==================== snn_inference_ctrl
--- config.mk ---
export PLATFORM = sky130hd
export DESIGN_NAME = snn_inference_ctrl
export DESIGN_NICKNAME = d
export VERILOG_FILES = /design/src/rtl/snn_inference_ctrl.sv
export SDC_FILE = /design/constraint.sdc
export NUM_CORES = 1
export LEC_CHECK = 0
export ABC_AREA = 1
export CORE_MARGIN = 5
export CORE_UTILIZATION = 49
export DETAILED_ROUTE_END_ITERATION = 6
export PLACE_DENSITY_LB_ADDON = 0.3
export REMOVE_ABC_BUFFERS = 1
export SETUP_SLACK_MARGIN = 0.4
export SLEW_MARGIN = 10
export SYNTH_ARGS = -nofsm -noshare
export SYNTH_HDL_FRONTEND = slang
export SYNTH_SLANG_ARGS = --single-unit
--- constraint.sdc ---
create_clock -name clk -period 4.5 [get_ports clk]
set_clock_uncertainty 0.15 [all_clocks]
set_input_delay 0.45 -clock clk [delete_from_list [all_inputs] [get_ports clk]]
set_output_delay 0.45 -clock clk [all_outputs]
set_load 0.02 [all_outputs]
--- src/rtl/snn_inference_ctrl.sv ---
// Sequences one spiking-network inference over N_STEPS timesteps and reports per-neuron spike counts plus argmax.
// Optional watchdog: define SNN_CTRL_TIMEOUT_EN to enable the TIMEOUT-cycle ISSUE/RUN watchdog and the error flag.
module snn_inference_ctrl #(
  parameter int N_IN    = 4,
  parameter int N_OUT   = 2,
  parameter int N_STEPS = 10,
  parameter int CNT_W   = 5,
  parameter int TIMEOUT = 64,
  localparam int CLS_W  = (N_OUT > 1) ? $clog2(N_OUT) : 1
) (
  input  logic                   clk,
  input  logic                   rst,
  input  logic                   start,
  input  logic                   abort,
  input  logic                   in_valid,
  input  logic [N_IN-1:0]        in_spikes,
  output logic                   in_ready,
  output logic                   net_start,
  output logic                   net_sample_ready,
  output logic [N_IN-1:0]        net_in_spikes,
  input  logic                   net_sample,
  input  logic                   net_ready,
  input  logic [N_OUT-1:0]       net_out_spikes,
  output logic                   busy,
  output logic                   result_valid,
  input  logic                   result_ready,
  output logic [CLS_W-1:0]       result_class,
  output logic [N_OUT*CNT_W-1:0] result_counts,
  output logic                   error
);

  typedef enum logic [2:0] {IDLE, FETCH, ISSUE, RUN, DONE} state_t;

  // Step counter is widened when CNT_W is too narrow to reach N_STEPS-1.
  localparam int STEP_W = ($clog2(N_STEPS + 1) > CNT_W) ? $clog2(N_STEPS + 1) : CNT_W;
  localparam logic [CNT_W-1:0] CNT_MAX = '1;

  state_t                 state, state_nxt;
  logic [N_IN-1:0]        buffer;
  logic [CNT_W-1:0]       cnt     [N_OUT];
  logic [CNT_W-1:0]       cnt_nxt [N_OUT];
  logic [N_OUT*CNT_W-1:0] cnt_flat;
  logic [STEP_W-1:0]      step_cnt;
  logic                   run_first;
  logic                   count_en;
  logic                   last_step;
  logic                   timeout_hit;
  logic [CLS_W-1:0]       argmax;
  logic [CNT_W-1:0]       best;

  assign in_ready         = (state == FETCH);
  assign net_sample_ready = (state == ISSUE);
  assign net_in_spikes    = (state == ISSUE) ? buffer : '0;
  assign busy             = (state == FETCH) || (state == ISSUE) || (state == RUN);
  assign net_start        = busy;
  assign result_valid     = (state == DONE);

  assign count_en  = (state == RUN) && !run_first && net_ready;
  assign last_step = (step_cnt == STEP_W'(N_STEPS - 1));

  // Saturating next-count values; argmax sees the final step's increments.
  always_comb begin
    cnt_flat = '0;
    for (int i = 0; i < N_OUT; i++) begin
      cnt_nxt[i] = cnt[i];
      if (count_en && net_out_spikes[i] && (cnt[i] != CNT_MAX))
        cnt_nxt[i] = cnt[i] + 1'b1;
      cnt_flat[i*CNT_W +: CNT_W] = cnt_nxt[i];
    end
  end

  always_comb begin
    best   = cnt_nxt[0];
    argmax = '0;
    for (int i = 1; i < N_OUT; i++) begin
      if (cnt_nxt[i] > best) begin
        best   = cnt_nxt[i];
        argmax = CLS_W'(i);
      end
    end
  end

  always_comb begin
    state_nxt = state;
    case (state)
      IDLE:  if (start) state_nxt = FETCH;
      FETCH: if (in_valid) state_nxt = ISSUE;
      ISSUE: if (net_sample) state_nxt = RUN;
      RUN:   if (count_en) state_nxt = last_step ? DONE : FETCH;
      DONE:  if (result_ready) state_nxt = IDLE;
      default: state_nxt = IDLE;
    endcase
    if (timeout_hit) state_nxt = DONE;
    if (abort) state_nxt = IDLE;
  end

  always_ff @(posedge clk or posedge rst) begin
    if (rst) begin
      state         <= IDLE;
      buffer        <= '0;
      step_cnt      <= '0;
      run_first     <= 1'b0;
      result_counts <= '0;
      result_class  <= '0;
      for (int i = 0; i < N_OUT; i++) cnt[i] <= '0;
    end else begin
      state     <= state_nxt;
      run_first <= (state == ISSUE);
      if (!abort && (state == FETCH) && in_valid) buffer <= in_spikes;
      if (abort || ((state == IDLE) && start)) begin
        step_cnt <= '0;
        for (int i = 0; i < N_OUT; i++) cnt[i] <= '0;
      end else if (count_en) begin
        step_cnt <= step_cnt + 1'b1;
        for (int i = 0; i < N_OUT; i++) cnt[i] <= cnt_nxt[i];
      end
      if ((state_nxt == DONE) && (state != DONE)) begin
        result_counts <= cnt_flat;
        result_class  <= argmax;
      end
    end
  end

`ifdef SNN_CTRL_TIMEOUT_EN
  localparam int WD_W = $clog2(TIMEOUT + 1);

  logic [WD_W-1:0] wd;
  logic            wd_active;

  assign wd_active   = (state == ISSUE) || (state == RUN);
  // Fires only when the current state would otherwise stay put.
  assign timeout_hit = wd_active && (wd == WD_W'(TIMEOUT - 1)) &&
                       !((state == ISSUE) && net_sample) && !count_en;

  always_ff @(posedge clk or posedge rst) begin
    if (rst) begin
      wd    <= '0;
      error <= 1'b0;
    end else begin
      if (abort || ((state == IDLE) && start)) error <= 1'b0;
      else if (timeout_hit)                    error <= 1'b1;
      if ((state_nxt != state) && ((state_nxt == ISSUE) || (state_nxt == RUN))) wd <= '0;
      else if (wd_active)                                                        wd <= wd + 1'b1;
    end
  end
`else
  assign timeout_hit = 1'b0;
  assign error       = 1'b0;
`endif

endmodule

==================== alu_sequencer_flat
`config.mk`:
```
export PLATFORM = sky130hd
export DESIGN_NAME = alu_sequencer_flat
export DESIGN_NICKNAME = d
export VERILOG_FILES = /design/src/rtl/alu_sequencer_if.sv /design/src/rtl/alu_sequencer.sv /design/src/flat_wrapper.sv
export SDC_FILE = /design/constraint.sdc
export NUM_CORES = 1
export LEC_CHECK = 0
export CORE_MARGIN = 2
export CORE_UTILIZATION = 30
export CTS_BUF_LIST = sky130_fd_sc_hd__clkbuf_4 sky130_fd_sc_hd__clkbuf_8
export CTS_CLUSTER_SIZE = 14
export DETAILED_ROUTE_END_ITERATION = 7
export MAX_ROUTING_LAYER = met4
export PLACE_DENSITY_LB_ADDON = 0.25
export SYNTH_ARGS = -nofsm -noshare
export SYNTH_HDL_FRONTEND = slang
export SYNTH_SLANG_ARGS = --single-unit
```
`constraint.sdc`:
```
create_clock -name clk -period 3.1 [get_ports clk]
set_input_delay 0.465 -clock clk [delete_from_list [all_inputs] [get_ports clk]]
set_output_delay 0.465 -clock clk [all_outputs]
set_load 0.005 [all_outputs]
```
`src/rtl/alu_sequencer_if.sv`:
```
// alu_sequencer_if: operation request, result return and ALU connection signals of alu_sequencer.
interface alu_sequencer_if #(
  parameter int ALU_CTRL_W = 3,
  parameter int OP_W = 4
);
  logic                  op_valid;
  logic                  op_ready;
  logic [OP_W-1:0]       op_code;
  logic [7:0]            op_a;
  logic [7:0]            op_b;
  logic                  flag_c_in;
  logic                  flag_d_in;
  logic                  res_valid;
  logic                  res_ready;
  logic [7:0]            res_y;
  logic                  res_n;
  logic                  res_z;
  logic                  res_c;
  logic                  res_v;
  logic [3:0]            res_flags_we;
  logic                  res_err;
  logic [ALU_CTRL_W-1:0] alu_control;
  logic [7:0]            alu_AI;
  logic [7:0]            alu_BI;
  logic                  alu_carry_in;
  logic [7:0]            alu_Y;
  logic                  alu_carry_out;
  logic                  alu_overflow;
  modport master (
    output op_valid, op_code, op_a, op_b, flag_c_in, flag_d_in, res_ready,
           alu_Y, alu_carry_out, alu_overflow,
    input  op_ready, res_valid, res_y, res_n, res_z, res_c, res_v, res_flags_we, res_err,
           alu_control, alu_AI, alu_BI, alu_carry_in
  );
  modport slave (
    input  op_valid, op_code, op_a, op_b, flag_c_in, flag_d_in, res_ready,
           alu_Y, alu_carry_out, alu_overflow,
    output op_ready, res_valid, res_y, res_n, res_z, res_c, res_v, res_flags_we, res_err,
           alu_control, alu_AI, alu_BI, alu_carry_in
  );
endinterface

```
`src/rtl/alu_sequencer.sv`:
```
// alu_sequencer: multi-cycle front end for the 6502 ALU; one op per request handshake, result + flags over a second handshake.
// Define DECIMAL_MODE_EN to build the BCD ADJUST step for ADC/SBC with the D flag set.
module alu_sequencer #(
  parameter int ALU_CTRL_W = 3,
  parameter int OP_W = 4
) (
  input logic           clk,
  input logic           resetn,
  alu_sequencer_if.slave bus
);
  typedef logic [OP_W-1:0] op_t;
  localparam logic [ALU_CTRL_W-1:0] ALU_ADD = ALU_CTRL_W'(0);
  localparam logic [ALU_CTRL_W-1:0] ALU_SR  = ALU_CTRL_W'(1);
  localparam logic [ALU_CTRL_W-1:0] ALU_AND = ALU_CTRL_W'(2);
  localparam logic [ALU_CTRL_W-1:0] ALU_OR  = ALU_CTRL_W'(3);
  localparam logic [ALU_CTRL_W-1:0] ALU_XOR = ALU_CTRL_W'(4);
`ifdef DECIMAL_MODE_EN
  typedef enum logic [1:0] {IDLE = 2'd0, DRIVE = 2'd1, ADJUST = 2'd2, RESULT = 2'd3} state_t;
`else
  typedef enum logic [1:0] {IDLE = 2'd0, DRIVE = 2'd1, RESULT = 2'd3} state_t;
`endif
  state_t                state_q, state_d;
  logic [ALU_CTRL_W-1:0] ctrl_q, ctrl_d, dc_ctrl;
  logic [7:0]            ai_q, ai_d, bi_q, bi_d, dc_bi, y_q, y_d;
  logic                  cin_q, cin_d, dc_cin;
  logic                  n_q, n_d, z_q, z_d, c_q, c_d, v_q, v_d;
  logic [3:0]            we_q, we_d, dc_we;
  logic                  err_q, err_d, dc_err;
`ifdef DECIMAL_MODE_EN
  logic                  dec_q, dec_d, sbc_q, sbc_d;
  logic [4:0]            hsum;
  logic                  hc, adc_lo, adc_hi;
  logic [7:0]            adc_t;
  // half-carry is rebuilt from the held operands since the ALU does not export it
  assign hsum   = {1'b0, ai_q[3:0]} + {1'b0, bi_q[3:0]} + {4'b0, cin_q};
  assign hc     = hsum[4];
  assign adc_lo = (y_q[3:0] > 4'd9) || hc;
  assign adc_t  = y_q + (adc_lo ? 8'h06 : 8'h00);
  assign adc_hi = (adc_t[7:4] > 4'd9) || c_q;
`endif
  always_comb begin
    dc_ctrl = ALU_ADD;
    dc_bi = bus.op_b;
    dc_cin = 1'b0;
    dc_we = 4'b1100;
    dc_err = 1'b0;
    case (bus.op_code)
      op_t'(0):  begin dc_cin = bus.flag_c_in; dc_we = 4'b1111; end
      op_t'(1):  begin dc_bi = ~bus.op_b; dc_cin = bus.flag_c_in; dc_we = 4'b1111; end
      op_t'(2):  begin dc_bi = ~bus.op_b; dc_cin = 1'b1; dc_we = 4'b1110; end
      op_t'(3):  dc_ctrl = ALU_AND;
      op_t'(4):  dc_ctrl = ALU_OR;
      op_t'(5):  dc_ctrl = ALU_XOR;
      op_t'(6):  begin dc_ctrl = ALU_SR; dc_bi = 8'h00; dc_we = 4'b1110; end
      op_t'(7):  begin dc_ctrl = ALU_SR; dc_bi = 8'h00; dc_cin = bus.flag_c_in; dc_we = 4'b1110; end
      op_t'(8):  begin dc_bi = bus.op_a; dc_we = 4'b1110; end
      op_t'(9):  begin dc_bi = bus.op_a; dc_cin = bus.flag_c_in; dc_we = 4'b1110; end
      op_t'(10): begin dc_bi = 8'h00; dc_cin = 1'b1; end
      op_t'(11): dc_bi = 8'hFF;
      default:   begin dc_bi = 8'h00; dc_we = 4'b0000; dc_err = 1'b1; end
    endcase
  end
  always_comb begin
    state_d = state_q;
    ctrl_d = ctrl_q;
    ai_d = ai_q;
    bi_d = bi_q;
    cin_d = cin_q;
    y_d = y_q;
    n_d = n_q;
    z_d = z_q;
    c_d = c_q;
    v_d = v_q;
    we_d = we_q;
    err_d = err_q;
`ifdef DECIMAL_MODE_EN
    dec_d = dec_q;
    sbc_d = sbc_q;
`endif
    case (state_q)
      IDLE: if (bus.op_valid) begin
        state_d = DRIVE;
        ctrl_d = dc_ctrl;
        ai_d = bus.op_a;
        bi_d = dc_bi;
        cin_d = dc_cin;
        we_d = dc_we;
        err_d = dc_err;
`ifdef DECIMAL_MODE_EN
        sbc_d = bus.op_code == op_t'(1);
        dec_d = bus.flag_d_in && (bus.op_code == op_t'(0) || bus.op_code == op_t'(1));
`endif
      end
      DRIVE: begin
        y_d = err_q ? ai_q : bus.alu_Y;
        n_d = y_d[7];
        z_d = y_d == 8'h00;
        c_d = bus.alu_carry_out;
        v_d = bus.alu_overflow;
`ifdef DECIMAL_MODE_EN
        state_d = dec_q ? ADJUST : RESULT;
`else
        state_d = RESULT;
`endif
      end
`ifdef DECIMAL_MODE_EN
      ADJUST: begin
        // N/Z/V stay from the binary result, as on the NMOS part
        y_d = sbc_q ? y_q - {(c_q ? 4'h0 : 4'h6), (hc ? 4'h0 : 4'h6)}
                    : adc_t + (adc_hi ? 8'h60 : 8'h00);
        c_d = sbc_q ? c_q : adc_hi;
        state_d = RESULT;
      end
`endif
      RESULT: state_d = bus.res_ready ? IDLE : RESULT;
      default: state_d = IDLE;
    endcase
  end
  always_ff @(posedge clk or negedge resetn) begin
    if (!resetn) begin
      state_q <= IDLE;
      ctrl_q <= ALU_ADD;
      ai_q <= 8'h00;
      bi_q <= 8'h00;
      cin_q <= 1'b0;
      y_q <= 8'h00;
      n_q <= 1'b0;
      z_q <= 1'b0;
      c_q <= 1'b0;
      v_q <= 1'b0;
      we_q <= 4'b0000;
      err_q <= 1'b0;
`ifdef DECIMAL_MODE_EN
      dec_q <= 1'b0;
      sbc_q <= 1'b0;
`endif
    end else begin
      state_q <= state_d;
      ctrl_q <= ctrl_d;
      ai_q <= ai_d;
      bi_q <= bi_d;
      cin_q <= cin_d;
      y_q <= y_d;
      n_q <= n_d;
      z_q <= z_d;
      c_q <= c_d;
      v_q <= v_d;
      we_q <= we_d;
      err_q <= err_d;
`ifdef DECIMAL_MODE_EN
      dec_q <= dec_d;
      sbc_q <= sbc_d;
`endif
    end
  end
  assign bus.op_ready = state_q == IDLE;
  assign bus.res_valid = state_q == RESULT;
  assign bus.res_y = y_q;
  assign bus.res_n = n_q;
  assign bus.res_z = z_q;
  assign bus.res_c = c_q;
  assign bus.res_v = v_q;
  assign bus.res_flags_we = we_q;
  assign bus.res_err = err_q;
  assign bus.alu_control = ctrl_q;
  assign bus.alu_AI = ai_q;
  assign bus.alu_BI = bi_q;
  assign bus.alu_carry_in = cin_q;
endmodule

```
`src/flat_wrapper.sv`:
```
// flat-port wrapper written by rule: the top's interface ports become plain ports
module alu_sequencer_flat 
#(
  parameter int ALU_CTRL_W = 3,
  parameter int OP_W = 4
)
  (clk, resetn, bus_op_valid, bus_op_code, bus_op_a, bus_op_b, bus_flag_c_in, bus_flag_d_in, bus_res_ready, bus_alu_Y, bus_alu_carry_out, bus_alu_overflow, bus_op_ready, bus_res_valid, bus_res_y, bus_res_n, bus_res_z, bus_res_c, bus_res_v, bus_res_flags_we, bus_res_err, bus_alu_control, bus_alu_AI, bus_alu_BI, bus_alu_carry_in);
  alu_sequencer_if #(.ALU_CTRL_W(ALU_CTRL_W), .OP_W(OP_W)) bus_i ();
  input logic clk;
  input logic resetn;
  input wire logic [$bits(bus_i.op_valid)-1:0] bus_op_valid;
  input wire logic [$bits(bus_i.op_code)-1:0] bus_op_code;
  input wire logic [$bits(bus_i.op_a)-1:0] bus_op_a;
  input wire logic [$bits(bus_i.op_b)-1:0] bus_op_b;
  input wire logic [$bits(bus_i.flag_c_in)-1:0] bus_flag_c_in;
  input wire logic [$bits(bus_i.flag_d_in)-1:0] bus_flag_d_in;
  input wire logic [$bits(bus_i.res_ready)-1:0] bus_res_ready;
  input wire logic [$bits(bus_i.alu_Y)-1:0] bus_alu_Y;
  input wire logic [$bits(bus_i.alu_carry_out)-1:0] bus_alu_carry_out;
  input wire logic [$bits(bus_i.alu_overflow)-1:0] bus_alu_overflow;
  output wire logic [$bits(bus_i.op_ready)-1:0] bus_op_ready;
  output wire logic [$bits(bus_i.res_valid)-1:0] bus_res_valid;
  output wire logic [$bits(bus_i.res_y)-1:0] bus_res_y;
  output wire logic [$bits(bus_i.res_n)-1:0] bus_res_n;
  output wire logic [$bits(bus_i.res_z)-1:0] bus_res_z;
  output wire logic [$bits(bus_i.res_c)-1:0] bus_res_c;
  output wire logic [$bits(bus_i.res_v)-1:0] bus_res_v;
  output wire logic [$bits(bus_i.res_flags_we)-1:0] bus_res_flags_we;
  output wire logic [$bits(bus_i.res_err)-1:0] bus_res_err;
  output wire logic [$bits(bus_i.alu_control)-1:0] bus_alu_control;
  output wire logic [$bits(bus_i.alu_AI)-1:0] bus_alu_AI;
  output wire logic [$bits(bus_i.alu_BI)-1:0] bus_alu_BI;
  output wire logic [$bits(bus_i.alu_carry_in)-1:0] bus_alu_carry_in;
  assign bus_i.op_valid = bus_op_valid;
  assign bus_i.op_code = bus_op_code;
  assign bus_i.op_a = bus_op_a;
  assign bus_i.op_b = bus_op_b;
  assign bus_i.flag_c_in = bus_flag_c_in;
  assign bus_i.flag_d_in = bus_flag_d_in;
  assign bus_i.res_ready = bus_res_ready;
  assign bus_i.alu_Y = bus_alu_Y;
  assign bus_i.alu_carry_out = bus_alu_carry_out;
  assign bus_i.alu_overflow = bus_alu_overflow;
  assign bus_op_ready = bus_i.op_ready;
  assign bus_res_valid = bus_i.res_valid;
  assign bus_res_y = bus_i.res_y;
  assign bus_res_n = bus_i.res_n;
  assign bus_res_z = bus_i.res_z;
  assign bus_res_c = bus_i.res_c;
  assign bus_res_v = bus_i.res_v;
  assign bus_res_flags_we = bus_i.res_flags_we;
  assign bus_res_err = bus_i.res_err;
  assign bus_alu_control = bus_i.alu_control;
  assign bus_alu_AI = bus_i.alu_AI;
  assign bus_alu_BI = bus_i.alu_BI;
  assign bus_alu_carry_in = bus_i.alu_carry_in;
  alu_sequencer #(.ALU_CTRL_W(ALU_CTRL_W), .OP_W(OP_W)) u_core (.clk(clk), .resetn(resetn), .bus(bus_i));
endmodule
```
==================== nx_instr_loader
File: src/rtl/nx_instr_loader.sv
`default_nettype none
// ============================================================================
// Module      : nx_instr_loader
// Description : Write-side front end of the dual-core instruction store.
//               Accepts instruction chunks (least-significant first) over a
//               valid/ready handshake, reassembles them into one instruction
//               and emits a single-cycle store write strobe per instruction.
//               Keeps saturating per-core load counts, drops instructions
//               aimed at a full core (sticky overflow) and flags a core-select
//               change in the middle of an instruction (sticky error).
//
// Ports       : clk_i            clock
//               rst_i            synchronous active-high reset
//               msg_data_i       inbound instruction chunk
//               msg_core_i       target core of the inbound chunk
//               msg_valid_i      inbound chunk valid
//               msg_ready_o      loader can accept a chunk
//               clear_i          abort assembly, zero counts and flags
//               store_core_o     target core of the emitted instruction
//               store_data_o     assembled instruction
//               store_valid_o    single-cycle write strobe
//               core_0_loaded_o  instructions written to core 0
//               core_1_loaded_o  instructions written to core 1
//               overflow_o       sticky: instruction dropped, core full
//               error_o          sticky: core select changed mid-instruction
//
// Revision    : 1.0 - initial release
// ============================================================================
module nx_instr_loader #(
    parameter int INSTR_WIDTH = 15,
    parameter int MAX_INSTRS  = 512,
    parameter int CHUNK_WIDTH = 8,
    localparam int CW         = $clog2(MAX_INSTRS) + 1
) (
    input  logic                   clk_i,
    input  logic                   rst_i,
    input  logic [CHUNK_WIDTH-1:0] msg_data_i,
    input  logic                   msg_core_i,
    input  logic                   msg_valid_i,
    output logic                   msg_ready_o,
    input  logic                   clear_i,
    output logic                   store_core_o,
    output logic [INSTR_WIDTH-1:0] store_data_o,
    output logic                   store_valid_o,
    output logic [CW-1:0]          core_0_loaded_o,
    output logic [CW-1:0]          core_1_loaded_o,
    output logic                   overflow_o,
    output logic                   error_o
);

    localparam int NUM_CHUNKS = (INSTR_WIDTH + CHUNK_WIDTH - 1) / CHUNK_WIDTH;
    // Index must be able to hold NUM_CHUNKS itself, not just NUM_CHUNKS-1.
    localparam int IDX_W      = (NUM_CHUNKS < 2) ? 1 : $clog2(NUM_CHUNKS + 1);

    localparam logic [1:0]       c_idle     = 2'd0;
    localparam logic [1:0]       c_assemble = 2'd1;
    localparam logic [1:0]       c_emit     = 2'd2;

    localparam logic             c_single   = (NUM_CHUNKS == 1);
    localparam logic [IDX_W-1:0] c_last_idx = IDX_W'(NUM_CHUNKS - 1);
    localparam logic [IDX_W-1:0] c_one_idx  = IDX_W'(1);
    localparam logic [CW-1:0]    c_max      = CW'(MAX_INSTRS);

    logic [1:0]             r_state;
    logic [IDX_W-1:0]       r_idx;
    logic [INSTR_WIDTH-1:0] r_asm;
    logic                   r_core;
    logic                   r_store_core;
    logic [INSTR_WIDTH-1:0] r_store_data;
    logic                   r_store_valid;
    logic [CW-1:0]          r_cnt0;
    logic [CW-1:0]          r_cnt1;
    logic                   r_ovf;
    logic                   r_err;

    logic                   w_xfer;
    logic [INSTR_WIDTH-1:0] w_asm_fill;
    logic [INSTR_WIDTH-1:0] w_asm_first;

    assign msg_ready_o = !rst_i && !clear_i && (r_state != c_emit);
    assign w_xfer      = msg_valid_i && msg_ready_o;

    // The assembly register only keeps INSTR_WIDTH bits; chunk bits that land
    // above the instruction width are never stored, which is how the excess
    // top-chunk bits get discarded.
    generate
        for (genvar b = 0; b < INSTR_WIDTH; b++) begin : g_bits
            localparam int c_chunk = b / CHUNK_WIDTH;
            localparam int c_bit   = b % CHUNK_WIDTH;
            // Fill the slice selected by the current index, keep the rest.
            assign w_asm_fill[b]  = (r_idx == IDX_W'(c_chunk)) ? msg_data_i[c_bit] : r_asm[b];
            // Start of a new instruction: slice 0 only, everything else zero.
            assign w_asm_first[b] = (c_chunk == 0) ? msg_data_i[c_bit] : 1'b0;
        end
    endgenerate

    always_ff @(posedge clk_i) begin
        if (rst_i) begin
            r_state       <= c_idle;
            r_idx         <= '0;
            r_asm         <= '0;
            r_core        <= 1'b0;
            r_store_core  <= 1'b0;
            r_store_data  <= '0;
            r_store_valid <= 1'b0;
            r_cnt0        <= '0;
            r_cnt1        <= '0;
            r_ovf         <= 1'b0;
            r_err         <= 1'b0;
        end else if (clear_i) begin
            // Store data/core outputs intentionally hold their last values.
            r_state       <= c_idle;
            r_idx         <= '0;
            r_asm         <= '0;
            r_store_valid <= 1'b0;
            r_cnt0        <= '0;
            r_cnt1        <= '0;
            r_ovf         <= 1'b0;
            r_err         <= 1'b0;
        end else begin
            r_store_valid <= 1'b0;
            case (r_state)
                c_idle: begin
                    if (w_xfer) begin
                        r_core  <= msg_core_i;
                        r_asm   <= w_asm_first;
                        r_idx   <= c_one_idx;
                        r_state <= c_single ? c_emit : c_assemble;
                    end
                end
                c_assemble: begin
                    if (w_xfer) begin
                        if (msg_core_i != r_core) begin
                            // Drop the partial instruction; the offending
                            // chunk becomes slice 0 of a fresh one.
                            r_err   <= 1'b1;
                            r_core  <= msg_core_i;
                            r_asm   <= w_asm_first;
                            r_idx   <= c_one_idx;
                            r_state <= c_single ? c_emit : c_assemble;
                        end else begin
                            r_asm <= w_asm_fill;
                            r_idx <= r_idx + c_one_idx;
                            if (r_idx == c_last_idx) begin
                                r_state <= c_emit;
                            end
                        end
                    end
                end
                c_emit: begin
                    if (r_core == 1'b0) begin
                        if (r_cnt0 < c_max) begin
                            r_store_valid <= 1'b1;
                            r_store_data  <= r_asm;
                            r_store_core  <= 1'b0;
                            r_cnt0        <= r_cnt0 + CW'(1);
                        end else begin
                            r_ovf <= 1'b1;
                        end
                    end else begin
                        if (r_cnt1 < c_max) begin
                            r_store_valid <= 1'b1;
                            r_store_data  <= r_asm;
                            r_store_core  <= 1'b1;
                            r_cnt1        <= r_cnt1 + CW'(1);
                        end else begin
                            r_ovf <= 1'b1;
                        end
                    end
                    r_idx   <= '0;
                    r_state <= c_idle;
                end
                default: begin
                    r_idx   <= '0;
                    r_state <= c_idle;
                end
            endcase
        end
    end

    assign store_core_o    = r_store_core;
    assign store_data_o    = r_store_data;
    assign store_valid_o   = r_store_valid;
    assign core_0_loaded_o = r_cnt0;
    assign core_1_loaded_o = r_cnt1;
    assign overflow_o      = r_ovf;
    assign error_o         = r_err;

endmodule
`default_nettype wire

File: config.mk
export PLATFORM = sky130hd
export DESIGN_NAME = nx_instr_loader
export DESIGN_NICKNAME = d
export VERILOG_FILES = /design/src/rtl/nx_instr_loader.sv
export SDC_FILE = /design/constraint.sdc
export NUM_CORES = 1
export LEC_CHECK = 0
export CAP_MARGIN = 20
export CORE_MARGIN = 2
export CORE_UTILIZATION = 53
export CTS_CLUSTER_SIZE = 25
export DETAILED_ROUTE_END_ITERATION = 12
export PLACE_DENSITY = 0.83
export REMOVE_ABC_BUFFERS = 1
export SKIP_LAST_GASP = 1
export SLEW_MARGIN = 40
export SYNTH_ARGS = -nofsm -noshare
export SYNTH_HDL_FRONTEND = slang
export SYNTH_SLANG_ARGS = --single-unit
File: constraint.sdc
create_clock -name clk_i -period 3.3 [get_ports clk_i]
set_input_delay 0.495 -clock clk_i [delete_from_list [all_inputs] [get_ports clk_i]]
set_output_delay 0.495 -clock clk_i [all_outputs]
set_load 0.02 [all_outputs]
==================== mlp_weight_sequencer
===== config.mk =====
export PLATFORM = sky130hd
export DESIGN_NAME = mlp_weight_sequencer
export DESIGN_NICKNAME = d
export VERILOG_FILES = /design/src/rtl/mlp_weight_sequencer.sv
export SDC_FILE = /design/constraint.sdc
export NUM_CORES = 1
export LEC_CHECK = 0
export CELL_PAD_IN_SITES_DETAIL_PLACEMENT = 0
export CELL_PAD_IN_SITES_GLOBAL_PLACEMENT = 2
export CORE_ASPECT_RATIO = 0.6
export CORE_UTILIZATION = 26
export DETAILED_ROUTE_END_ITERATION = 12
export PLACE_DENSITY_LB_ADDON = 0.1
export SETUP_SLACK_MARGIN = 0.5
export SLEW_MARGIN = 20
export SYNTH_ARGS = -nofsm -noshare
export SYNTH_HDL_FRONTEND = slang
export SYNTH_SLANG_ARGS = --single-unit

===== constraint.sdc =====
create_clock -name clk -period 3 [get_ports clk]
set_input_delay 0.3 -clock clk [delete_from_list [all_inputs] [get_ports clk]]
set_output_delay 0.3 -clock clk [all_outputs]
set_load 0.1 [all_outputs]

===== src/rtl/mlp_weight_sequencer.sv =====
// mlp_weight_sequencer: loads the activation LUT and the layer-1/layer-2
// weight RAMs from a valid/ready word stream, then runs inference on
// command by sweeping the RAM address space and flagging valid results.
// Optional feature macro: MLP_SEQ_CHECKSUM_EN (trailing checksum word).
module mlp_weight_sequencer #(
  parameter int N_L1      = 784,
  parameter int N_L2      = 10,
  parameter int DEPTH     = 64,
  parameter int LUT_DEPTH = 256,
  parameter int PIPE_LAT  = 4
) (
  input  logic                 clk,
  input  logic                 reset,
  input  logic                 load_start,
  input  logic                 run_start,
  input  logic                 s_valid,
  input  logic [15:0]          s_data,
  output logic                 s_ready,
  output logic [1:0]           en,
  output logic [N_L1+N_L2-1:0] we,
  output logic                 active_we,
  output logic [17:0]          addr,
  output logic [15:0]          wdata,
  output logic                 busy,
  output logic                 loaded,
  output logic                 result_valid,
  output logic                 chk_err
);

  localparam int NW = N_L1 + N_L2;
  localparam int BW = (N_L1 > 1) ? $clog2(N_L1) : 1;

`ifdef MLP_SEQ_CHECKSUM_EN
  typedef enum logic [2:0] {IDLE, LD_LUT, LD_L1, LD_L2, LD_CHK, READY, RUN, DRAIN} state_t;
`else
  typedef enum logic [2:0] {IDLE, LD_LUT, LD_L1, LD_L2, READY, RUN, DRAIN} state_t;
`endif

  state_t          state_q;
  logic [17:0]     cnt_q;     // word address during load, sweep/drain count during run
  logic [BW-1:0]   bank_q;
  logic [1:0]      en_q;
  logic [NW-1:0]   we_q;
  logic            active_we_q;
  logic [17:0]     addr_q;
  logic [15:0]     wdata_q;
  logic            loaded_q;
  logic            rv_q;
  logic            xfer;

  assign s_ready = (state_q == LD_LUT) || (state_q == LD_L1) || (state_q == LD_L2)
`ifdef MLP_SEQ_CHECKSUM_EN
                   || (state_q == LD_CHK)
`endif
                   ;
  assign busy = (state_q != IDLE) && (state_q != READY);
  assign xfer = s_valid && s_ready;

`ifdef MLP_SEQ_CHECKSUM_EN
  logic [15:0] sum_q;
  logic        chk_err_q;
  assign chk_err = chk_err_q;

  // Running 16-bit sum of every data word; compared against the trailing word.
  always_ff @(posedge clk) begin
    if (reset) begin
      sum_q     <= '0;
      chk_err_q <= 1'b0;
    end else if (load_start && !busy) begin
      sum_q     <= '0;
      chk_err_q <= 1'b0;
    end else if (xfer && state_q != LD_CHK) begin
      sum_q <= sum_q + s_data;
    end else if (xfer && state_q == LD_CHK) begin
      chk_err_q <= (s_data != sum_q);
    end
  end
`else
  assign chk_err = 1'b0;
`endif

  // Main sequencer: state, counters and registered write/run outputs.
  always_ff @(posedge clk) begin
    if (reset) begin
      state_q     <= IDLE;
      cnt_q       <= '0;
      bank_q      <= '0;
      en_q        <= '0;
      we_q        <= '0;
      active_we_q <= 1'b0;
      addr_q      <= '0;
      wdata_q     <= '0;
      loaded_q    <= 1'b0;
      rv_q        <= 1'b0;
    end else begin
      // strobes are single-cycle; en only persists through RUN/DRAIN
      we_q        <= '0;
      active_we_q <= 1'b0;
      en_q        <= '0;
      rv_q        <= 1'b0;
      case (state_q)
        IDLE, READY: begin
          if (load_start) begin
            state_q  <= LD_LUT;
            loaded_q <= 1'b0;
            cnt_q    <= '0;
            bank_q   <= '0;
          end else if (run_start && state_q == READY) begin
            state_q <= RUN;
            cnt_q   <= '0;
            addr_q  <= '0;
            en_q    <= 2'b11;
          end
        end
        LD_LUT: if (xfer) begin
          active_we_q <= 1'b1;
          addr_q      <= cnt_q;
          wdata_q     <= s_data;
          if (cnt_q == 18'(LUT_DEPTH-1)) begin
            cnt_q   <= '0;
            state_q <= LD_L1;
          end else cnt_q <= cnt_q + 18'd1;
        end
        LD_L1: if (xfer) begin
          we_q    <= NW'(1) << bank_q;
          en_q    <= 2'b01;
          addr_q  <= cnt_q;
          wdata_q <= s_data;
          if (cnt_q == 18'(DEPTH-1)) begin
            cnt_q <= '0;
            if (bank_q == BW'(N_L1-1)) begin
              bank_q  <= '0;
              state_q <= LD_L2;
            end else bank_q <= bank_q + BW'(1);
          end else cnt_q <= cnt_q + 18'd1;
        end
        LD_L2: if (xfer) begin
          we_q    <= NW'(1) << (N_L1 + int'(bank_q));
          en_q    <= 2'b10;
          addr_q  <= cnt_q;
          wdata_q <= s_data;
          if (cnt_q == 18'(DEPTH-1)) begin
            cnt_q <= '0;
            if (bank_q == BW'(N_L2-1)) begin
              bank_q <= '0;
`ifdef MLP_SEQ_CHECKSUM_EN
              state_q <= LD_CHK;
`else
              state_q  <= READY;
              loaded_q <= 1'b1;
`endif
            end else bank_q <= bank_q + BW'(1);
          end else cnt_q <= cnt_q + 18'd1;
        end
`ifdef MLP_SEQ_CHECKSUM_EN
        // checksum word produces no write; load counts as complete either way
        LD_CHK: if (xfer) begin
          state_q  <= READY;
          loaded_q <= 1'b1;
        end
`endif
        RUN: begin
          en_q <= 2'b11;
          if (cnt_q == 18'(DEPTH-1)) begin
            state_q <= DRAIN;
            cnt_q   <= '0;
            rv_q    <= (PIPE_LAT == 1);
          end else begin
            cnt_q  <= cnt_q + 18'd1;
            addr_q <= cnt_q + 18'd1;
          end
        end
        DRAIN: begin
          if (cnt_q == 18'(PIPE_LAT-1)) begin
            state_q <= READY;
            cnt_q   <= '0;
          end else begin
            en_q  <= 2'b11;
            cnt_q <= cnt_q + 18'd1;
            rv_q  <= (cnt_q + 18'd1 == 18'(PIPE_LAT-1));
          end
        end
        default: state_q <= IDLE;
      endcase
    end
  end

  assign en           = en_q;
  assign we           = we_q;
  assign active_we    = active_we_q;
  assign addr         = addr_q;
  assign wdata        = wdata_q;
  assign loaded       = loaded_q;
  assign result_valid = rv_q;

endmodule



==> gallery <==
Routing congestion map.
shot_01.png
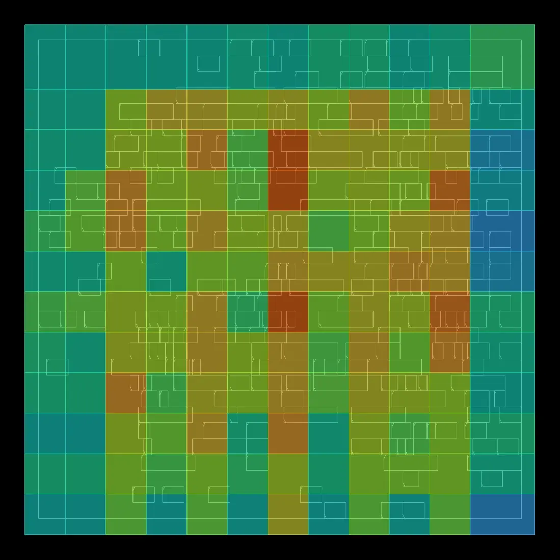
shot_02.png
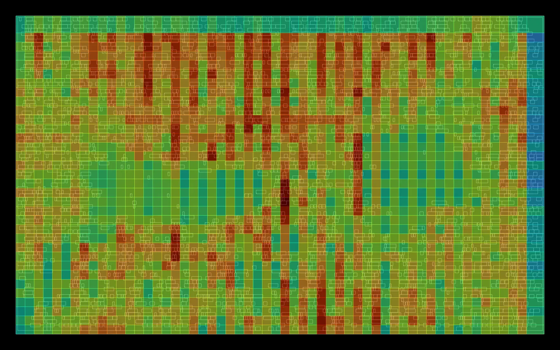
shot_03.png
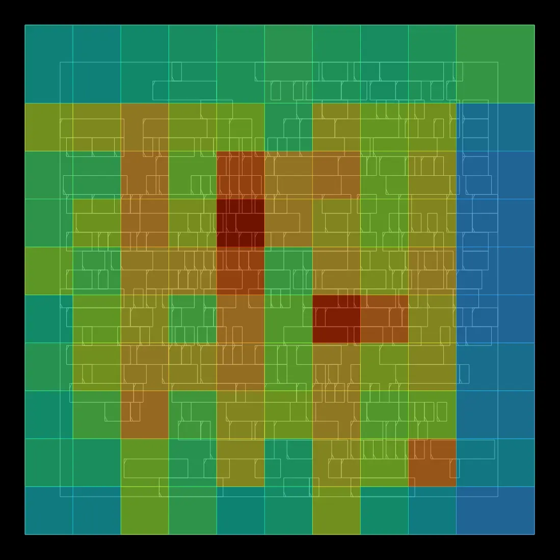
shot_04.png
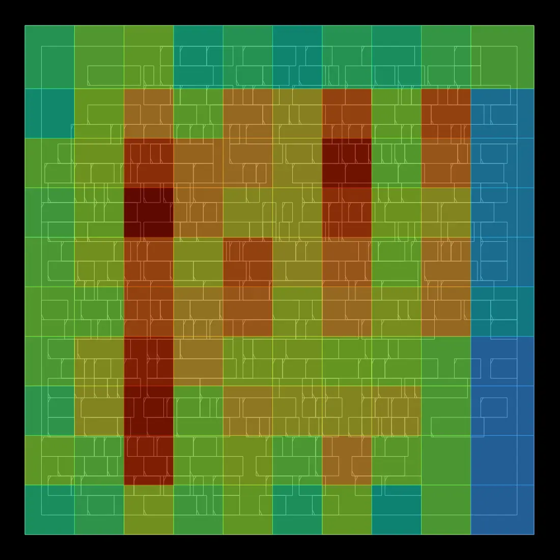
- least wire per cell: shot_03.png
- highest utilization: shot_04.png
alu_sequencer_flat -> shot_01.png
snn_inference_ctrl -> shot_03.png
mlp_weight_sequencer -> shot_02.png
nx_instr_loader -> shot_04.png

mlp_weight_sequencer/layers.png
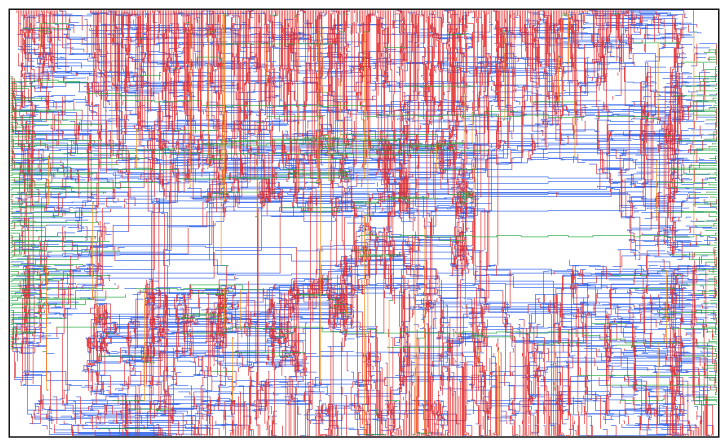
Blue stands for M1, wire length 48.0 mm. Red stands for M2, wire length 52.4 mm. Orange stands for M4, wire length 3210 µm. Green stands for M3, wire length 7020 µm.

==> results_slide.txt, mlp_weight_sequencer <==
Key Metrics from the Run

Status
  • Status: finished clean

Yosys
  • EDFF count, synth: 0
  • Syn Area/Cell: 9.848 µm²

Power
  • VDD IR-drop max: 362.8 µV

Die
  • DIE AREA: 96080 µm²
  • I/O pin cnt: 857
  • Core Box Area: 93940 µm²

Worst setup path
  • CP delay by family, top: buffers and inverters
  • Setup slack, reg-to-reg: 0.60 ns
  • Startpoint Class: flop

STA
  • Count of final setup violators: 0
  • Tmin final: 2.446 ns

Clock network
  • Setup repair bufs after CTS: 9

Worst hold path
  • Sink of the worst hold path: wdata[12]

Layout
  • Final Core Density: 39.51%

Global route
  • First-pass GRT wire length: 151700 µm
  • GR Overflow Total: 0

Placement
  • Post-Place Worst Slack: 0.1066 ns
-- mlp_weight_sequencer: state kept, by name, summed over array words and instances, names as in the netlist, 2 cells and up --
name	cells
addr	18
bank_q	10
cnt_q	18
en	2
state_q	3
wdata	16
we	794
-- mlp_weight_sequencer: per-layer routing --
layer  part of all wire, %  routed length, µm  vias up
li1                      -                  -     9761
met1                    43              48030    10330
met2                    47              52440      681
met3                   6.3               7018      141
met4                   2.9               3213        0
met5                     0                  0        -
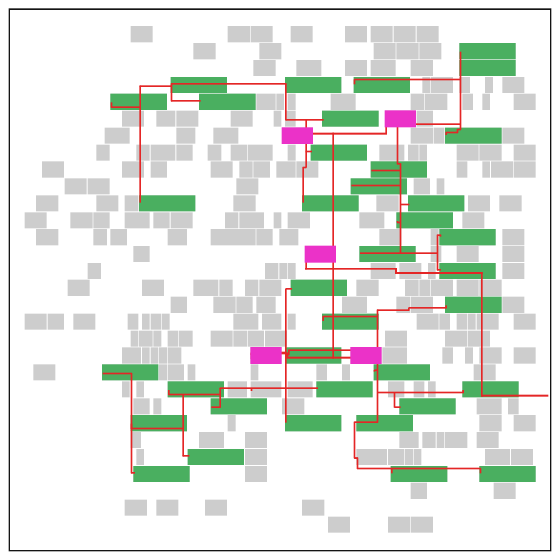
alu_sequencer_flat/clock_wires.png
Red stands for clock wires, length 514 µm. Green stands for flip-flops, count 37. Magenta stands for clock-net drivers, count 5.
There are 6 routed clock nets.

==> results_slide.txt, alu_sequencer_flat <==
Key Metrics from the Run

Status
  • Status: finished clean

STA
  • Cycle use final: 67.29%
  • Post-route setup slack: 1.014 ns

Yosys
  • EDFF count, synth: 0
  • Synth Seq Share: 44.96%
  • MUX share of area: 18.71%
  • Area leader share: 44.96%
  • Main logic family after synthesis: AND-OR/OR-AND gates
  • Post-synth ARST share: 100.0%

Layout
  • Syn-to-layout area delta: 42.10%
  • Fin nets: 302
  • Final clock-cell share: 3.463%
  • Comb/total area: 34.76%
  • Most frequent cells in the layout: clkdlybuf4s50_1 (72), dfrtp_1 (37), nand2_1 (27), mux2_2 (20), mux2i_1 (16)
  • Antenna cells: 0
  • Sequential share of cell area: 31.64%

Die
  • Chip height: 86.86 µm
  • FP Core Util: 30.65%

Placement
  • DP Wirelength: 3761 µm

Drt
  • Number of routed nets with antenna violations: 0

Power
  • Leakage Power: 1.164 nW
  • Sequential power share: 39.2%

Worst setup path
  • Setup CP Type: reg2out
  • CP required: 2.63 ns
  • Worst path bufs/invs: 1

Clock network
  • CTS Buffer Depth: 2
alu_sequencer_flat: worst paths after layout:
| kind | end | slack [ns] | cells past startpoint |
|---|---|---|---|
| worst max-delay path | bus_res_err | 1.01 | 1 |
| worst min-delay path | u_core.bus.res_c | 0.27 | 1 |
| worst max register to register | u_core.bus.alu_BI[6] | 1.27 | 4 |
| worst min register to register | u_core.bus.res_z | 0.48 | 2 |
| max in group asynchronous | u_core.bus.alu_BI[5] | 2.29 | 1 |
| min in group clk | u_core.bus.res_z | 0.48 | 2 |
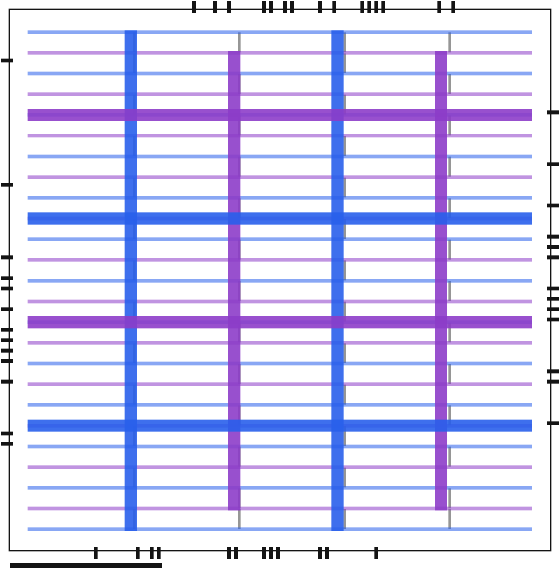
nx_instr_loader/floorplan.png
Scale bar: 20 µm. Pins as bars on the die edge. Tap cells in gray.
Blue stands for VSS. Purple stands for VDD.
25 met1 rails follow the rows. 4 straps on met5.

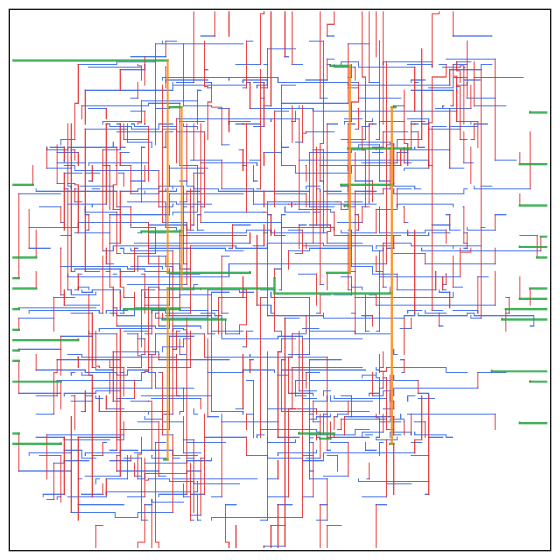
nx_instr_loader/layers.png
Green stands for M3, wire length 190 µm. Orange stands for M4, wire length 146 µm. Red stands for M2, wire length 2300 µm. Blue stands for M1, wire length 2400 µm.

==> results_slide.txt, nx_instr_loader <==
Key Metrics from the Run

Drt
  • Routed length per placed instance: 13.81 µm
  • Final WL: 5040 µm
  • DR DRC count: 0

Layout
  • Logic area: 1129 µm²
  • Top cell excl fill/tap: dfxtp_1
  • Sequential share of cell area: 37.36%

Power
  • VDD IR-drop max: 364.0 µV

Clock network
  • Total CTS buffers: 9

STA
  • FMAX: 395.1 MHz
  • Max Transition Viols Final: 0

Status
  • Status: finished clean

Worst setup path
  • Slowest cell on the critical path: clkdlybuf4s50_1

Die
  • FP Core Util: 54.86%

Global route
  • Initial antenna violation count: 0

Worst hold path
  • Sink of the worst hold path: r_asm[13]

Yosys
  • Yosys chip area: 2372 µm²
  • Synth flops: 59
  • Synth top cells by count: dfxtp_1 (59), nor2_1 (48), mux2i_1 (24)

Flow run
  • Tool warnings: 26
nx_instr_loader: critical path: cells and delay by family:
| family | cells | cell delay (ns) |
|---|---|---|
| buffers and inverters | 2 | 1.11 |
| and+or+nand+nor | 2 | 0.43 |
nx_instr_loader: kinds of logic after synthesis:
| kind of cell | share of synthesized area, % |
|---|---|
| multiplexers | 10.60 |
| buffers and inverters | 2.637 |
| XOR/XNOR | 5.538 |
| AND-OR/OR-AND | 6.593 |
| flip-flops | 49.79 |
| adder cells (fa/ha/maj) | 2.110 |
| AND/OR/NAND/NOR | 22.73 |
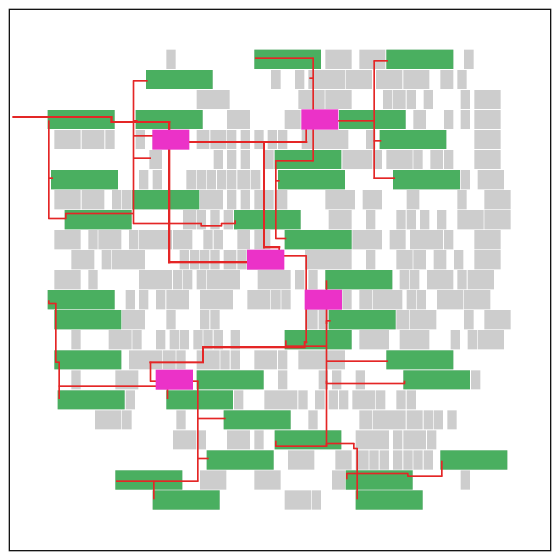
snn_inference_ctrl/clock_wires.png
Magenta stands for clock-net drivers, count 5. Red stands for clock wires, length 432 µm. Green stands for flip-flops, count 34.
Position of the flops: widely spread.

==> results_slide.txt, snn_inference_ctrl <==
Key Metrics from the Run

Die
  • I/O pin cnt: 35
  • FP Core Util: 49.89%
  • DIE AREA: 5381 µm²
  • Core Box Area: 3943 µm²

Yosys
  • Yosys xor share: 2.672%
  • Synth Seq Share: 43.26%
  • Adders+Majority by Area: 6.997%

Layout
  • Flip-flops: 34

Global route
  • Initial antenna violation count: 0
  • M3 GR Usage: 5.062%
  • Largest net degree at the start of global routing: 22

Power
  • NetSw: 0.1669 mW

Clock network
  • Hold_buf cts: 0
  • Later-pin clock latency in the skew report: 0.28 ns
  • Cts repair resizes: 0
  • H-tree depth: 2

Status
  • Status: finished clean

Worst setup path
  • Worst path arrival time: 2.69 ns
  • Worst path cell trace: clkdlybuf4s50_1 > inv_1 > nor2_1 > nand3_4 > inv_1 > nand2_1 > nand2_1 > inv_1 > ha_1 > nand2_1 > nor3_1 > nor2_1 > nor2_1 > nand3_1 > nand2_1

Placement
  • DP Wirelength: 2908 µm
  • Port bufs: 33

STA
  • Hold slack: 0.3300 ns

Worst hold path
  • Sink of the worst hold path: result_counts[2]
-- snn_inference_ctrl: layout by cell type (no fill, tap or decap), types with 3 or more instances in the layout --
cell,n
nand2_4,4
nand3_1,10
clkdlybuf4s50_1,33
nand2_1,58
o21ai_2,11
clkbuf_8,6
inv_2,3
nand3_4,3
ha_1,11
inv_1,36
xor2_1,5
a21oi_1,8
dfrtp_1,34
nor2_1,34
-- snn_inference_ctrl: sequential cells by signal (all words and copies together) (netlist names) --
name / count
cnt: 10
result_counts: 10
step_cnt: 5
buffer: 4
state: 3
result_class: 1
run_first: 1

==================== thread_csr_array_flat
thread_csr_array_flat/congestion_map.png
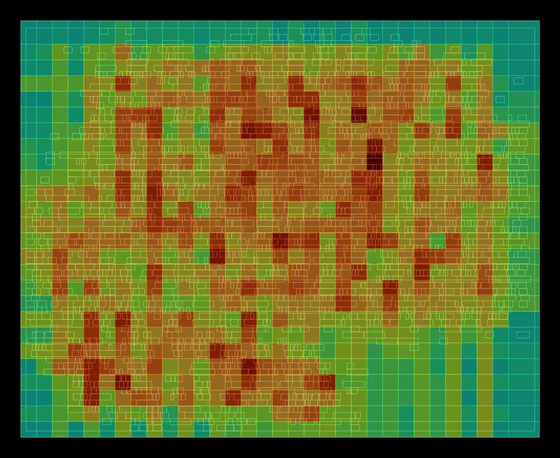

===== src/rtl/thread_csr_array_pkg.sv =====
// Shared types and constants for the per-thread CSR array.
package thread_csr_array_pkg;

  localparam int unsigned PC_W  = 32;
  localparam int unsigned CMD_W = 2;
  localparam int unsigned ERR_W = 3;

  localparam logic [PC_W-1:0] START_PC = 32'h0000_1000;

  typedef enum logic [1:0] {
    TS_FREE  = 2'd0,
    TS_RUN   = 2'd1,
    TS_SLEEP = 2'd2
  } trd_state_t;

  typedef enum logic [CMD_W-1:0] {
    CMD_INIT = 2'd0,
    CMD_SLP  = 2'd1,
    CMD_WAKE = 2'd2,
    CMD_KILL = 2'd3
  } trd_cmd_t;

  typedef enum logic [ERR_W-1:0] {
    ERR_NONE       = 3'd0,
    ERR_BAD_ID     = 3'd1,
    ERR_INIT_BUSY  = 3'd2,
    ERR_NOT_PARENT = 3'd3,
    ERR_NOT_VALID  = 3'd4
  } trd_err_t;

endpackage


===== src/rtl/thread_csr_array_if.sv =====
// Command / PC-write / fetch-select bundle between thread decode, CSR array and fetch.
interface thread_csr_array_if
  import thread_csr_array_pkg::*;
#(
  parameter int unsigned NUM_TRD = 8
);
  localparam int unsigned TW = $clog2(NUM_TRD);

  logic                    cmd_vld;
  logic [CMD_W-1:0]        cmd_op;
  logic [TW-1:0]           obj_trd;
  logic [TW-1:0]           act_trd;
  logic [PC_W-1:0]         init_pc;
  logic                    pc_wr;
  logic [TW-1:0]           pc_wr_trd;
  logic [PC_W-1:0]         nxt_pc;
  logic                    sched_adv;

  logic [NUM_TRD-1:0]      valid_vec;
  logic [NUM_TRD-1:0]      running_vec;
  logic [NUM_TRD*TW-1:0]   par_trd_flat;
  logic                    sel_vld;
  logic [TW-1:0]           sel_trd;
  logic [PC_W-1:0]         sel_pc;
  logic                    err;
  logic [ERR_W-1:0]        err_code;

  modport master (
    output cmd_vld, cmd_op, obj_trd, act_trd, init_pc,
    output pc_wr, pc_wr_trd, nxt_pc, sched_adv,
    input  valid_vec, running_vec, par_trd_flat,
    input  sel_vld, sel_trd, sel_pc, err, err_code
  );

  modport slave (
    input  cmd_vld, cmd_op, obj_trd, act_trd, init_pc,
    input  pc_wr, pc_wr_trd, nxt_pc, sched_adv,
    output valid_vec, running_vec, par_trd_flat,
    output sel_vld, sel_trd, sel_pc, err, err_code
  );

endinterface


===== src/rtl/thread_csr_array_rr_arbiter.sv =====
// Combinational round-robin search: first set request after i_ptr, wrapping, ending at i_ptr.
module thread_csr_array_rr_arbiter #(
  parameter int unsigned N = 8,
  parameter int unsigned W = $clog2(N)
) (
  input  logic [N-1:0] i_req,
  input  logic [W-1:0] i_ptr,
  output logic [W-1:0] o_grant,
  output logic         o_found
);

  int unsigned w_idx;

  // Circular scan from i_ptr+1 through i_ptr itself; lowest offset wins.
  always_comb begin
    o_grant = i_ptr;
    o_found = 1'b0;
    w_idx   = 0;
    for (int unsigned k = 1; k <= N; k++) begin
      w_idx = 32'(i_ptr) + k;
      if (w_idx >= N) w_idx = w_idx - N;
      if (!o_found && i_req[W'(w_idx)]) begin
        o_found = 1'b1;
        o_grant = W'(w_idx);
      end
    end
  end

endmodule


===== src/rtl/thread_csr_array.sv =====
// Per-thread state/parent/PC array with command checking and round-robin fetch selector.
module thread_csr_array
  import thread_csr_array_pkg::*;
#(
  parameter int unsigned NUM_TRD  = 8,
  parameter int unsigned BOOT_TRD = 0
) (
  input  logic              clk,
  input  logic              rst_n,
  thread_csr_array_if.slave bus
);

  localparam int unsigned TW = $clog2(NUM_TRD);

  trd_state_t      r_state [NUM_TRD];
  logic [TW-1:0]   r_par   [NUM_TRD];
  logic [PC_W-1:0] r_pc    [NUM_TRD];
  logic            r_sel_vld;
  logic [TW-1:0]   r_sel_trd;
  logic            r_err;
  trd_err_t        r_err_code;

  trd_state_t      w_state_nxt [NUM_TRD];
  logic [TW-1:0]   w_par_nxt   [NUM_TRD];
  logic [PC_W-1:0] w_pc_nxt    [NUM_TRD];
  trd_err_t        w_err_nxt;
  logic [NUM_TRD-1:0] w_run_nxt;
  logic            w_obj_ok;
  logic            w_pcw_ok;
  logic [TW-1:0]   w_obj;
  trd_state_t      w_obj_st;
  logic [TW-1:0]   w_obj_par;
  logic [TW-1:0]   w_grant;
  logic            w_found;
  logic            w_resel;

  // Out-of-range IDs are possible only when NUM_TRD is not a power of two.
  assign w_obj_ok  = ({1'b0, bus.obj_trd}   < (TW+1)'(NUM_TRD));
  assign w_pcw_ok  = ({1'b0, bus.pc_wr_trd} < (TW+1)'(NUM_TRD));
  assign w_obj     = w_obj_ok ? bus.obj_trd : '0;
  assign w_obj_st  = r_state[w_obj];
  assign w_obj_par = r_par[w_obj];

  // Thread state register plus parent/PC storage; boot thread comes up running.
  always_ff @(posedge clk or negedge rst_n) begin
    if (!rst_n) begin
      for (int unsigned i = 0; i < NUM_TRD; i++) begin
        r_state[TW'(i)] <= (i == BOOT_TRD) ? TS_RUN : TS_FREE;
        r_par[TW'(i)]   <= (i == BOOT_TRD) ? TW'(BOOT_TRD) : '0;
        r_pc[TW'(i)]    <= START_PC;
      end
    end else begin
      r_state <= w_state_nxt;
      r_par   <= w_par_nxt;
      r_pc    <= w_pc_nxt;
    end
  end

  // Next-state: PC write first so a legal INIT on the same thread overrides it.
  always_comb begin
    w_state_nxt = r_state;
    w_par_nxt   = r_par;
    w_pc_nxt    = r_pc;
    w_err_nxt   = ERR_NONE;
    if (bus.pc_wr && w_pcw_ok) w_pc_nxt[bus.pc_wr_trd] = bus.nxt_pc;
    if (bus.cmd_vld) begin
      if (!w_obj_ok) begin
        w_err_nxt = ERR_BAD_ID;
      end else begin
        case (trd_cmd_t'(bus.cmd_op))
          CMD_INIT: begin
            if (w_obj_st == TS_FREE) begin
              w_state_nxt[w_obj] = TS_RUN;
              w_par_nxt[w_obj]   = bus.act_trd;
              w_pc_nxt[w_obj]    = bus.init_pc;
            end else begin
              w_err_nxt = ERR_INIT_BUSY;
            end
          end
          CMD_SLP: begin
            if (bus.act_trd != w_obj_par)  w_err_nxt = ERR_NOT_PARENT;
            else if (w_obj_st != TS_RUN)   w_err_nxt = ERR_NOT_VALID;
            else                           w_state_nxt[w_obj] = TS_SLEEP;
          end
          CMD_WAKE: begin
            if (w_obj_st == TS_FREE) w_err_nxt = ERR_NOT_VALID;
            else                     w_state_nxt[w_obj] = TS_RUN;
          end
          CMD_KILL: begin
            if (bus.act_trd != w_obj_par)  w_err_nxt = ERR_NOT_PARENT;
            else if (w_obj_st == TS_FREE)  w_err_nxt = ERR_NOT_VALID;
            else                           w_state_nxt[w_obj] = TS_FREE;
          end
          default: w_err_nxt = ERR_NONE;
        endcase
      end
    end
  end

  // Status outputs decoded from the state register.
  always_comb begin
    bus.valid_vec    = '0;
    bus.running_vec  = '0;
    bus.par_trd_flat = '0;
    for (int unsigned i = 0; i < NUM_TRD; i++) begin
      bus.valid_vec[TW'(i)]        = (r_state[TW'(i)] != TS_FREE);
      bus.running_vec[TW'(i)]      = (r_state[TW'(i)] == TS_RUN);
      bus.par_trd_flat[i*TW +: TW] = r_par[TW'(i)];
    end
  end

  // Running mask as it will be after this edge, for the selector search.
  always_comb begin
    w_run_nxt = '0;
    for (int unsigned i = 0; i < NUM_TRD; i++) begin
      w_run_nxt[TW'(i)] = (w_state_nxt[TW'(i)] == TS_RUN);
    end
  end

  thread_csr_array_rr_arbiter #(.N(NUM_TRD), .W(TW)) u_rr (
    .i_req   (w_run_nxt),
    .i_ptr   (r_sel_trd),
    .o_grant (w_grant),
    .o_found (w_found)
  );

  // Idle selector re-searches every cycle so a newly running thread is picked up.
  assign w_resel = !r_sel_vld || bus.sched_adv || !w_run_nxt[r_sel_trd];

  // Fetch selection register.
  always_ff @(posedge clk or negedge rst_n) begin
    if (!rst_n) begin
      r_sel_vld <= 1'b1;
      r_sel_trd <= TW'(BOOT_TRD);
    end else if (w_resel) begin
      r_sel_vld <= w_found;
      if (w_found) r_sel_trd <= w_grant;
    end
  end

  // Error pulse and sticky cause.
  always_ff @(posedge clk or negedge rst_n) begin
    if (!rst_n) begin
      r_err      <= 1'b0;
      r_err_code <= ERR_NONE;
    end else begin
      r_err <= (w_err_nxt != ERR_NONE);
      if (w_err_nxt != ERR_NONE) r_err_code <= w_err_nxt;
    end
  end

  assign bus.sel_vld  = r_sel_vld;
  assign bus.sel_trd  = r_sel_trd;
  assign bus.sel_pc   = r_pc[r_sel_trd];
  assign bus.err      = r_err;
  assign bus.err_code = r_err_code;

endmodule


===== src/flat_wrapper.sv =====
// flat-port wrapper written by rule: the top's interface ports become plain ports
module thread_csr_array_flat import thread_csr_array_pkg::*;
#(
  parameter int unsigned NUM_TRD  = 8,
  parameter int unsigned BOOT_TRD = 0
)
  (clk, rst_n, bus_cmd_vld, bus_cmd_op, bus_obj_trd, bus_act_trd, bus_init_pc, bus_pc_wr, bus_pc_wr_trd, bus_nxt_pc, bus_sched_adv, bus_valid_vec, bus_running_vec, bus_par_trd_flat, bus_sel_vld, bus_sel_trd, bus_sel_pc, bus_err, bus_err_code);
  thread_csr_array_if #(.NUM_TRD(NUM_TRD)) bus_i ();
  input  logic clk;
  input  logic rst_n;
  input wire logic [$bits(bus_i.cmd_vld)-1:0] bus_cmd_vld;
  input wire logic [$bits(bus_i.cmd_op)-1:0] bus_cmd_op;
  input wire logic [$bits(bus_i.obj_trd)-1:0] bus_obj_trd;
  input wire logic [$bits(bus_i.act_trd)-1:0] bus_act_trd;
  input wire logic [$bits(bus_i.init_pc)-1:0] bus_init_pc;
  input wire logic [$bits(bus_i.pc_wr)-1:0] bus_pc_wr;
  input wire logic [$bits(bus_i.pc_wr_trd)-1:0] bus_pc_wr_trd;
  input wire logic [$bits(bus_i.nxt_pc)-1:0] bus_nxt_pc;
  input wire logic [$bits(bus_i.sched_adv)-1:0] bus_sched_adv;
  output wire logic [$bits(bus_i.valid_vec)-1:0] bus_valid_vec;
  output wire logic [$bits(bus_i.running_vec)-1:0] bus_running_vec;
  output wire logic [$bits(bus_i.par_trd_flat)-1:0] bus_par_trd_flat;
  output wire logic [$bits(bus_i.sel_vld)-1:0] bus_sel_vld;
  output wire logic [$bits(bus_i.sel_trd)-1:0] bus_sel_trd;
  output wire logic [$bits(bus_i.sel_pc)-1:0] bus_sel_pc;
  output wire logic [$bits(bus_i.err)-1:0] bus_err;
  output wire logic [$bits(bus_i.err_code)-1:0] bus_err_code;
  assign bus_i.cmd_vld = bus_cmd_vld;
  assign bus_i.cmd_op = bus_cmd_op;
  assign bus_i.obj_trd = bus_obj_trd;
  assign bus_i.act_trd = bus_act_trd;
  assign bus_i.init_pc = bus_init_pc;
  assign bus_i.pc_wr = bus_pc_wr;
  assign bus_i.pc_wr_trd = bus_pc_wr_trd;
  assign bus_i.nxt_pc = bus_nxt_pc;
  assign bus_i.sched_adv = bus_sched_adv;
  assign bus_valid_vec = bus_i.valid_vec;
  assign bus_running_vec = bus_i.running_vec;
  assign bus_par_trd_flat = bus_i.par_trd_flat;
  assign bus_sel_vld = bus_i.sel_vld;
  assign bus_sel_trd = bus_i.sel_trd;
  assign bus_sel_pc = bus_i.sel_pc;
  assign bus_err = bus_i.err;
  assign bus_err_code = bus_i.err_code;
  thread_csr_array #(.NUM_TRD(NUM_TRD), .BOOT_TRD(BOOT_TRD)) u_core (.clk(clk), .rst_n(rst_n), .bus(bus_i));
endmodule

===== config.mk =====
export PLATFORM = sky130hd
export DESIGN_NAME = thread_csr_array_flat
export DESIGN_NICKNAME = d
export VERILOG_FILES = /design/src/rtl/thread_csr_array_pkg.sv /design/src/rtl/thread_csr_array_if.sv /design/src/rtl/thread_csr_array_rr_arbiter.sv /design/src/rtl/thread_csr_array.sv /design/src/flat_wrapper.sv
export SDC_FILE = /design/constraint.sdc
export NUM_CORES = 1
export LEC_CHECK = 0
export CAP_MARGIN = 20
export CORE_ASPECT_RATIO = 0.8
export CORE_MARGIN = 2
export CORE_UTILIZATION = 45
export DETAILED_ROUTE_END_ITERATION = 10
export PLACE_DENSITY = 0.7
export SLEW_MARGIN = 20
export SYNTH_ARGS = -nofsm -noshare
export SYNTH_HDL_FRONTEND = slang
export SYNTH_SLANG_ARGS = --single-unit
export TNS_END_PERCENT = 10

===== constraint.sdc =====
create_clock -name clk -period 13.84 [get_ports clk]
set_clock_uncertainty 0.1 [all_clocks]
set_input_delay 2.768 -clock clk [delete_from_list [all_inputs] [get_ports clk]]
set_output_delay 2.768 -clock clk [all_outputs]
set_load 0.02 [all_outputs]

==================== fetch_unit
## config.mk

```make
export PLATFORM = sky130hd
export DESIGN_NAME = fetch_unit
export DESIGN_NICKNAME = d
export VERILOG_FILES = /design/src/rtl/fetch_unit.sv
export SDC_FILE = /design/constraint.sdc
export NUM_CORES = 1
export LEC_CHECK = 0
export CAP_MARGIN = 20
export CORE_ASPECT_RATIO = 1.75
export CORE_UTILIZATION = 34
export DETAILED_ROUTE_END_ITERATION = 10
export HOLD_SLACK_MARGIN = 0.03
export PLACE_DENSITY_LB_ADDON = 0.15
export SKIP_CTS_REPAIR_TIMING = 1
export SLEW_MARGIN = 20
export SYNTH_ARGS = -nofsm -noshare
export SYNTH_HDL_FRONTEND = slang
export SYNTH_SLANG_ARGS = --single-unit
```

## constraint.sdc

```tcl
create_clock -name clk -period 1.4 [get_ports clk]
set_input_delay 0.28 -clock clk [delete_from_list [all_inputs] [get_ports clk]]
set_output_delay 0.28 -clock clk [all_outputs]
set_load 0.02 [all_outputs]
```

## src/rtl/fetch_unit.sv

```systemverilog
// ============================================================================
// Module      : fetch_unit
// Description : Instruction fetch stage in front of the program ROM. Owns the
//               PC, runs the extra data-read cycle for ROM data opcodes and
//               hands the instruction to execute over valid/ready. Optional
//               halt-on-0xFFFF behaviour is enabled by FETCH_HALT_OPCODE_EN.
// Revision    : 1.0 - initial release
// ============================================================================
`default_nettype none

module fetch_unit #(
    parameter int                    DATA_WIDTH = 16,
    parameter int                    ROM_DEPTH  = 256,
    parameter logic [DATA_WIDTH-1:0] RESET_PC   = '0
) (
    input  logic                  clk,
    input  logic                  rst,
    output logic [DATA_WIDTH-1:0] rom_addr,
    output logic                  rom_enable,
    output logic                  rom_read_data_enable,
    input  logic [DATA_WIDTH-1:0] rom_opcode,
    input  logic [DATA_WIDTH-1:0] rom_operand,
    input  logic [DATA_WIDTH-1:0] rom_data,
    input  logic                  jump_valid,
    input  logic [DATA_WIDTH-1:0] jump_target,
    output logic                  instr_valid,
    input  logic                  instr_ready,
    output logic [DATA_WIDTH-1:0] instr_pc,
    output logic [DATA_WIDTH-1:0] instr_opcode,
    output logic [DATA_WIDTH-1:0] instr_operand,
    output logic [DATA_WIDTH-1:0] instr_data,
    output logic                  halted
);

    localparam logic [1:0] c_FETCH = 2'd0;
    localparam logic [1:0] c_DATA  = 2'd1;
    localparam logic [1:0] c_HOLD  = 2'd2;
    localparam logic [1:0] c_HALT  = 2'd3;

    // ROM_DEPTH is a power of two, so masking implements the modulo.
    localparam logic [DATA_WIDTH-1:0] c_PC_MASK = DATA_WIDTH'(ROM_DEPTH - 1);

    logic [1:0]            state_q, state_d;
    logic [DATA_WIDTH-1:0] pc_q, pc_d;
    logic                  valid_q, valid_d;
    logic [DATA_WIDTH-1:0] ipc_q, ipc_d;
    logic [DATA_WIDTH-1:0] iop_q, iop_d;
    logic [DATA_WIDTH-1:0] iopnd_q, iopnd_d;
    logic [DATA_WIDTH-1:0] idata_q, idata_d;
    logic                  halted_q, halted_d;
    logic                  is_data_op;

    assign is_data_op = (rom_opcode[15:8] == 8'h31) || (rom_opcode[15:8] == 8'h32);

    always_comb begin
        state_d  = state_q;
        pc_d     = pc_q;
        valid_d  = valid_q;
        ipc_d    = ipc_q;
        iop_d    = iop_q;
        iopnd_d  = iopnd_q;
        idata_d  = idata_q;
        halted_d = halted_q;
        if (jump_valid) begin
            pc_d     = jump_target & c_PC_MASK;
            state_d  = c_FETCH;
            valid_d  = 1'b0;
            halted_d = 1'b0;
        end else begin
            case (state_q)
                c_FETCH: begin
                    ipc_d   = pc_q;
                    iop_d   = rom_opcode;
                    iopnd_d = rom_operand;
                    if (is_data_op) begin
                        state_d = c_DATA;
`ifdef FETCH_HALT_OPCODE_EN
                    end else if (rom_opcode == 16'hFFFF) begin
                        // The halt word is captured but never presented.
                        valid_d  = 1'b0;
                        halted_d = 1'b1;
                        state_d  = c_HALT;
`endif
                    end else begin
                        idata_d = '0;
                        valid_d = 1'b1;
                        state_d = c_HOLD;
                    end
                end
                c_DATA: begin
                    idata_d = rom_data;
                    valid_d = 1'b1;
                    state_d = c_HOLD;
                end
                c_HOLD: begin
                    if (instr_ready) begin
                        valid_d = 1'b0;
                        pc_d    = (pc_q + DATA_WIDTH'(1)) & c_PC_MASK;
                        state_d = c_FETCH;
                    end
                end
`ifdef FETCH_HALT_OPCODE_EN
                c_HALT: begin
                    state_d = c_HALT;
                end
`endif
                default: begin
                    state_d = c_FETCH;
                end
            endcase
        end
    end

    always_ff @(posedge clk) begin
        if (rst) begin
            state_q  <= c_FETCH;
            pc_q     <= RESET_PC & c_PC_MASK;
            valid_q  <= 1'b0;
            ipc_q    <= '0;
            iop_q    <= '0;
            iopnd_q  <= '0;
            idata_q  <= '0;
            halted_q <= 1'b0;
        end else begin
            state_q  <= state_d;
            pc_q     <= pc_d;
            valid_q  <= valid_d;
            ipc_q    <= ipc_d;
            iop_q    <= iop_d;
            iopnd_q  <= iopnd_d;
            idata_q  <= idata_d;
            halted_q <= halted_d;
        end
    end

    assign rom_addr             = pc_q;
    assign rom_enable           = (state_q == c_FETCH) || (state_q == c_DATA);
    assign rom_read_data_enable = (state_q == c_DATA);
    assign instr_valid          = valid_q;
    assign instr_pc             = ipc_q;
    assign instr_opcode         = iop_q;
    assign instr_operand        = iopnd_q;
    assign instr_data           = idata_q;
`ifdef FETCH_HALT_OPCODE_EN
    assign halted               = halted_q;
`else
    assign halted               = 1'b0;
`endif

endmodule

`default_nettype wire

```

==================== sp_ram_fifo_ctrl
--- src/rtl/sp_ram_fifo_ctrl_pkg.sv ---
// Shared sizing for the FIFO controller and its single-port RAM, plus the arbiter grant encoding.
package sp_ram_fifo_ctrl_pkg;

  localparam int DATA_W_DEF = 4;
  localparam int ADDR_W_DEF = 4;
  localparam int DEPTH_DEF  = 2 ** ADDR_W_DEF;

  typedef enum logic [1:0] {
    GNT_IDLE = 2'd0,
    GNT_WR   = 2'd1,
    GNT_RD   = 2'd2
  } gnt_e;

endpackage

--- src/rtl/sp_ram_fifo_ctrl.sv ---
// Valid/ready FIFO over one single-port RAM port: one access per cycle, write/read arbitrated by a toggling priority.
// Registered output word prefetched from RAM; push-to-out_valid is 3 cycles, sustained drain is 1 word per 2 cycles.
module sp_ram_fifo_ctrl
  import sp_ram_fifo_ctrl_pkg::*;
#(
  parameter int DATA_W = DATA_W_DEF,
  parameter int ADDR_W = ADDR_W_DEF
) (
  input  logic              clk,
  input  logic              rst_n,
  input  logic              in_valid,
  output logic              in_ready,
  input  logic [DATA_W-1:0] in_data,
  output logic              out_valid,
  input  logic              out_ready,
  output logic [DATA_W-1:0] out_data,
  output logic [ADDR_W:0]   count,
  output logic              empty,
  output logic              full,
  output logic              ram_we,
  output logic [ADDR_W-1:0] ram_addr,
  output logic [DATA_W-1:0] ram_wdata,
  input  logic [DATA_W-1:0] ram_rdata
);

  localparam logic [ADDR_W:0] CNT_FULL = {1'b1, {ADDR_W{1'b0}}};

  logic [ADDR_W-1:0] wr_ptr_q, wr_ptr_d;
  logic [ADDR_W-1:0] rd_ptr_q, rd_ptr_d;
  logic [ADDR_W:0]   ram_cnt_q, ram_cnt_d;
  logic              rd_pend_q, rd_pend_d;
  logic              out_valid_q, out_valid_d;
  logic [DATA_W-1:0] out_data_q, out_data_d;
  logic              prio_q, prio_d;
  logic              rdy_en_q, rdy_en_d;

  logic read_req;
  logic write_req;
  gnt_e gnt;

  // Arbiter: read_req deliberately ignores in_valid so in_ready stays a pure function of state.
  always_comb begin
    read_req  = (ram_cnt_q != '0) && !rd_pend_q && (!out_valid_q || out_ready);
    write_req = in_valid && (ram_cnt_q != CNT_FULL) && rdy_en_q;
    gnt       = GNT_IDLE;
    prio_d    = prio_q;
    if (read_req && write_req) begin
      gnt    = prio_q ? GNT_RD : GNT_WR;
      prio_d = !prio_q;
    end else if (read_req) begin
      gnt = GNT_RD;
    end else if (write_req) begin
      gnt = GNT_WR;
    end
    in_ready  = rdy_en_q && (ram_cnt_q != CNT_FULL) && !(read_req && prio_q);
    ram_we    = (gnt == GNT_WR);
    ram_addr  = (gnt == GNT_WR) ? wr_ptr_q : rd_ptr_q;
    ram_wdata = in_data;
    rdy_en_d  = 1'b1;
  end

  always_comb begin
    wr_ptr_d  = wr_ptr_q;
    rd_ptr_d  = rd_ptr_q;
    ram_cnt_d = ram_cnt_q;
    rd_pend_d = 1'b0;
    if (gnt == GNT_WR) begin
      wr_ptr_d  = wr_ptr_q + 1'b1;
      ram_cnt_d = ram_cnt_q + 1'b1;
    end else if (gnt == GNT_RD) begin
      rd_ptr_d  = rd_ptr_q + 1'b1;
      ram_cnt_d = ram_cnt_q - 1'b1;
      rd_pend_d = 1'b1;
    end
  end

  always_ff @(posedge clk or negedge rst_n) begin
    if (!rst_n) begin
      wr_ptr_q  <= '0;
      rd_ptr_q  <= '0;
      ram_cnt_q <= '0;
      rd_pend_q <= 1'b0;
      prio_q    <= 1'b0;
      rdy_en_q  <= 1'b0;
    end else begin
      wr_ptr_q  <= wr_ptr_d;
      rd_ptr_q  <= rd_ptr_d;
      ram_cnt_q <= ram_cnt_d;
      rd_pend_q <= rd_pend_d;
      prio_q    <= prio_d;
      rdy_en_q  <= rdy_en_d;
    end
  end

  // A read is only issued when the output slot will be free, so capture never overwrites a live word.
  always_comb begin
    out_valid_d = out_valid_q;
    out_data_d  = out_data_q;
    if (rd_pend_q) begin
      out_valid_d = 1'b1;
      out_data_d  = ram_rdata;
    end else if (out_valid_q && out_ready) begin
      out_valid_d = 1'b0;
    end
  end

  always_ff @(posedge clk or negedge rst_n) begin
    if (!rst_n) begin
      out_valid_q <= 1'b0;
      out_data_q  <= '0;
    end else begin
      out_valid_q <= out_valid_d;
      out_data_q  <= out_data_d;
    end
  end

  assign out_valid = out_valid_q;
  assign out_data  = out_data_q;
  assign count     = ram_cnt_q + (ADDR_W+1)'(rd_pend_q) + (ADDR_W+1)'(out_valid_q);
  assign empty     = (count == '0);
  assign full      = (ram_cnt_q == CNT_FULL);

endmodule

--- config.mk ---
export PLATFORM = sky130hd
export DESIGN_NAME = sp_ram_fifo_ctrl
export DESIGN_NICKNAME = d
export VERILOG_FILES = /design/src/rtl/sp_ram_fifo_ctrl_pkg.sv /design/src/rtl/sp_ram_fifo_ctrl.sv
export SDC_FILE = /design/constraint.sdc
export NUM_CORES = 1
export LEC_CHECK = 0
export CAP_MARGIN = 20
export CORE_UTILIZATION = 51
export DETAILED_ROUTE_END_ITERATION = 7
export PLACE_DENSITY = 0.88
export SLEW_MARGIN = 20
export SYNTH_ARGS = -nofsm -noshare
export SYNTH_HDL_FRONTEND = slang
export SYNTH_SLANG_ARGS = --single-unit
--- constraint.sdc ---
create_clock -name clk -period 6.1 [get_ports clk]
set_input_delay 1.525 -clock clk [delete_from_list [all_inputs] [get_ports clk]]
set_output_delay 1.525 -clock clk [all_outputs]
set_load 0.02 [all_outputs]
==================== snes_pad_reader_flat
## src/rtl/snes_pad_if.sv

```systemverilog
// SNES pad reader bundle: host-side controls/results plus pad pins.
// slave = reader side, master = host/pad side.
interface snes_pad_if;
    logic        enable;
    logic        pad_data;
    logic        pad_latch;
    logic        pad_clk;
    logic        busy;
    logic [15:0] con_state;
    logic        con_update;

    modport slave (
        input  enable,
        input  pad_data,
        output pad_latch,
        output pad_clk,
        output busy,
        output con_state,
        output con_update
    );

    modport master (
        output enable,
        output pad_data,
        input  pad_latch,
        input  pad_clk,
        input  busy,
        input  con_state,
        input  con_update
    );
endinterface

```

## src/rtl/snes_pad_reader.sv

```systemverilog
// Polls an SNES pad: latch pulse, 16 serial bits, atomic con_state commit.
// Optional CON_DEBOUNCE_EN: commit only when two successive raw frames agree.
module snes_pad_reader #(
    parameter int HALF_CYC = 300,
    parameter int POLL_CYC = 833333
) (
    input  logic       clk,
    input  logic       rst_n,
    snes_pad_if.slave  pad
);
    localparam int PW = $clog2(POLL_CYC);
    localparam int CW = $clog2(2 * HALF_CYC);

    typedef enum logic [2:0] {
        IDLE,
        LATCH,
        LOW,
        HIGH,
        DONE
    } state_t;

    state_t        state_q, state_d;
    logic [PW-1:0] poll_q, poll_d;
    logic [CW-1:0] cnt_q, cnt_d;
    logic [3:0]    idx_q, idx_d;
    logic [15:0]   shift_q, shift_d;
    logic [15:0]   con_state_q, con_state_d;
    logic          con_update_q, con_update_d;
    logic          pad_latch_q, pad_latch_d;
    logic          pad_clk_q, pad_clk_d;
    logic          busy_q, busy_d;
    logic          sync1_q, sync1_d;
    logic          sync2_q, sync2_d;
`ifdef CON_DEBOUNCE_EN
    logic [15:0]   prev_q, prev_d;
`endif
    logic          tick;

    assign tick = (poll_q == PW'(POLL_CYC - 1));

    // Next-state, frame sequencing and registered pad outputs
    always_comb begin
        state_d      = state_q;
        poll_d       = tick ? '0 : poll_q + PW'(1);
        cnt_d        = cnt_q;
        idx_d        = idx_q;
        shift_d      = shift_q;
        con_state_d  = con_state_q;
        con_update_d = 1'b0;
        sync1_d      = pad.pad_data;
        sync2_d      = sync1_q;
`ifdef CON_DEBOUNCE_EN
        prev_d       = prev_q;
`endif
        unique case (state_q)
            IDLE: begin
                if (tick && pad.enable) begin
                    state_d = LATCH;
                    cnt_d   = '0;
                end
            end
            LATCH: begin
                if (cnt_q == CW'(2 * HALF_CYC - 1)) begin
                    state_d = LOW;
                    cnt_d   = '0;
                end else begin
                    cnt_d = cnt_q + CW'(1);
                end
            end
            LOW: begin
                if (cnt_q == CW'(HALF_CYC - 1)) begin
                    shift_d[idx_q] = ~sync2_q;
                    state_d        = HIGH;
                    cnt_d          = '0;
                end else begin
                    cnt_d = cnt_q + CW'(1);
                end
            end
            HIGH: begin
                if (cnt_q == CW'(HALF_CYC - 1)) begin
                    cnt_d = '0;
                    if (idx_q == 4'd15) begin
                        state_d = DONE;
                    end else begin
                        idx_d   = idx_q + 4'd1;
                        state_d = LOW;
                    end
                end else begin
                    cnt_d = cnt_q + CW'(1);
                end
            end
            DONE: begin
`ifdef CON_DEBOUNCE_EN
                if (shift_q == prev_q) begin
                    con_state_d  = shift_q;
                    con_update_d = 1'b1;
                end
                prev_d = shift_q;
`else
                con_state_d  = shift_q;
                con_update_d = 1'b1;
`endif
                idx_d   = '0;
                state_d = IDLE;
            end
            default: state_d = IDLE;
        endcase
        pad_latch_d = (state_d == LATCH);
        pad_clk_d   = (state_d != LOW);
        busy_d      = (state_d != IDLE);
    end

    // State and output registers
    always_ff @(posedge clk or negedge rst_n) begin
        if (!rst_n) begin
            state_q      <= IDLE;
            poll_q       <= '0;
            cnt_q        <= '0;
            idx_q        <= '0;
            shift_q      <= '0;
            con_state_q  <= '0;
            con_update_q <= 1'b0;
            pad_latch_q  <= 1'b0;
            pad_clk_q    <= 1'b1;
            busy_q       <= 1'b0;
            sync1_q      <= 1'b1;
            sync2_q      <= 1'b1;
`ifdef CON_DEBOUNCE_EN
            prev_q       <= '0;
`endif
        end else begin
            state_q      <= state_d;
            poll_q       <= poll_d;
            cnt_q        <= cnt_d;
            idx_q        <= idx_d;
            shift_q      <= shift_d;
            con_state_q  <= con_state_d;
            con_update_q <= con_update_d;
            pad_latch_q  <= pad_latch_d;
            pad_clk_q    <= pad_clk_d;
            busy_q       <= busy_d;
            sync1_q      <= sync1_d;
            sync2_q      <= sync2_d;
`ifdef CON_DEBOUNCE_EN
            prev_q       <= prev_d;
`endif
        end
    end

    assign pad.pad_latch  = pad_latch_q;
    assign pad.pad_clk    = pad_clk_q;
    assign pad.busy       = busy_q;
    assign pad.con_state  = con_state_q;
    assign pad.con_update = con_update_q;
endmodule

```

## src/flat_wrapper.sv

```systemverilog
// flat-port wrapper written by rule: the top's interface ports become plain ports
module snes_pad_reader_flat 
#(
    parameter int HALF_CYC = 300,
    parameter int POLL_CYC = 833333
)
  (clk, rst_n, pad_enable, pad_pad_data, pad_pad_latch, pad_pad_clk, pad_busy, pad_con_state, pad_con_update);
  snes_pad_if pad_i ();
  input  logic clk;
  input  logic rst_n;
  input wire logic [$bits(pad_i.enable)-1:0] pad_enable;
  input wire logic [$bits(pad_i.pad_data)-1:0] pad_pad_data;
  output wire logic [$bits(pad_i.pad_latch)-1:0] pad_pad_latch;
  output wire logic [$bits(pad_i.pad_clk)-1:0] pad_pad_clk;
  output wire logic [$bits(pad_i.busy)-1:0] pad_busy;
  output wire logic [$bits(pad_i.con_state)-1:0] pad_con_state;
  output wire logic [$bits(pad_i.con_update)-1:0] pad_con_update;
  assign pad_i.enable = pad_enable;
  assign pad_i.pad_data = pad_pad_data;
  assign pad_pad_latch = pad_i.pad_latch;
  assign pad_pad_clk = pad_i.pad_clk;
  assign pad_busy = pad_i.busy;
  assign pad_con_state = pad_i.con_state;
  assign pad_con_update = pad_i.con_update;
  snes_pad_reader #(.HALF_CYC(HALF_CYC), .POLL_CYC(POLL_CYC)) u_core (.clk(clk), .rst_n(rst_n), .pad(pad_i));
endmodule
```

## config.mk

```make
export PLATFORM = sky130hd
export DESIGN_NAME = snes_pad_reader_flat
export DESIGN_NICKNAME = d
export VERILOG_FILES = /design/src/rtl/snes_pad_if.sv /design/src/rtl/snes_pad_reader.sv /design/src/flat_wrapper.sv
export SDC_FILE = /design/constraint.sdc
export NUM_CORES = 1
export LEC_CHECK = 0
export CAP_MARGIN = 5
export CELL_PAD_IN_SITES_DETAIL_PLACEMENT = 1
export CELL_PAD_IN_SITES_GLOBAL_PLACEMENT = 1
export CORE_UTILIZATION = 40
export DETAILED_ROUTE_END_ITERATION = 6
export MAX_ROUTING_LAYER = met4
export PLACE_DENSITY = 0.78
export SYNTH_ARGS = -nofsm -noshare
export SYNTH_HDL_FRONTEND = slang
export SYNTH_SLANG_ARGS = --single-unit
```

## constraint.sdc

```tcl
create_clock -name clk -period 4.49 [get_ports clk]
set_clock_uncertainty 0.2 [all_clocks]
set_input_delay 0.898 -clock clk [delete_from_list [all_inputs] [get_ports clk]]
set_output_delay 0.898 -clock clk [all_outputs]
set_load 0.02 [all_outputs]
```

sp_ram_fifo_ctrl/layers.png
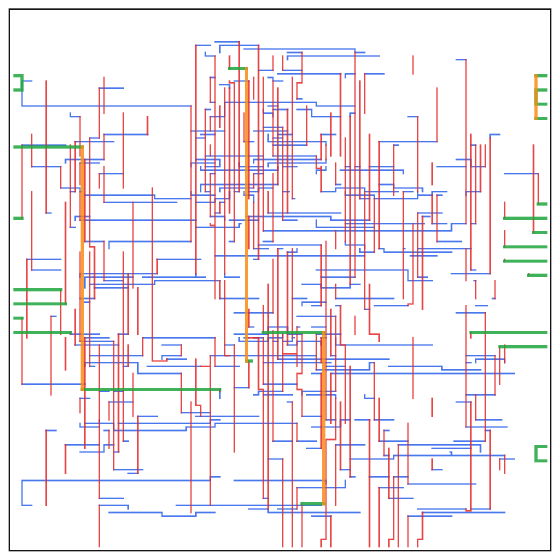
Red stands for M2, wire length 1270 µm. Orange stands for M4, wire length 71.4 µm. Blue stands for M1, wire length 968 µm. Green stands for M3, wire length 82.7 µm.

==> results_slide.txt, sp_ram_fifo_ctrl <==
Key Metrics from the Run

Yosys
  • Main logic family after synthesis: simple AND/OR/NAND/NOR gates
  • Mapped cell area: 1249 µm²
  • Adders+Majority by Area: 11.22%
  • Synth flops: 21

Worst setup path
  • Setup crit end: ram_addr[2]

Layout
  • Filler cell count: 195
  • Top cell excl fill/tap: clkdlybuf4s50_1
  • Syn-to-layout area delta: 22.35%

STA
  • Worst slew margin: 38.98%

Clock network
  • Hold_buf cts: 0

Die
  • Die Width: 51.48 µm
  • DIE AREA: 2650 µm²

Power
  • Comb power: 0.632 mW

Status
  • Status: finished clean

Placement
  • Placed Instances: 160

Worst hold path
  • Hold_sp: rd_ptr_q[3]

Flow run
  • Number of max-cap violations: 0
## sp_ram_fifo_ctrl: worst max-delay path: cells and delay by family
kind	cells	cell delay (ns)
simple gates	3	0.62
mux	1	0.25
buf+inv	2	1.07
fa+ha+maj	1	0.29
## sp_ram_fifo_ctrl: sequential cells by signal, summed over array words and instances, names as in the netlist
name,cells
prio_q,1
rdy_en_q,1
out_data,4
out_valid,1
rd_ptr_q,4
rd_pend_q,1
wr_ptr_q,4
ram_cnt_q,5
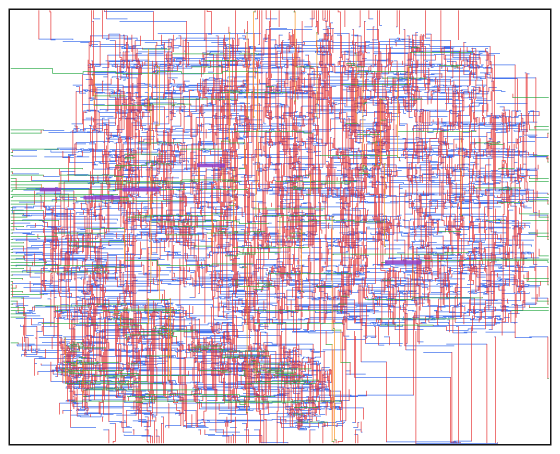
thread_csr_array_flat/layers.png
Red stands for M2, wire length 24.8 mm. Purple stands for M5, wire length 58.9 µm. Blue stands for M1, wire length 23.3 mm. Green stands for M3, wire length 3780 µm. Orange stands for M4, wire length 1120 µm.

About thread_csr_array_flat/congestion_map.png:
GR Util All Layers: 25.66%
routed length per placed instance: 22.01 µm

==> results_slide.txt, thread_csr_array_flat <==
Key Metrics from the Run

Status
  • Status: finished clean

Yosys
  • Top-count cell post-synth: dfrtp_1
  • Floorplan Nets: 1918
  • Ys cells: 1836
  • Cell type with the largest total area: dfrtp_1

Power
  • Comb power: 1.72 mW
  • Clk pwr share: 23.5%
  • Leakage Power: 9.223 nW
  • NetSw: 1.449 mW

Clock network
  • Hold_buf cts: 0
  • Total CTS buffers: 34
  • TritonCTS clock tree: built

Worst setup path
  • Critical path peak fanout: 20
  • Slowest cell on the critical path: a222oi_1
  • Reg-to-reg startpoint: u_core.bus.sel_trd[0]
  • Setup slack, reg-to-reg: 7.58 ns
  • Slowest stage delay, CP: 0.95 ns

Layout
  • Final clock-cell share: 5.449%
  • Most frequent cells in the layout: dfrtp_1 (291), nor2_1 (283), a21oi_1 (275), mux2i_1 (272), clkdlybuf4s50_1 (158)
  • Finished Cell Area: 20760 µm²
  • Flop area: 7629 µm²
  • Logic area: 9474 µm²

Drt
  • Vias per cell: 5.906
  • Routed met2 length: 24790 µm

Die
  • Chip height: 182.7 µm
  • Core Box Area: 39440 µm²

STA
  • Max Transition Viols Final: 0
  • Tmin final: 8.563 ns

Worst hold path
  • Hold_sp: u_core.bus.err_code[2]
-- thread_csr_array_flat: kinds of logic (layout without fill, tap and decap cells) --
group | count (synthesis) | count (layout) | share of synthesized area (%)
compound gates | 382 | 382 | 12.54
flops | 304 | 304 | 42.40
fa+ha+maj | 2 | 2 | 0.1392
buf+inv | 219 | 258 | 5.096
mux | 377 | 377 | 26.35
simple gates | 546 | 546 | 13.19
xor+xnor | 6 | 6 | 0.2925
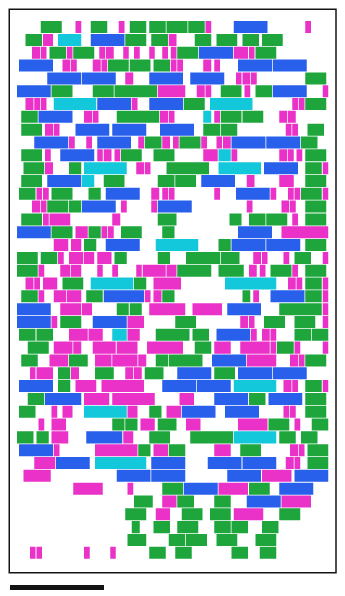
fetch_unit/class_map.png
Scale bar: 20 µm.
Green stands for remaining buffers and delay cells, cells 165, share of their area 38%. Blue stands for registers, cells 67, share of their area 27%. Magenta stands for remaining logic cells, cells 217, share of their area 28%. Cyan stands for clock drivers and dummy loads, cells 16, share of their area 6.6%.

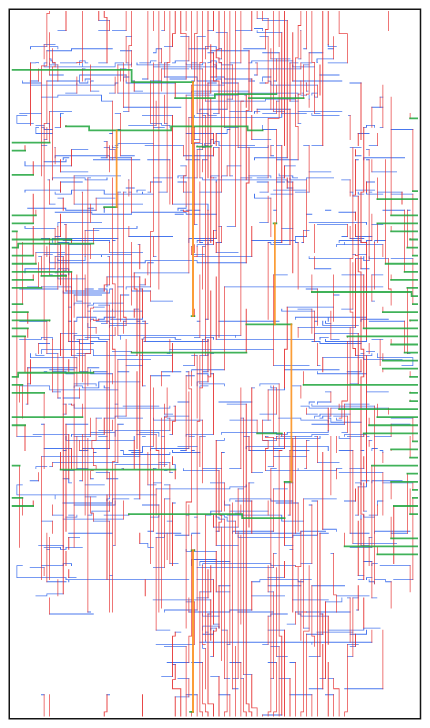
fetch_unit/layers.png
Blue stands for M1, wire length 2910 µm. Orange stands for M4, wire length 123 µm. Red stands for M2, wire length 4990 µm. Green stands for M3, wire length 522 µm.

==> results_slide.txt, fetch_unit <==
Key Metrics from the Run

Status
  • Status: finished, violations left
  • Failing checks: setup timing

Clock network
  • CTS Buffer Depth: 2
  • Later-pin clock latency in the skew report: 0.33 ns

STA
  • Max Transition Viols Final: 0
  • Post-route setup slack: -0.1821 ns
  • Count of final setup violators: 39

Layout
  • Finished Cell Area: 5091 µm²
  • Most frequent cells in the layout: nand2_1 (80), dlymetal6s2s_1 (68), dfxtp_1 (64), clkdlybuf4s50_1 (55), a21oi_1 (38)

Yosys
  • Synth flops: 67
  • Syn Inst Count: 302
  • Syn Area/Cell: 8.841 µm²
  • Yosys chip area: 2670 µm²
  • YS warnings: 0

Worst setup path
  • Setup slack, reg-to-reg: -0.18 ns
  • Critical R2R Capture: instr_data[13]
  • R2R depth: 8
  • CP delay by family, top: buffers and inverters

Placement
  • Post-Place Worst Slack: -0.4802 ns
  • Dpl cell area: 4200 µm²

Global route
  • Initial antenna violation count: 0

Power
  • Top pwr grp: clock
  • P_clk: 2.44 mW
==> fetch_unit: kinds of logic after synthesis <==
logic type | Yosys count | synth area share, %
other | 1 | 0.1404
AOI/OAI and AO/OA | 68 | 17.29
DFF | 67 | 50.23
buffers and inverters | 37 | 7.966
muxes | 3 | 1.172
and+or+nand+nor | 114 | 18.42
xor gates and xnor gates | 8 | 2.906
adders and majority gates | 4 | 1.874
==> fetch_unit: cell type report <==
cell class                 count  share of cell area, %
clock buffer                  10                  4.694
clock inverter                 6                  1.745
sequential                    67                  26.47
inverter                       3                 0.3195
timing repair buffer         165                  37.06
tap                           88                  2.163
multi-input combinational    214                  27.55
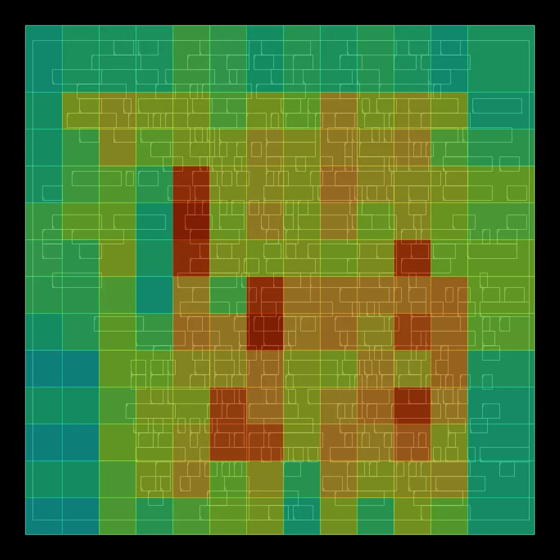
snes_pad_reader_flat/congestion_map.png
M3 GR Usage: 2.951%
met2 Use GR: 29.46%
gr busiest metal: met2
routed length per placed instance: 15.72 µm
GR met1 Demand/Resource: 22.47%

==> results_slide.txt, snes_pad_reader_flat <==
Key Metrics from the Run

Drt
  • Number of routed nets with antenna violations: 0
  • Final WL: 7043 µm
  • DRT Pass-1 Iters: 4
  • Via count: 2336
  • Routed length on met1: 3238 µm

Worst setup path
  • CP delay by family, top: simple AND/OR/NAND/NOR gates

Placement
  • Final Wtd Congestion: 0.7625

STA
  • Hold slack: 0.1576 ns

Clock network
  • Hold_buf cts: 0

Worst hold path
  • Hold_sp: u_core.sync1_q

Yosys
  • Synth Seq Share: 54.01%
  • Synth flops: 75
  • Area leader share: 51.74%
  • EDFF count, synth: 0

Global route
  • First-pass GRT wire length: 12150 µm
  • GR Overflow Total: 0

Flow run
  • Tool warnings: 30

Layout
  • Comb/total area: 36.45%
  • Flip-flops: 75

Die
  • Die Width: 95.30 µm

Status
  • Status: finished clean
-- snes_pad_reader_flat: flip-flops by register name, summed over array words and instances (netlist names) --
name / cells
u_core.state_q: 3
u_core.pad.con_update: 1
u_core.shift_q: 16
u_core.idx_q: 4
u_core.sync1_q: 1
u_core.pad.busy: 1
u_core.pad.con_state: 16
u_core.pad.pad_clk: 1
u_core.sync2_q: 1
u_core.cnt_q: 10
u_core.pad.pad_latch: 1
u_core.poll_q: 20
-- snes_pad_reader_flat: where the power goes --
part,internal (mW),switching [mW],leakage [nW]
clock network,0.255,0.256,0.0955
logic,0.00275,0.0133,0.757
registers,0.677,0.00219,0.988

==> screenshots <==
Clock network drawn from the DEF.
(a)
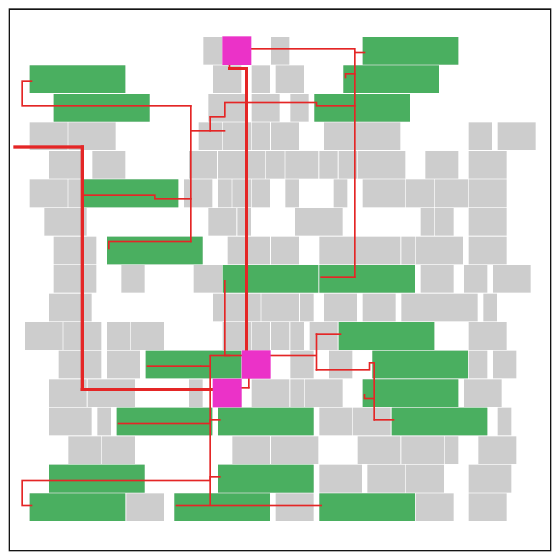
(b)
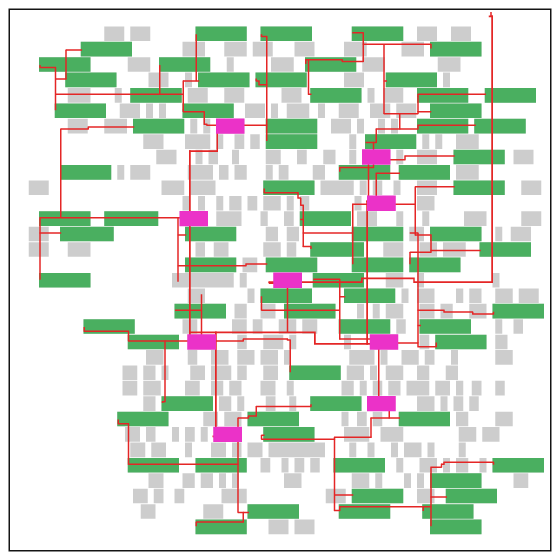
(c)
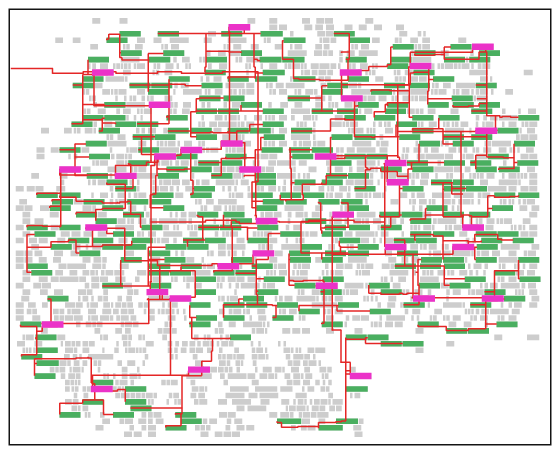
(d)
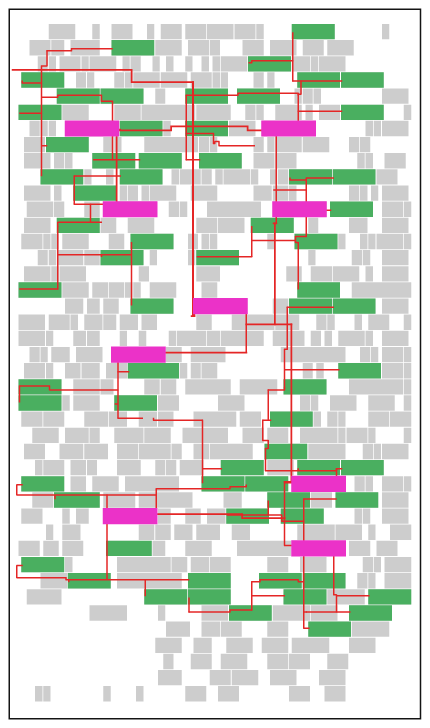
- most sequential cells: (c)
- fewest sequential cells: (a)
(d) is fetch_unit.
(a) is sp_ram_fifo_ctrl.
(b) is snes_pad_reader_flat.
(c) is thread_csr_array_flat.



==> layout pictures side by side <==
Cell classes on the final placement.
panel A
Scale bar: 20 µm.
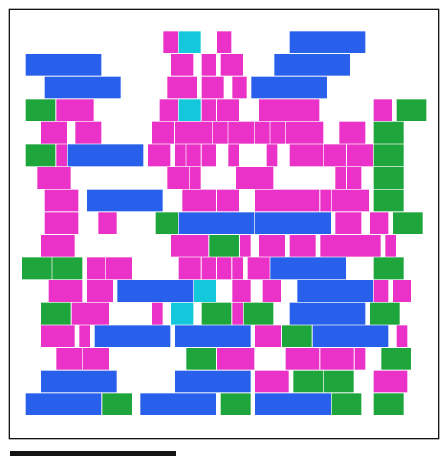
panel B
Scale bar: 100 µm.
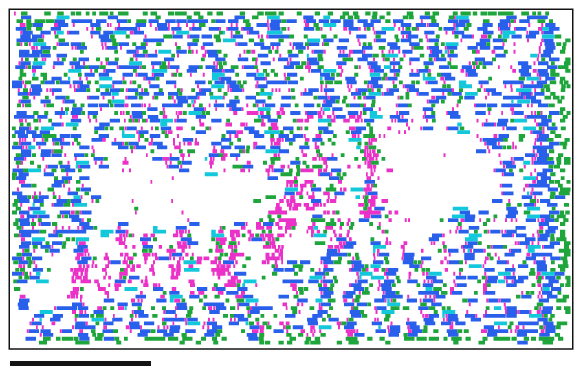
panel C
Scale bar: 20 µm.
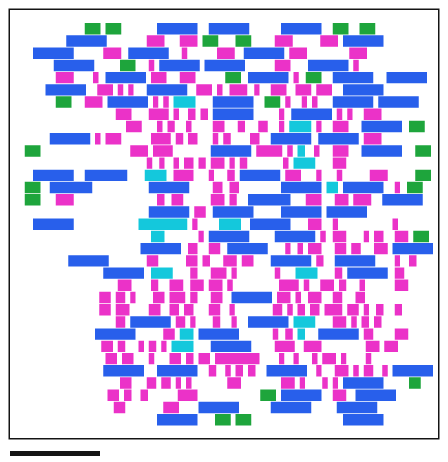
panel D
Scale bar: 20 µm.
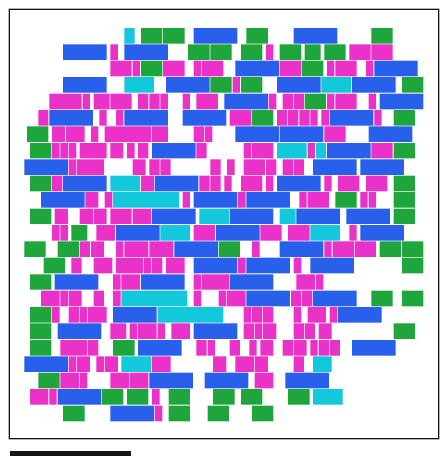
panel E
Scale bar: 20 µm.
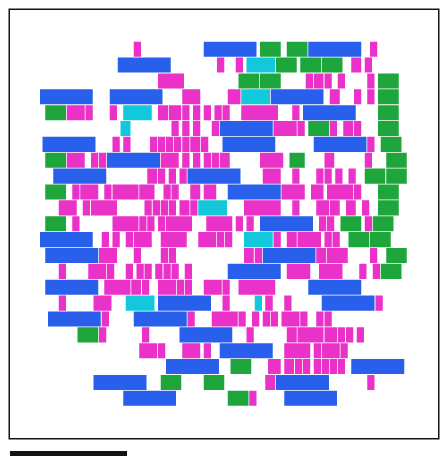
panel F
Scale bar: 20 µm.
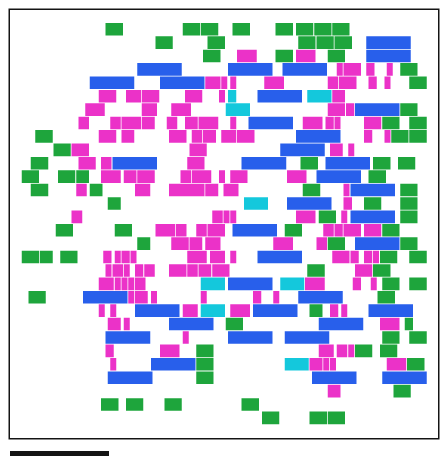
Panel E is snn_inference_ctrl.
Panel F is alu_sequencer_flat.
Panel C is snes_pad_reader_flat.
Panel A is sp_ram_fifo_ctrl.
Panel D is nx_instr_loader.
Panel B is mlp_weight_sequencer.


==> screenshots <==
Signal wires by layer.
Plate I
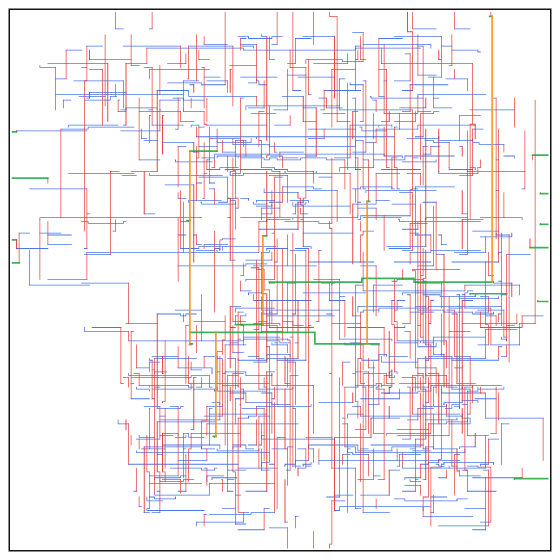
Plate II
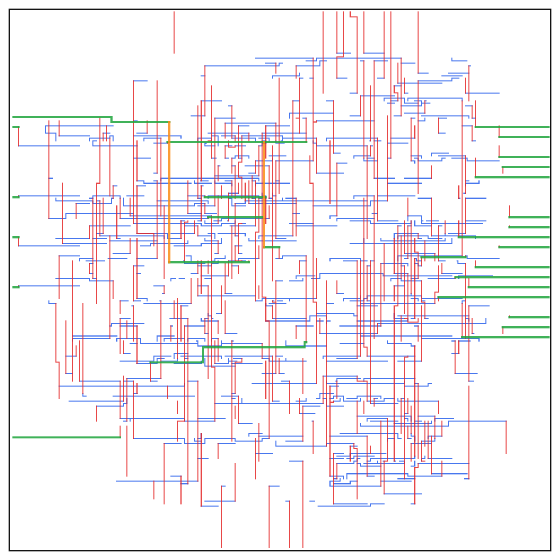
Plate III
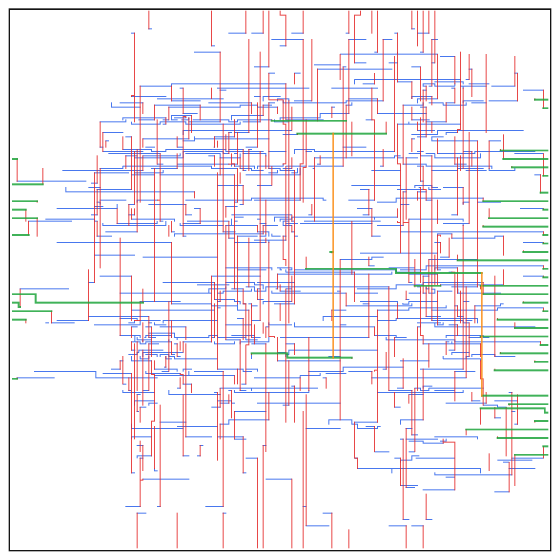
Plate III: alu_sequencer_flat
Plate I: snes_pad_reader_flat
Plate II: snn_inference_ctrl
Of these, most wire: Plate I

No activity file was given, so power comes from the tool's default toggle rates.
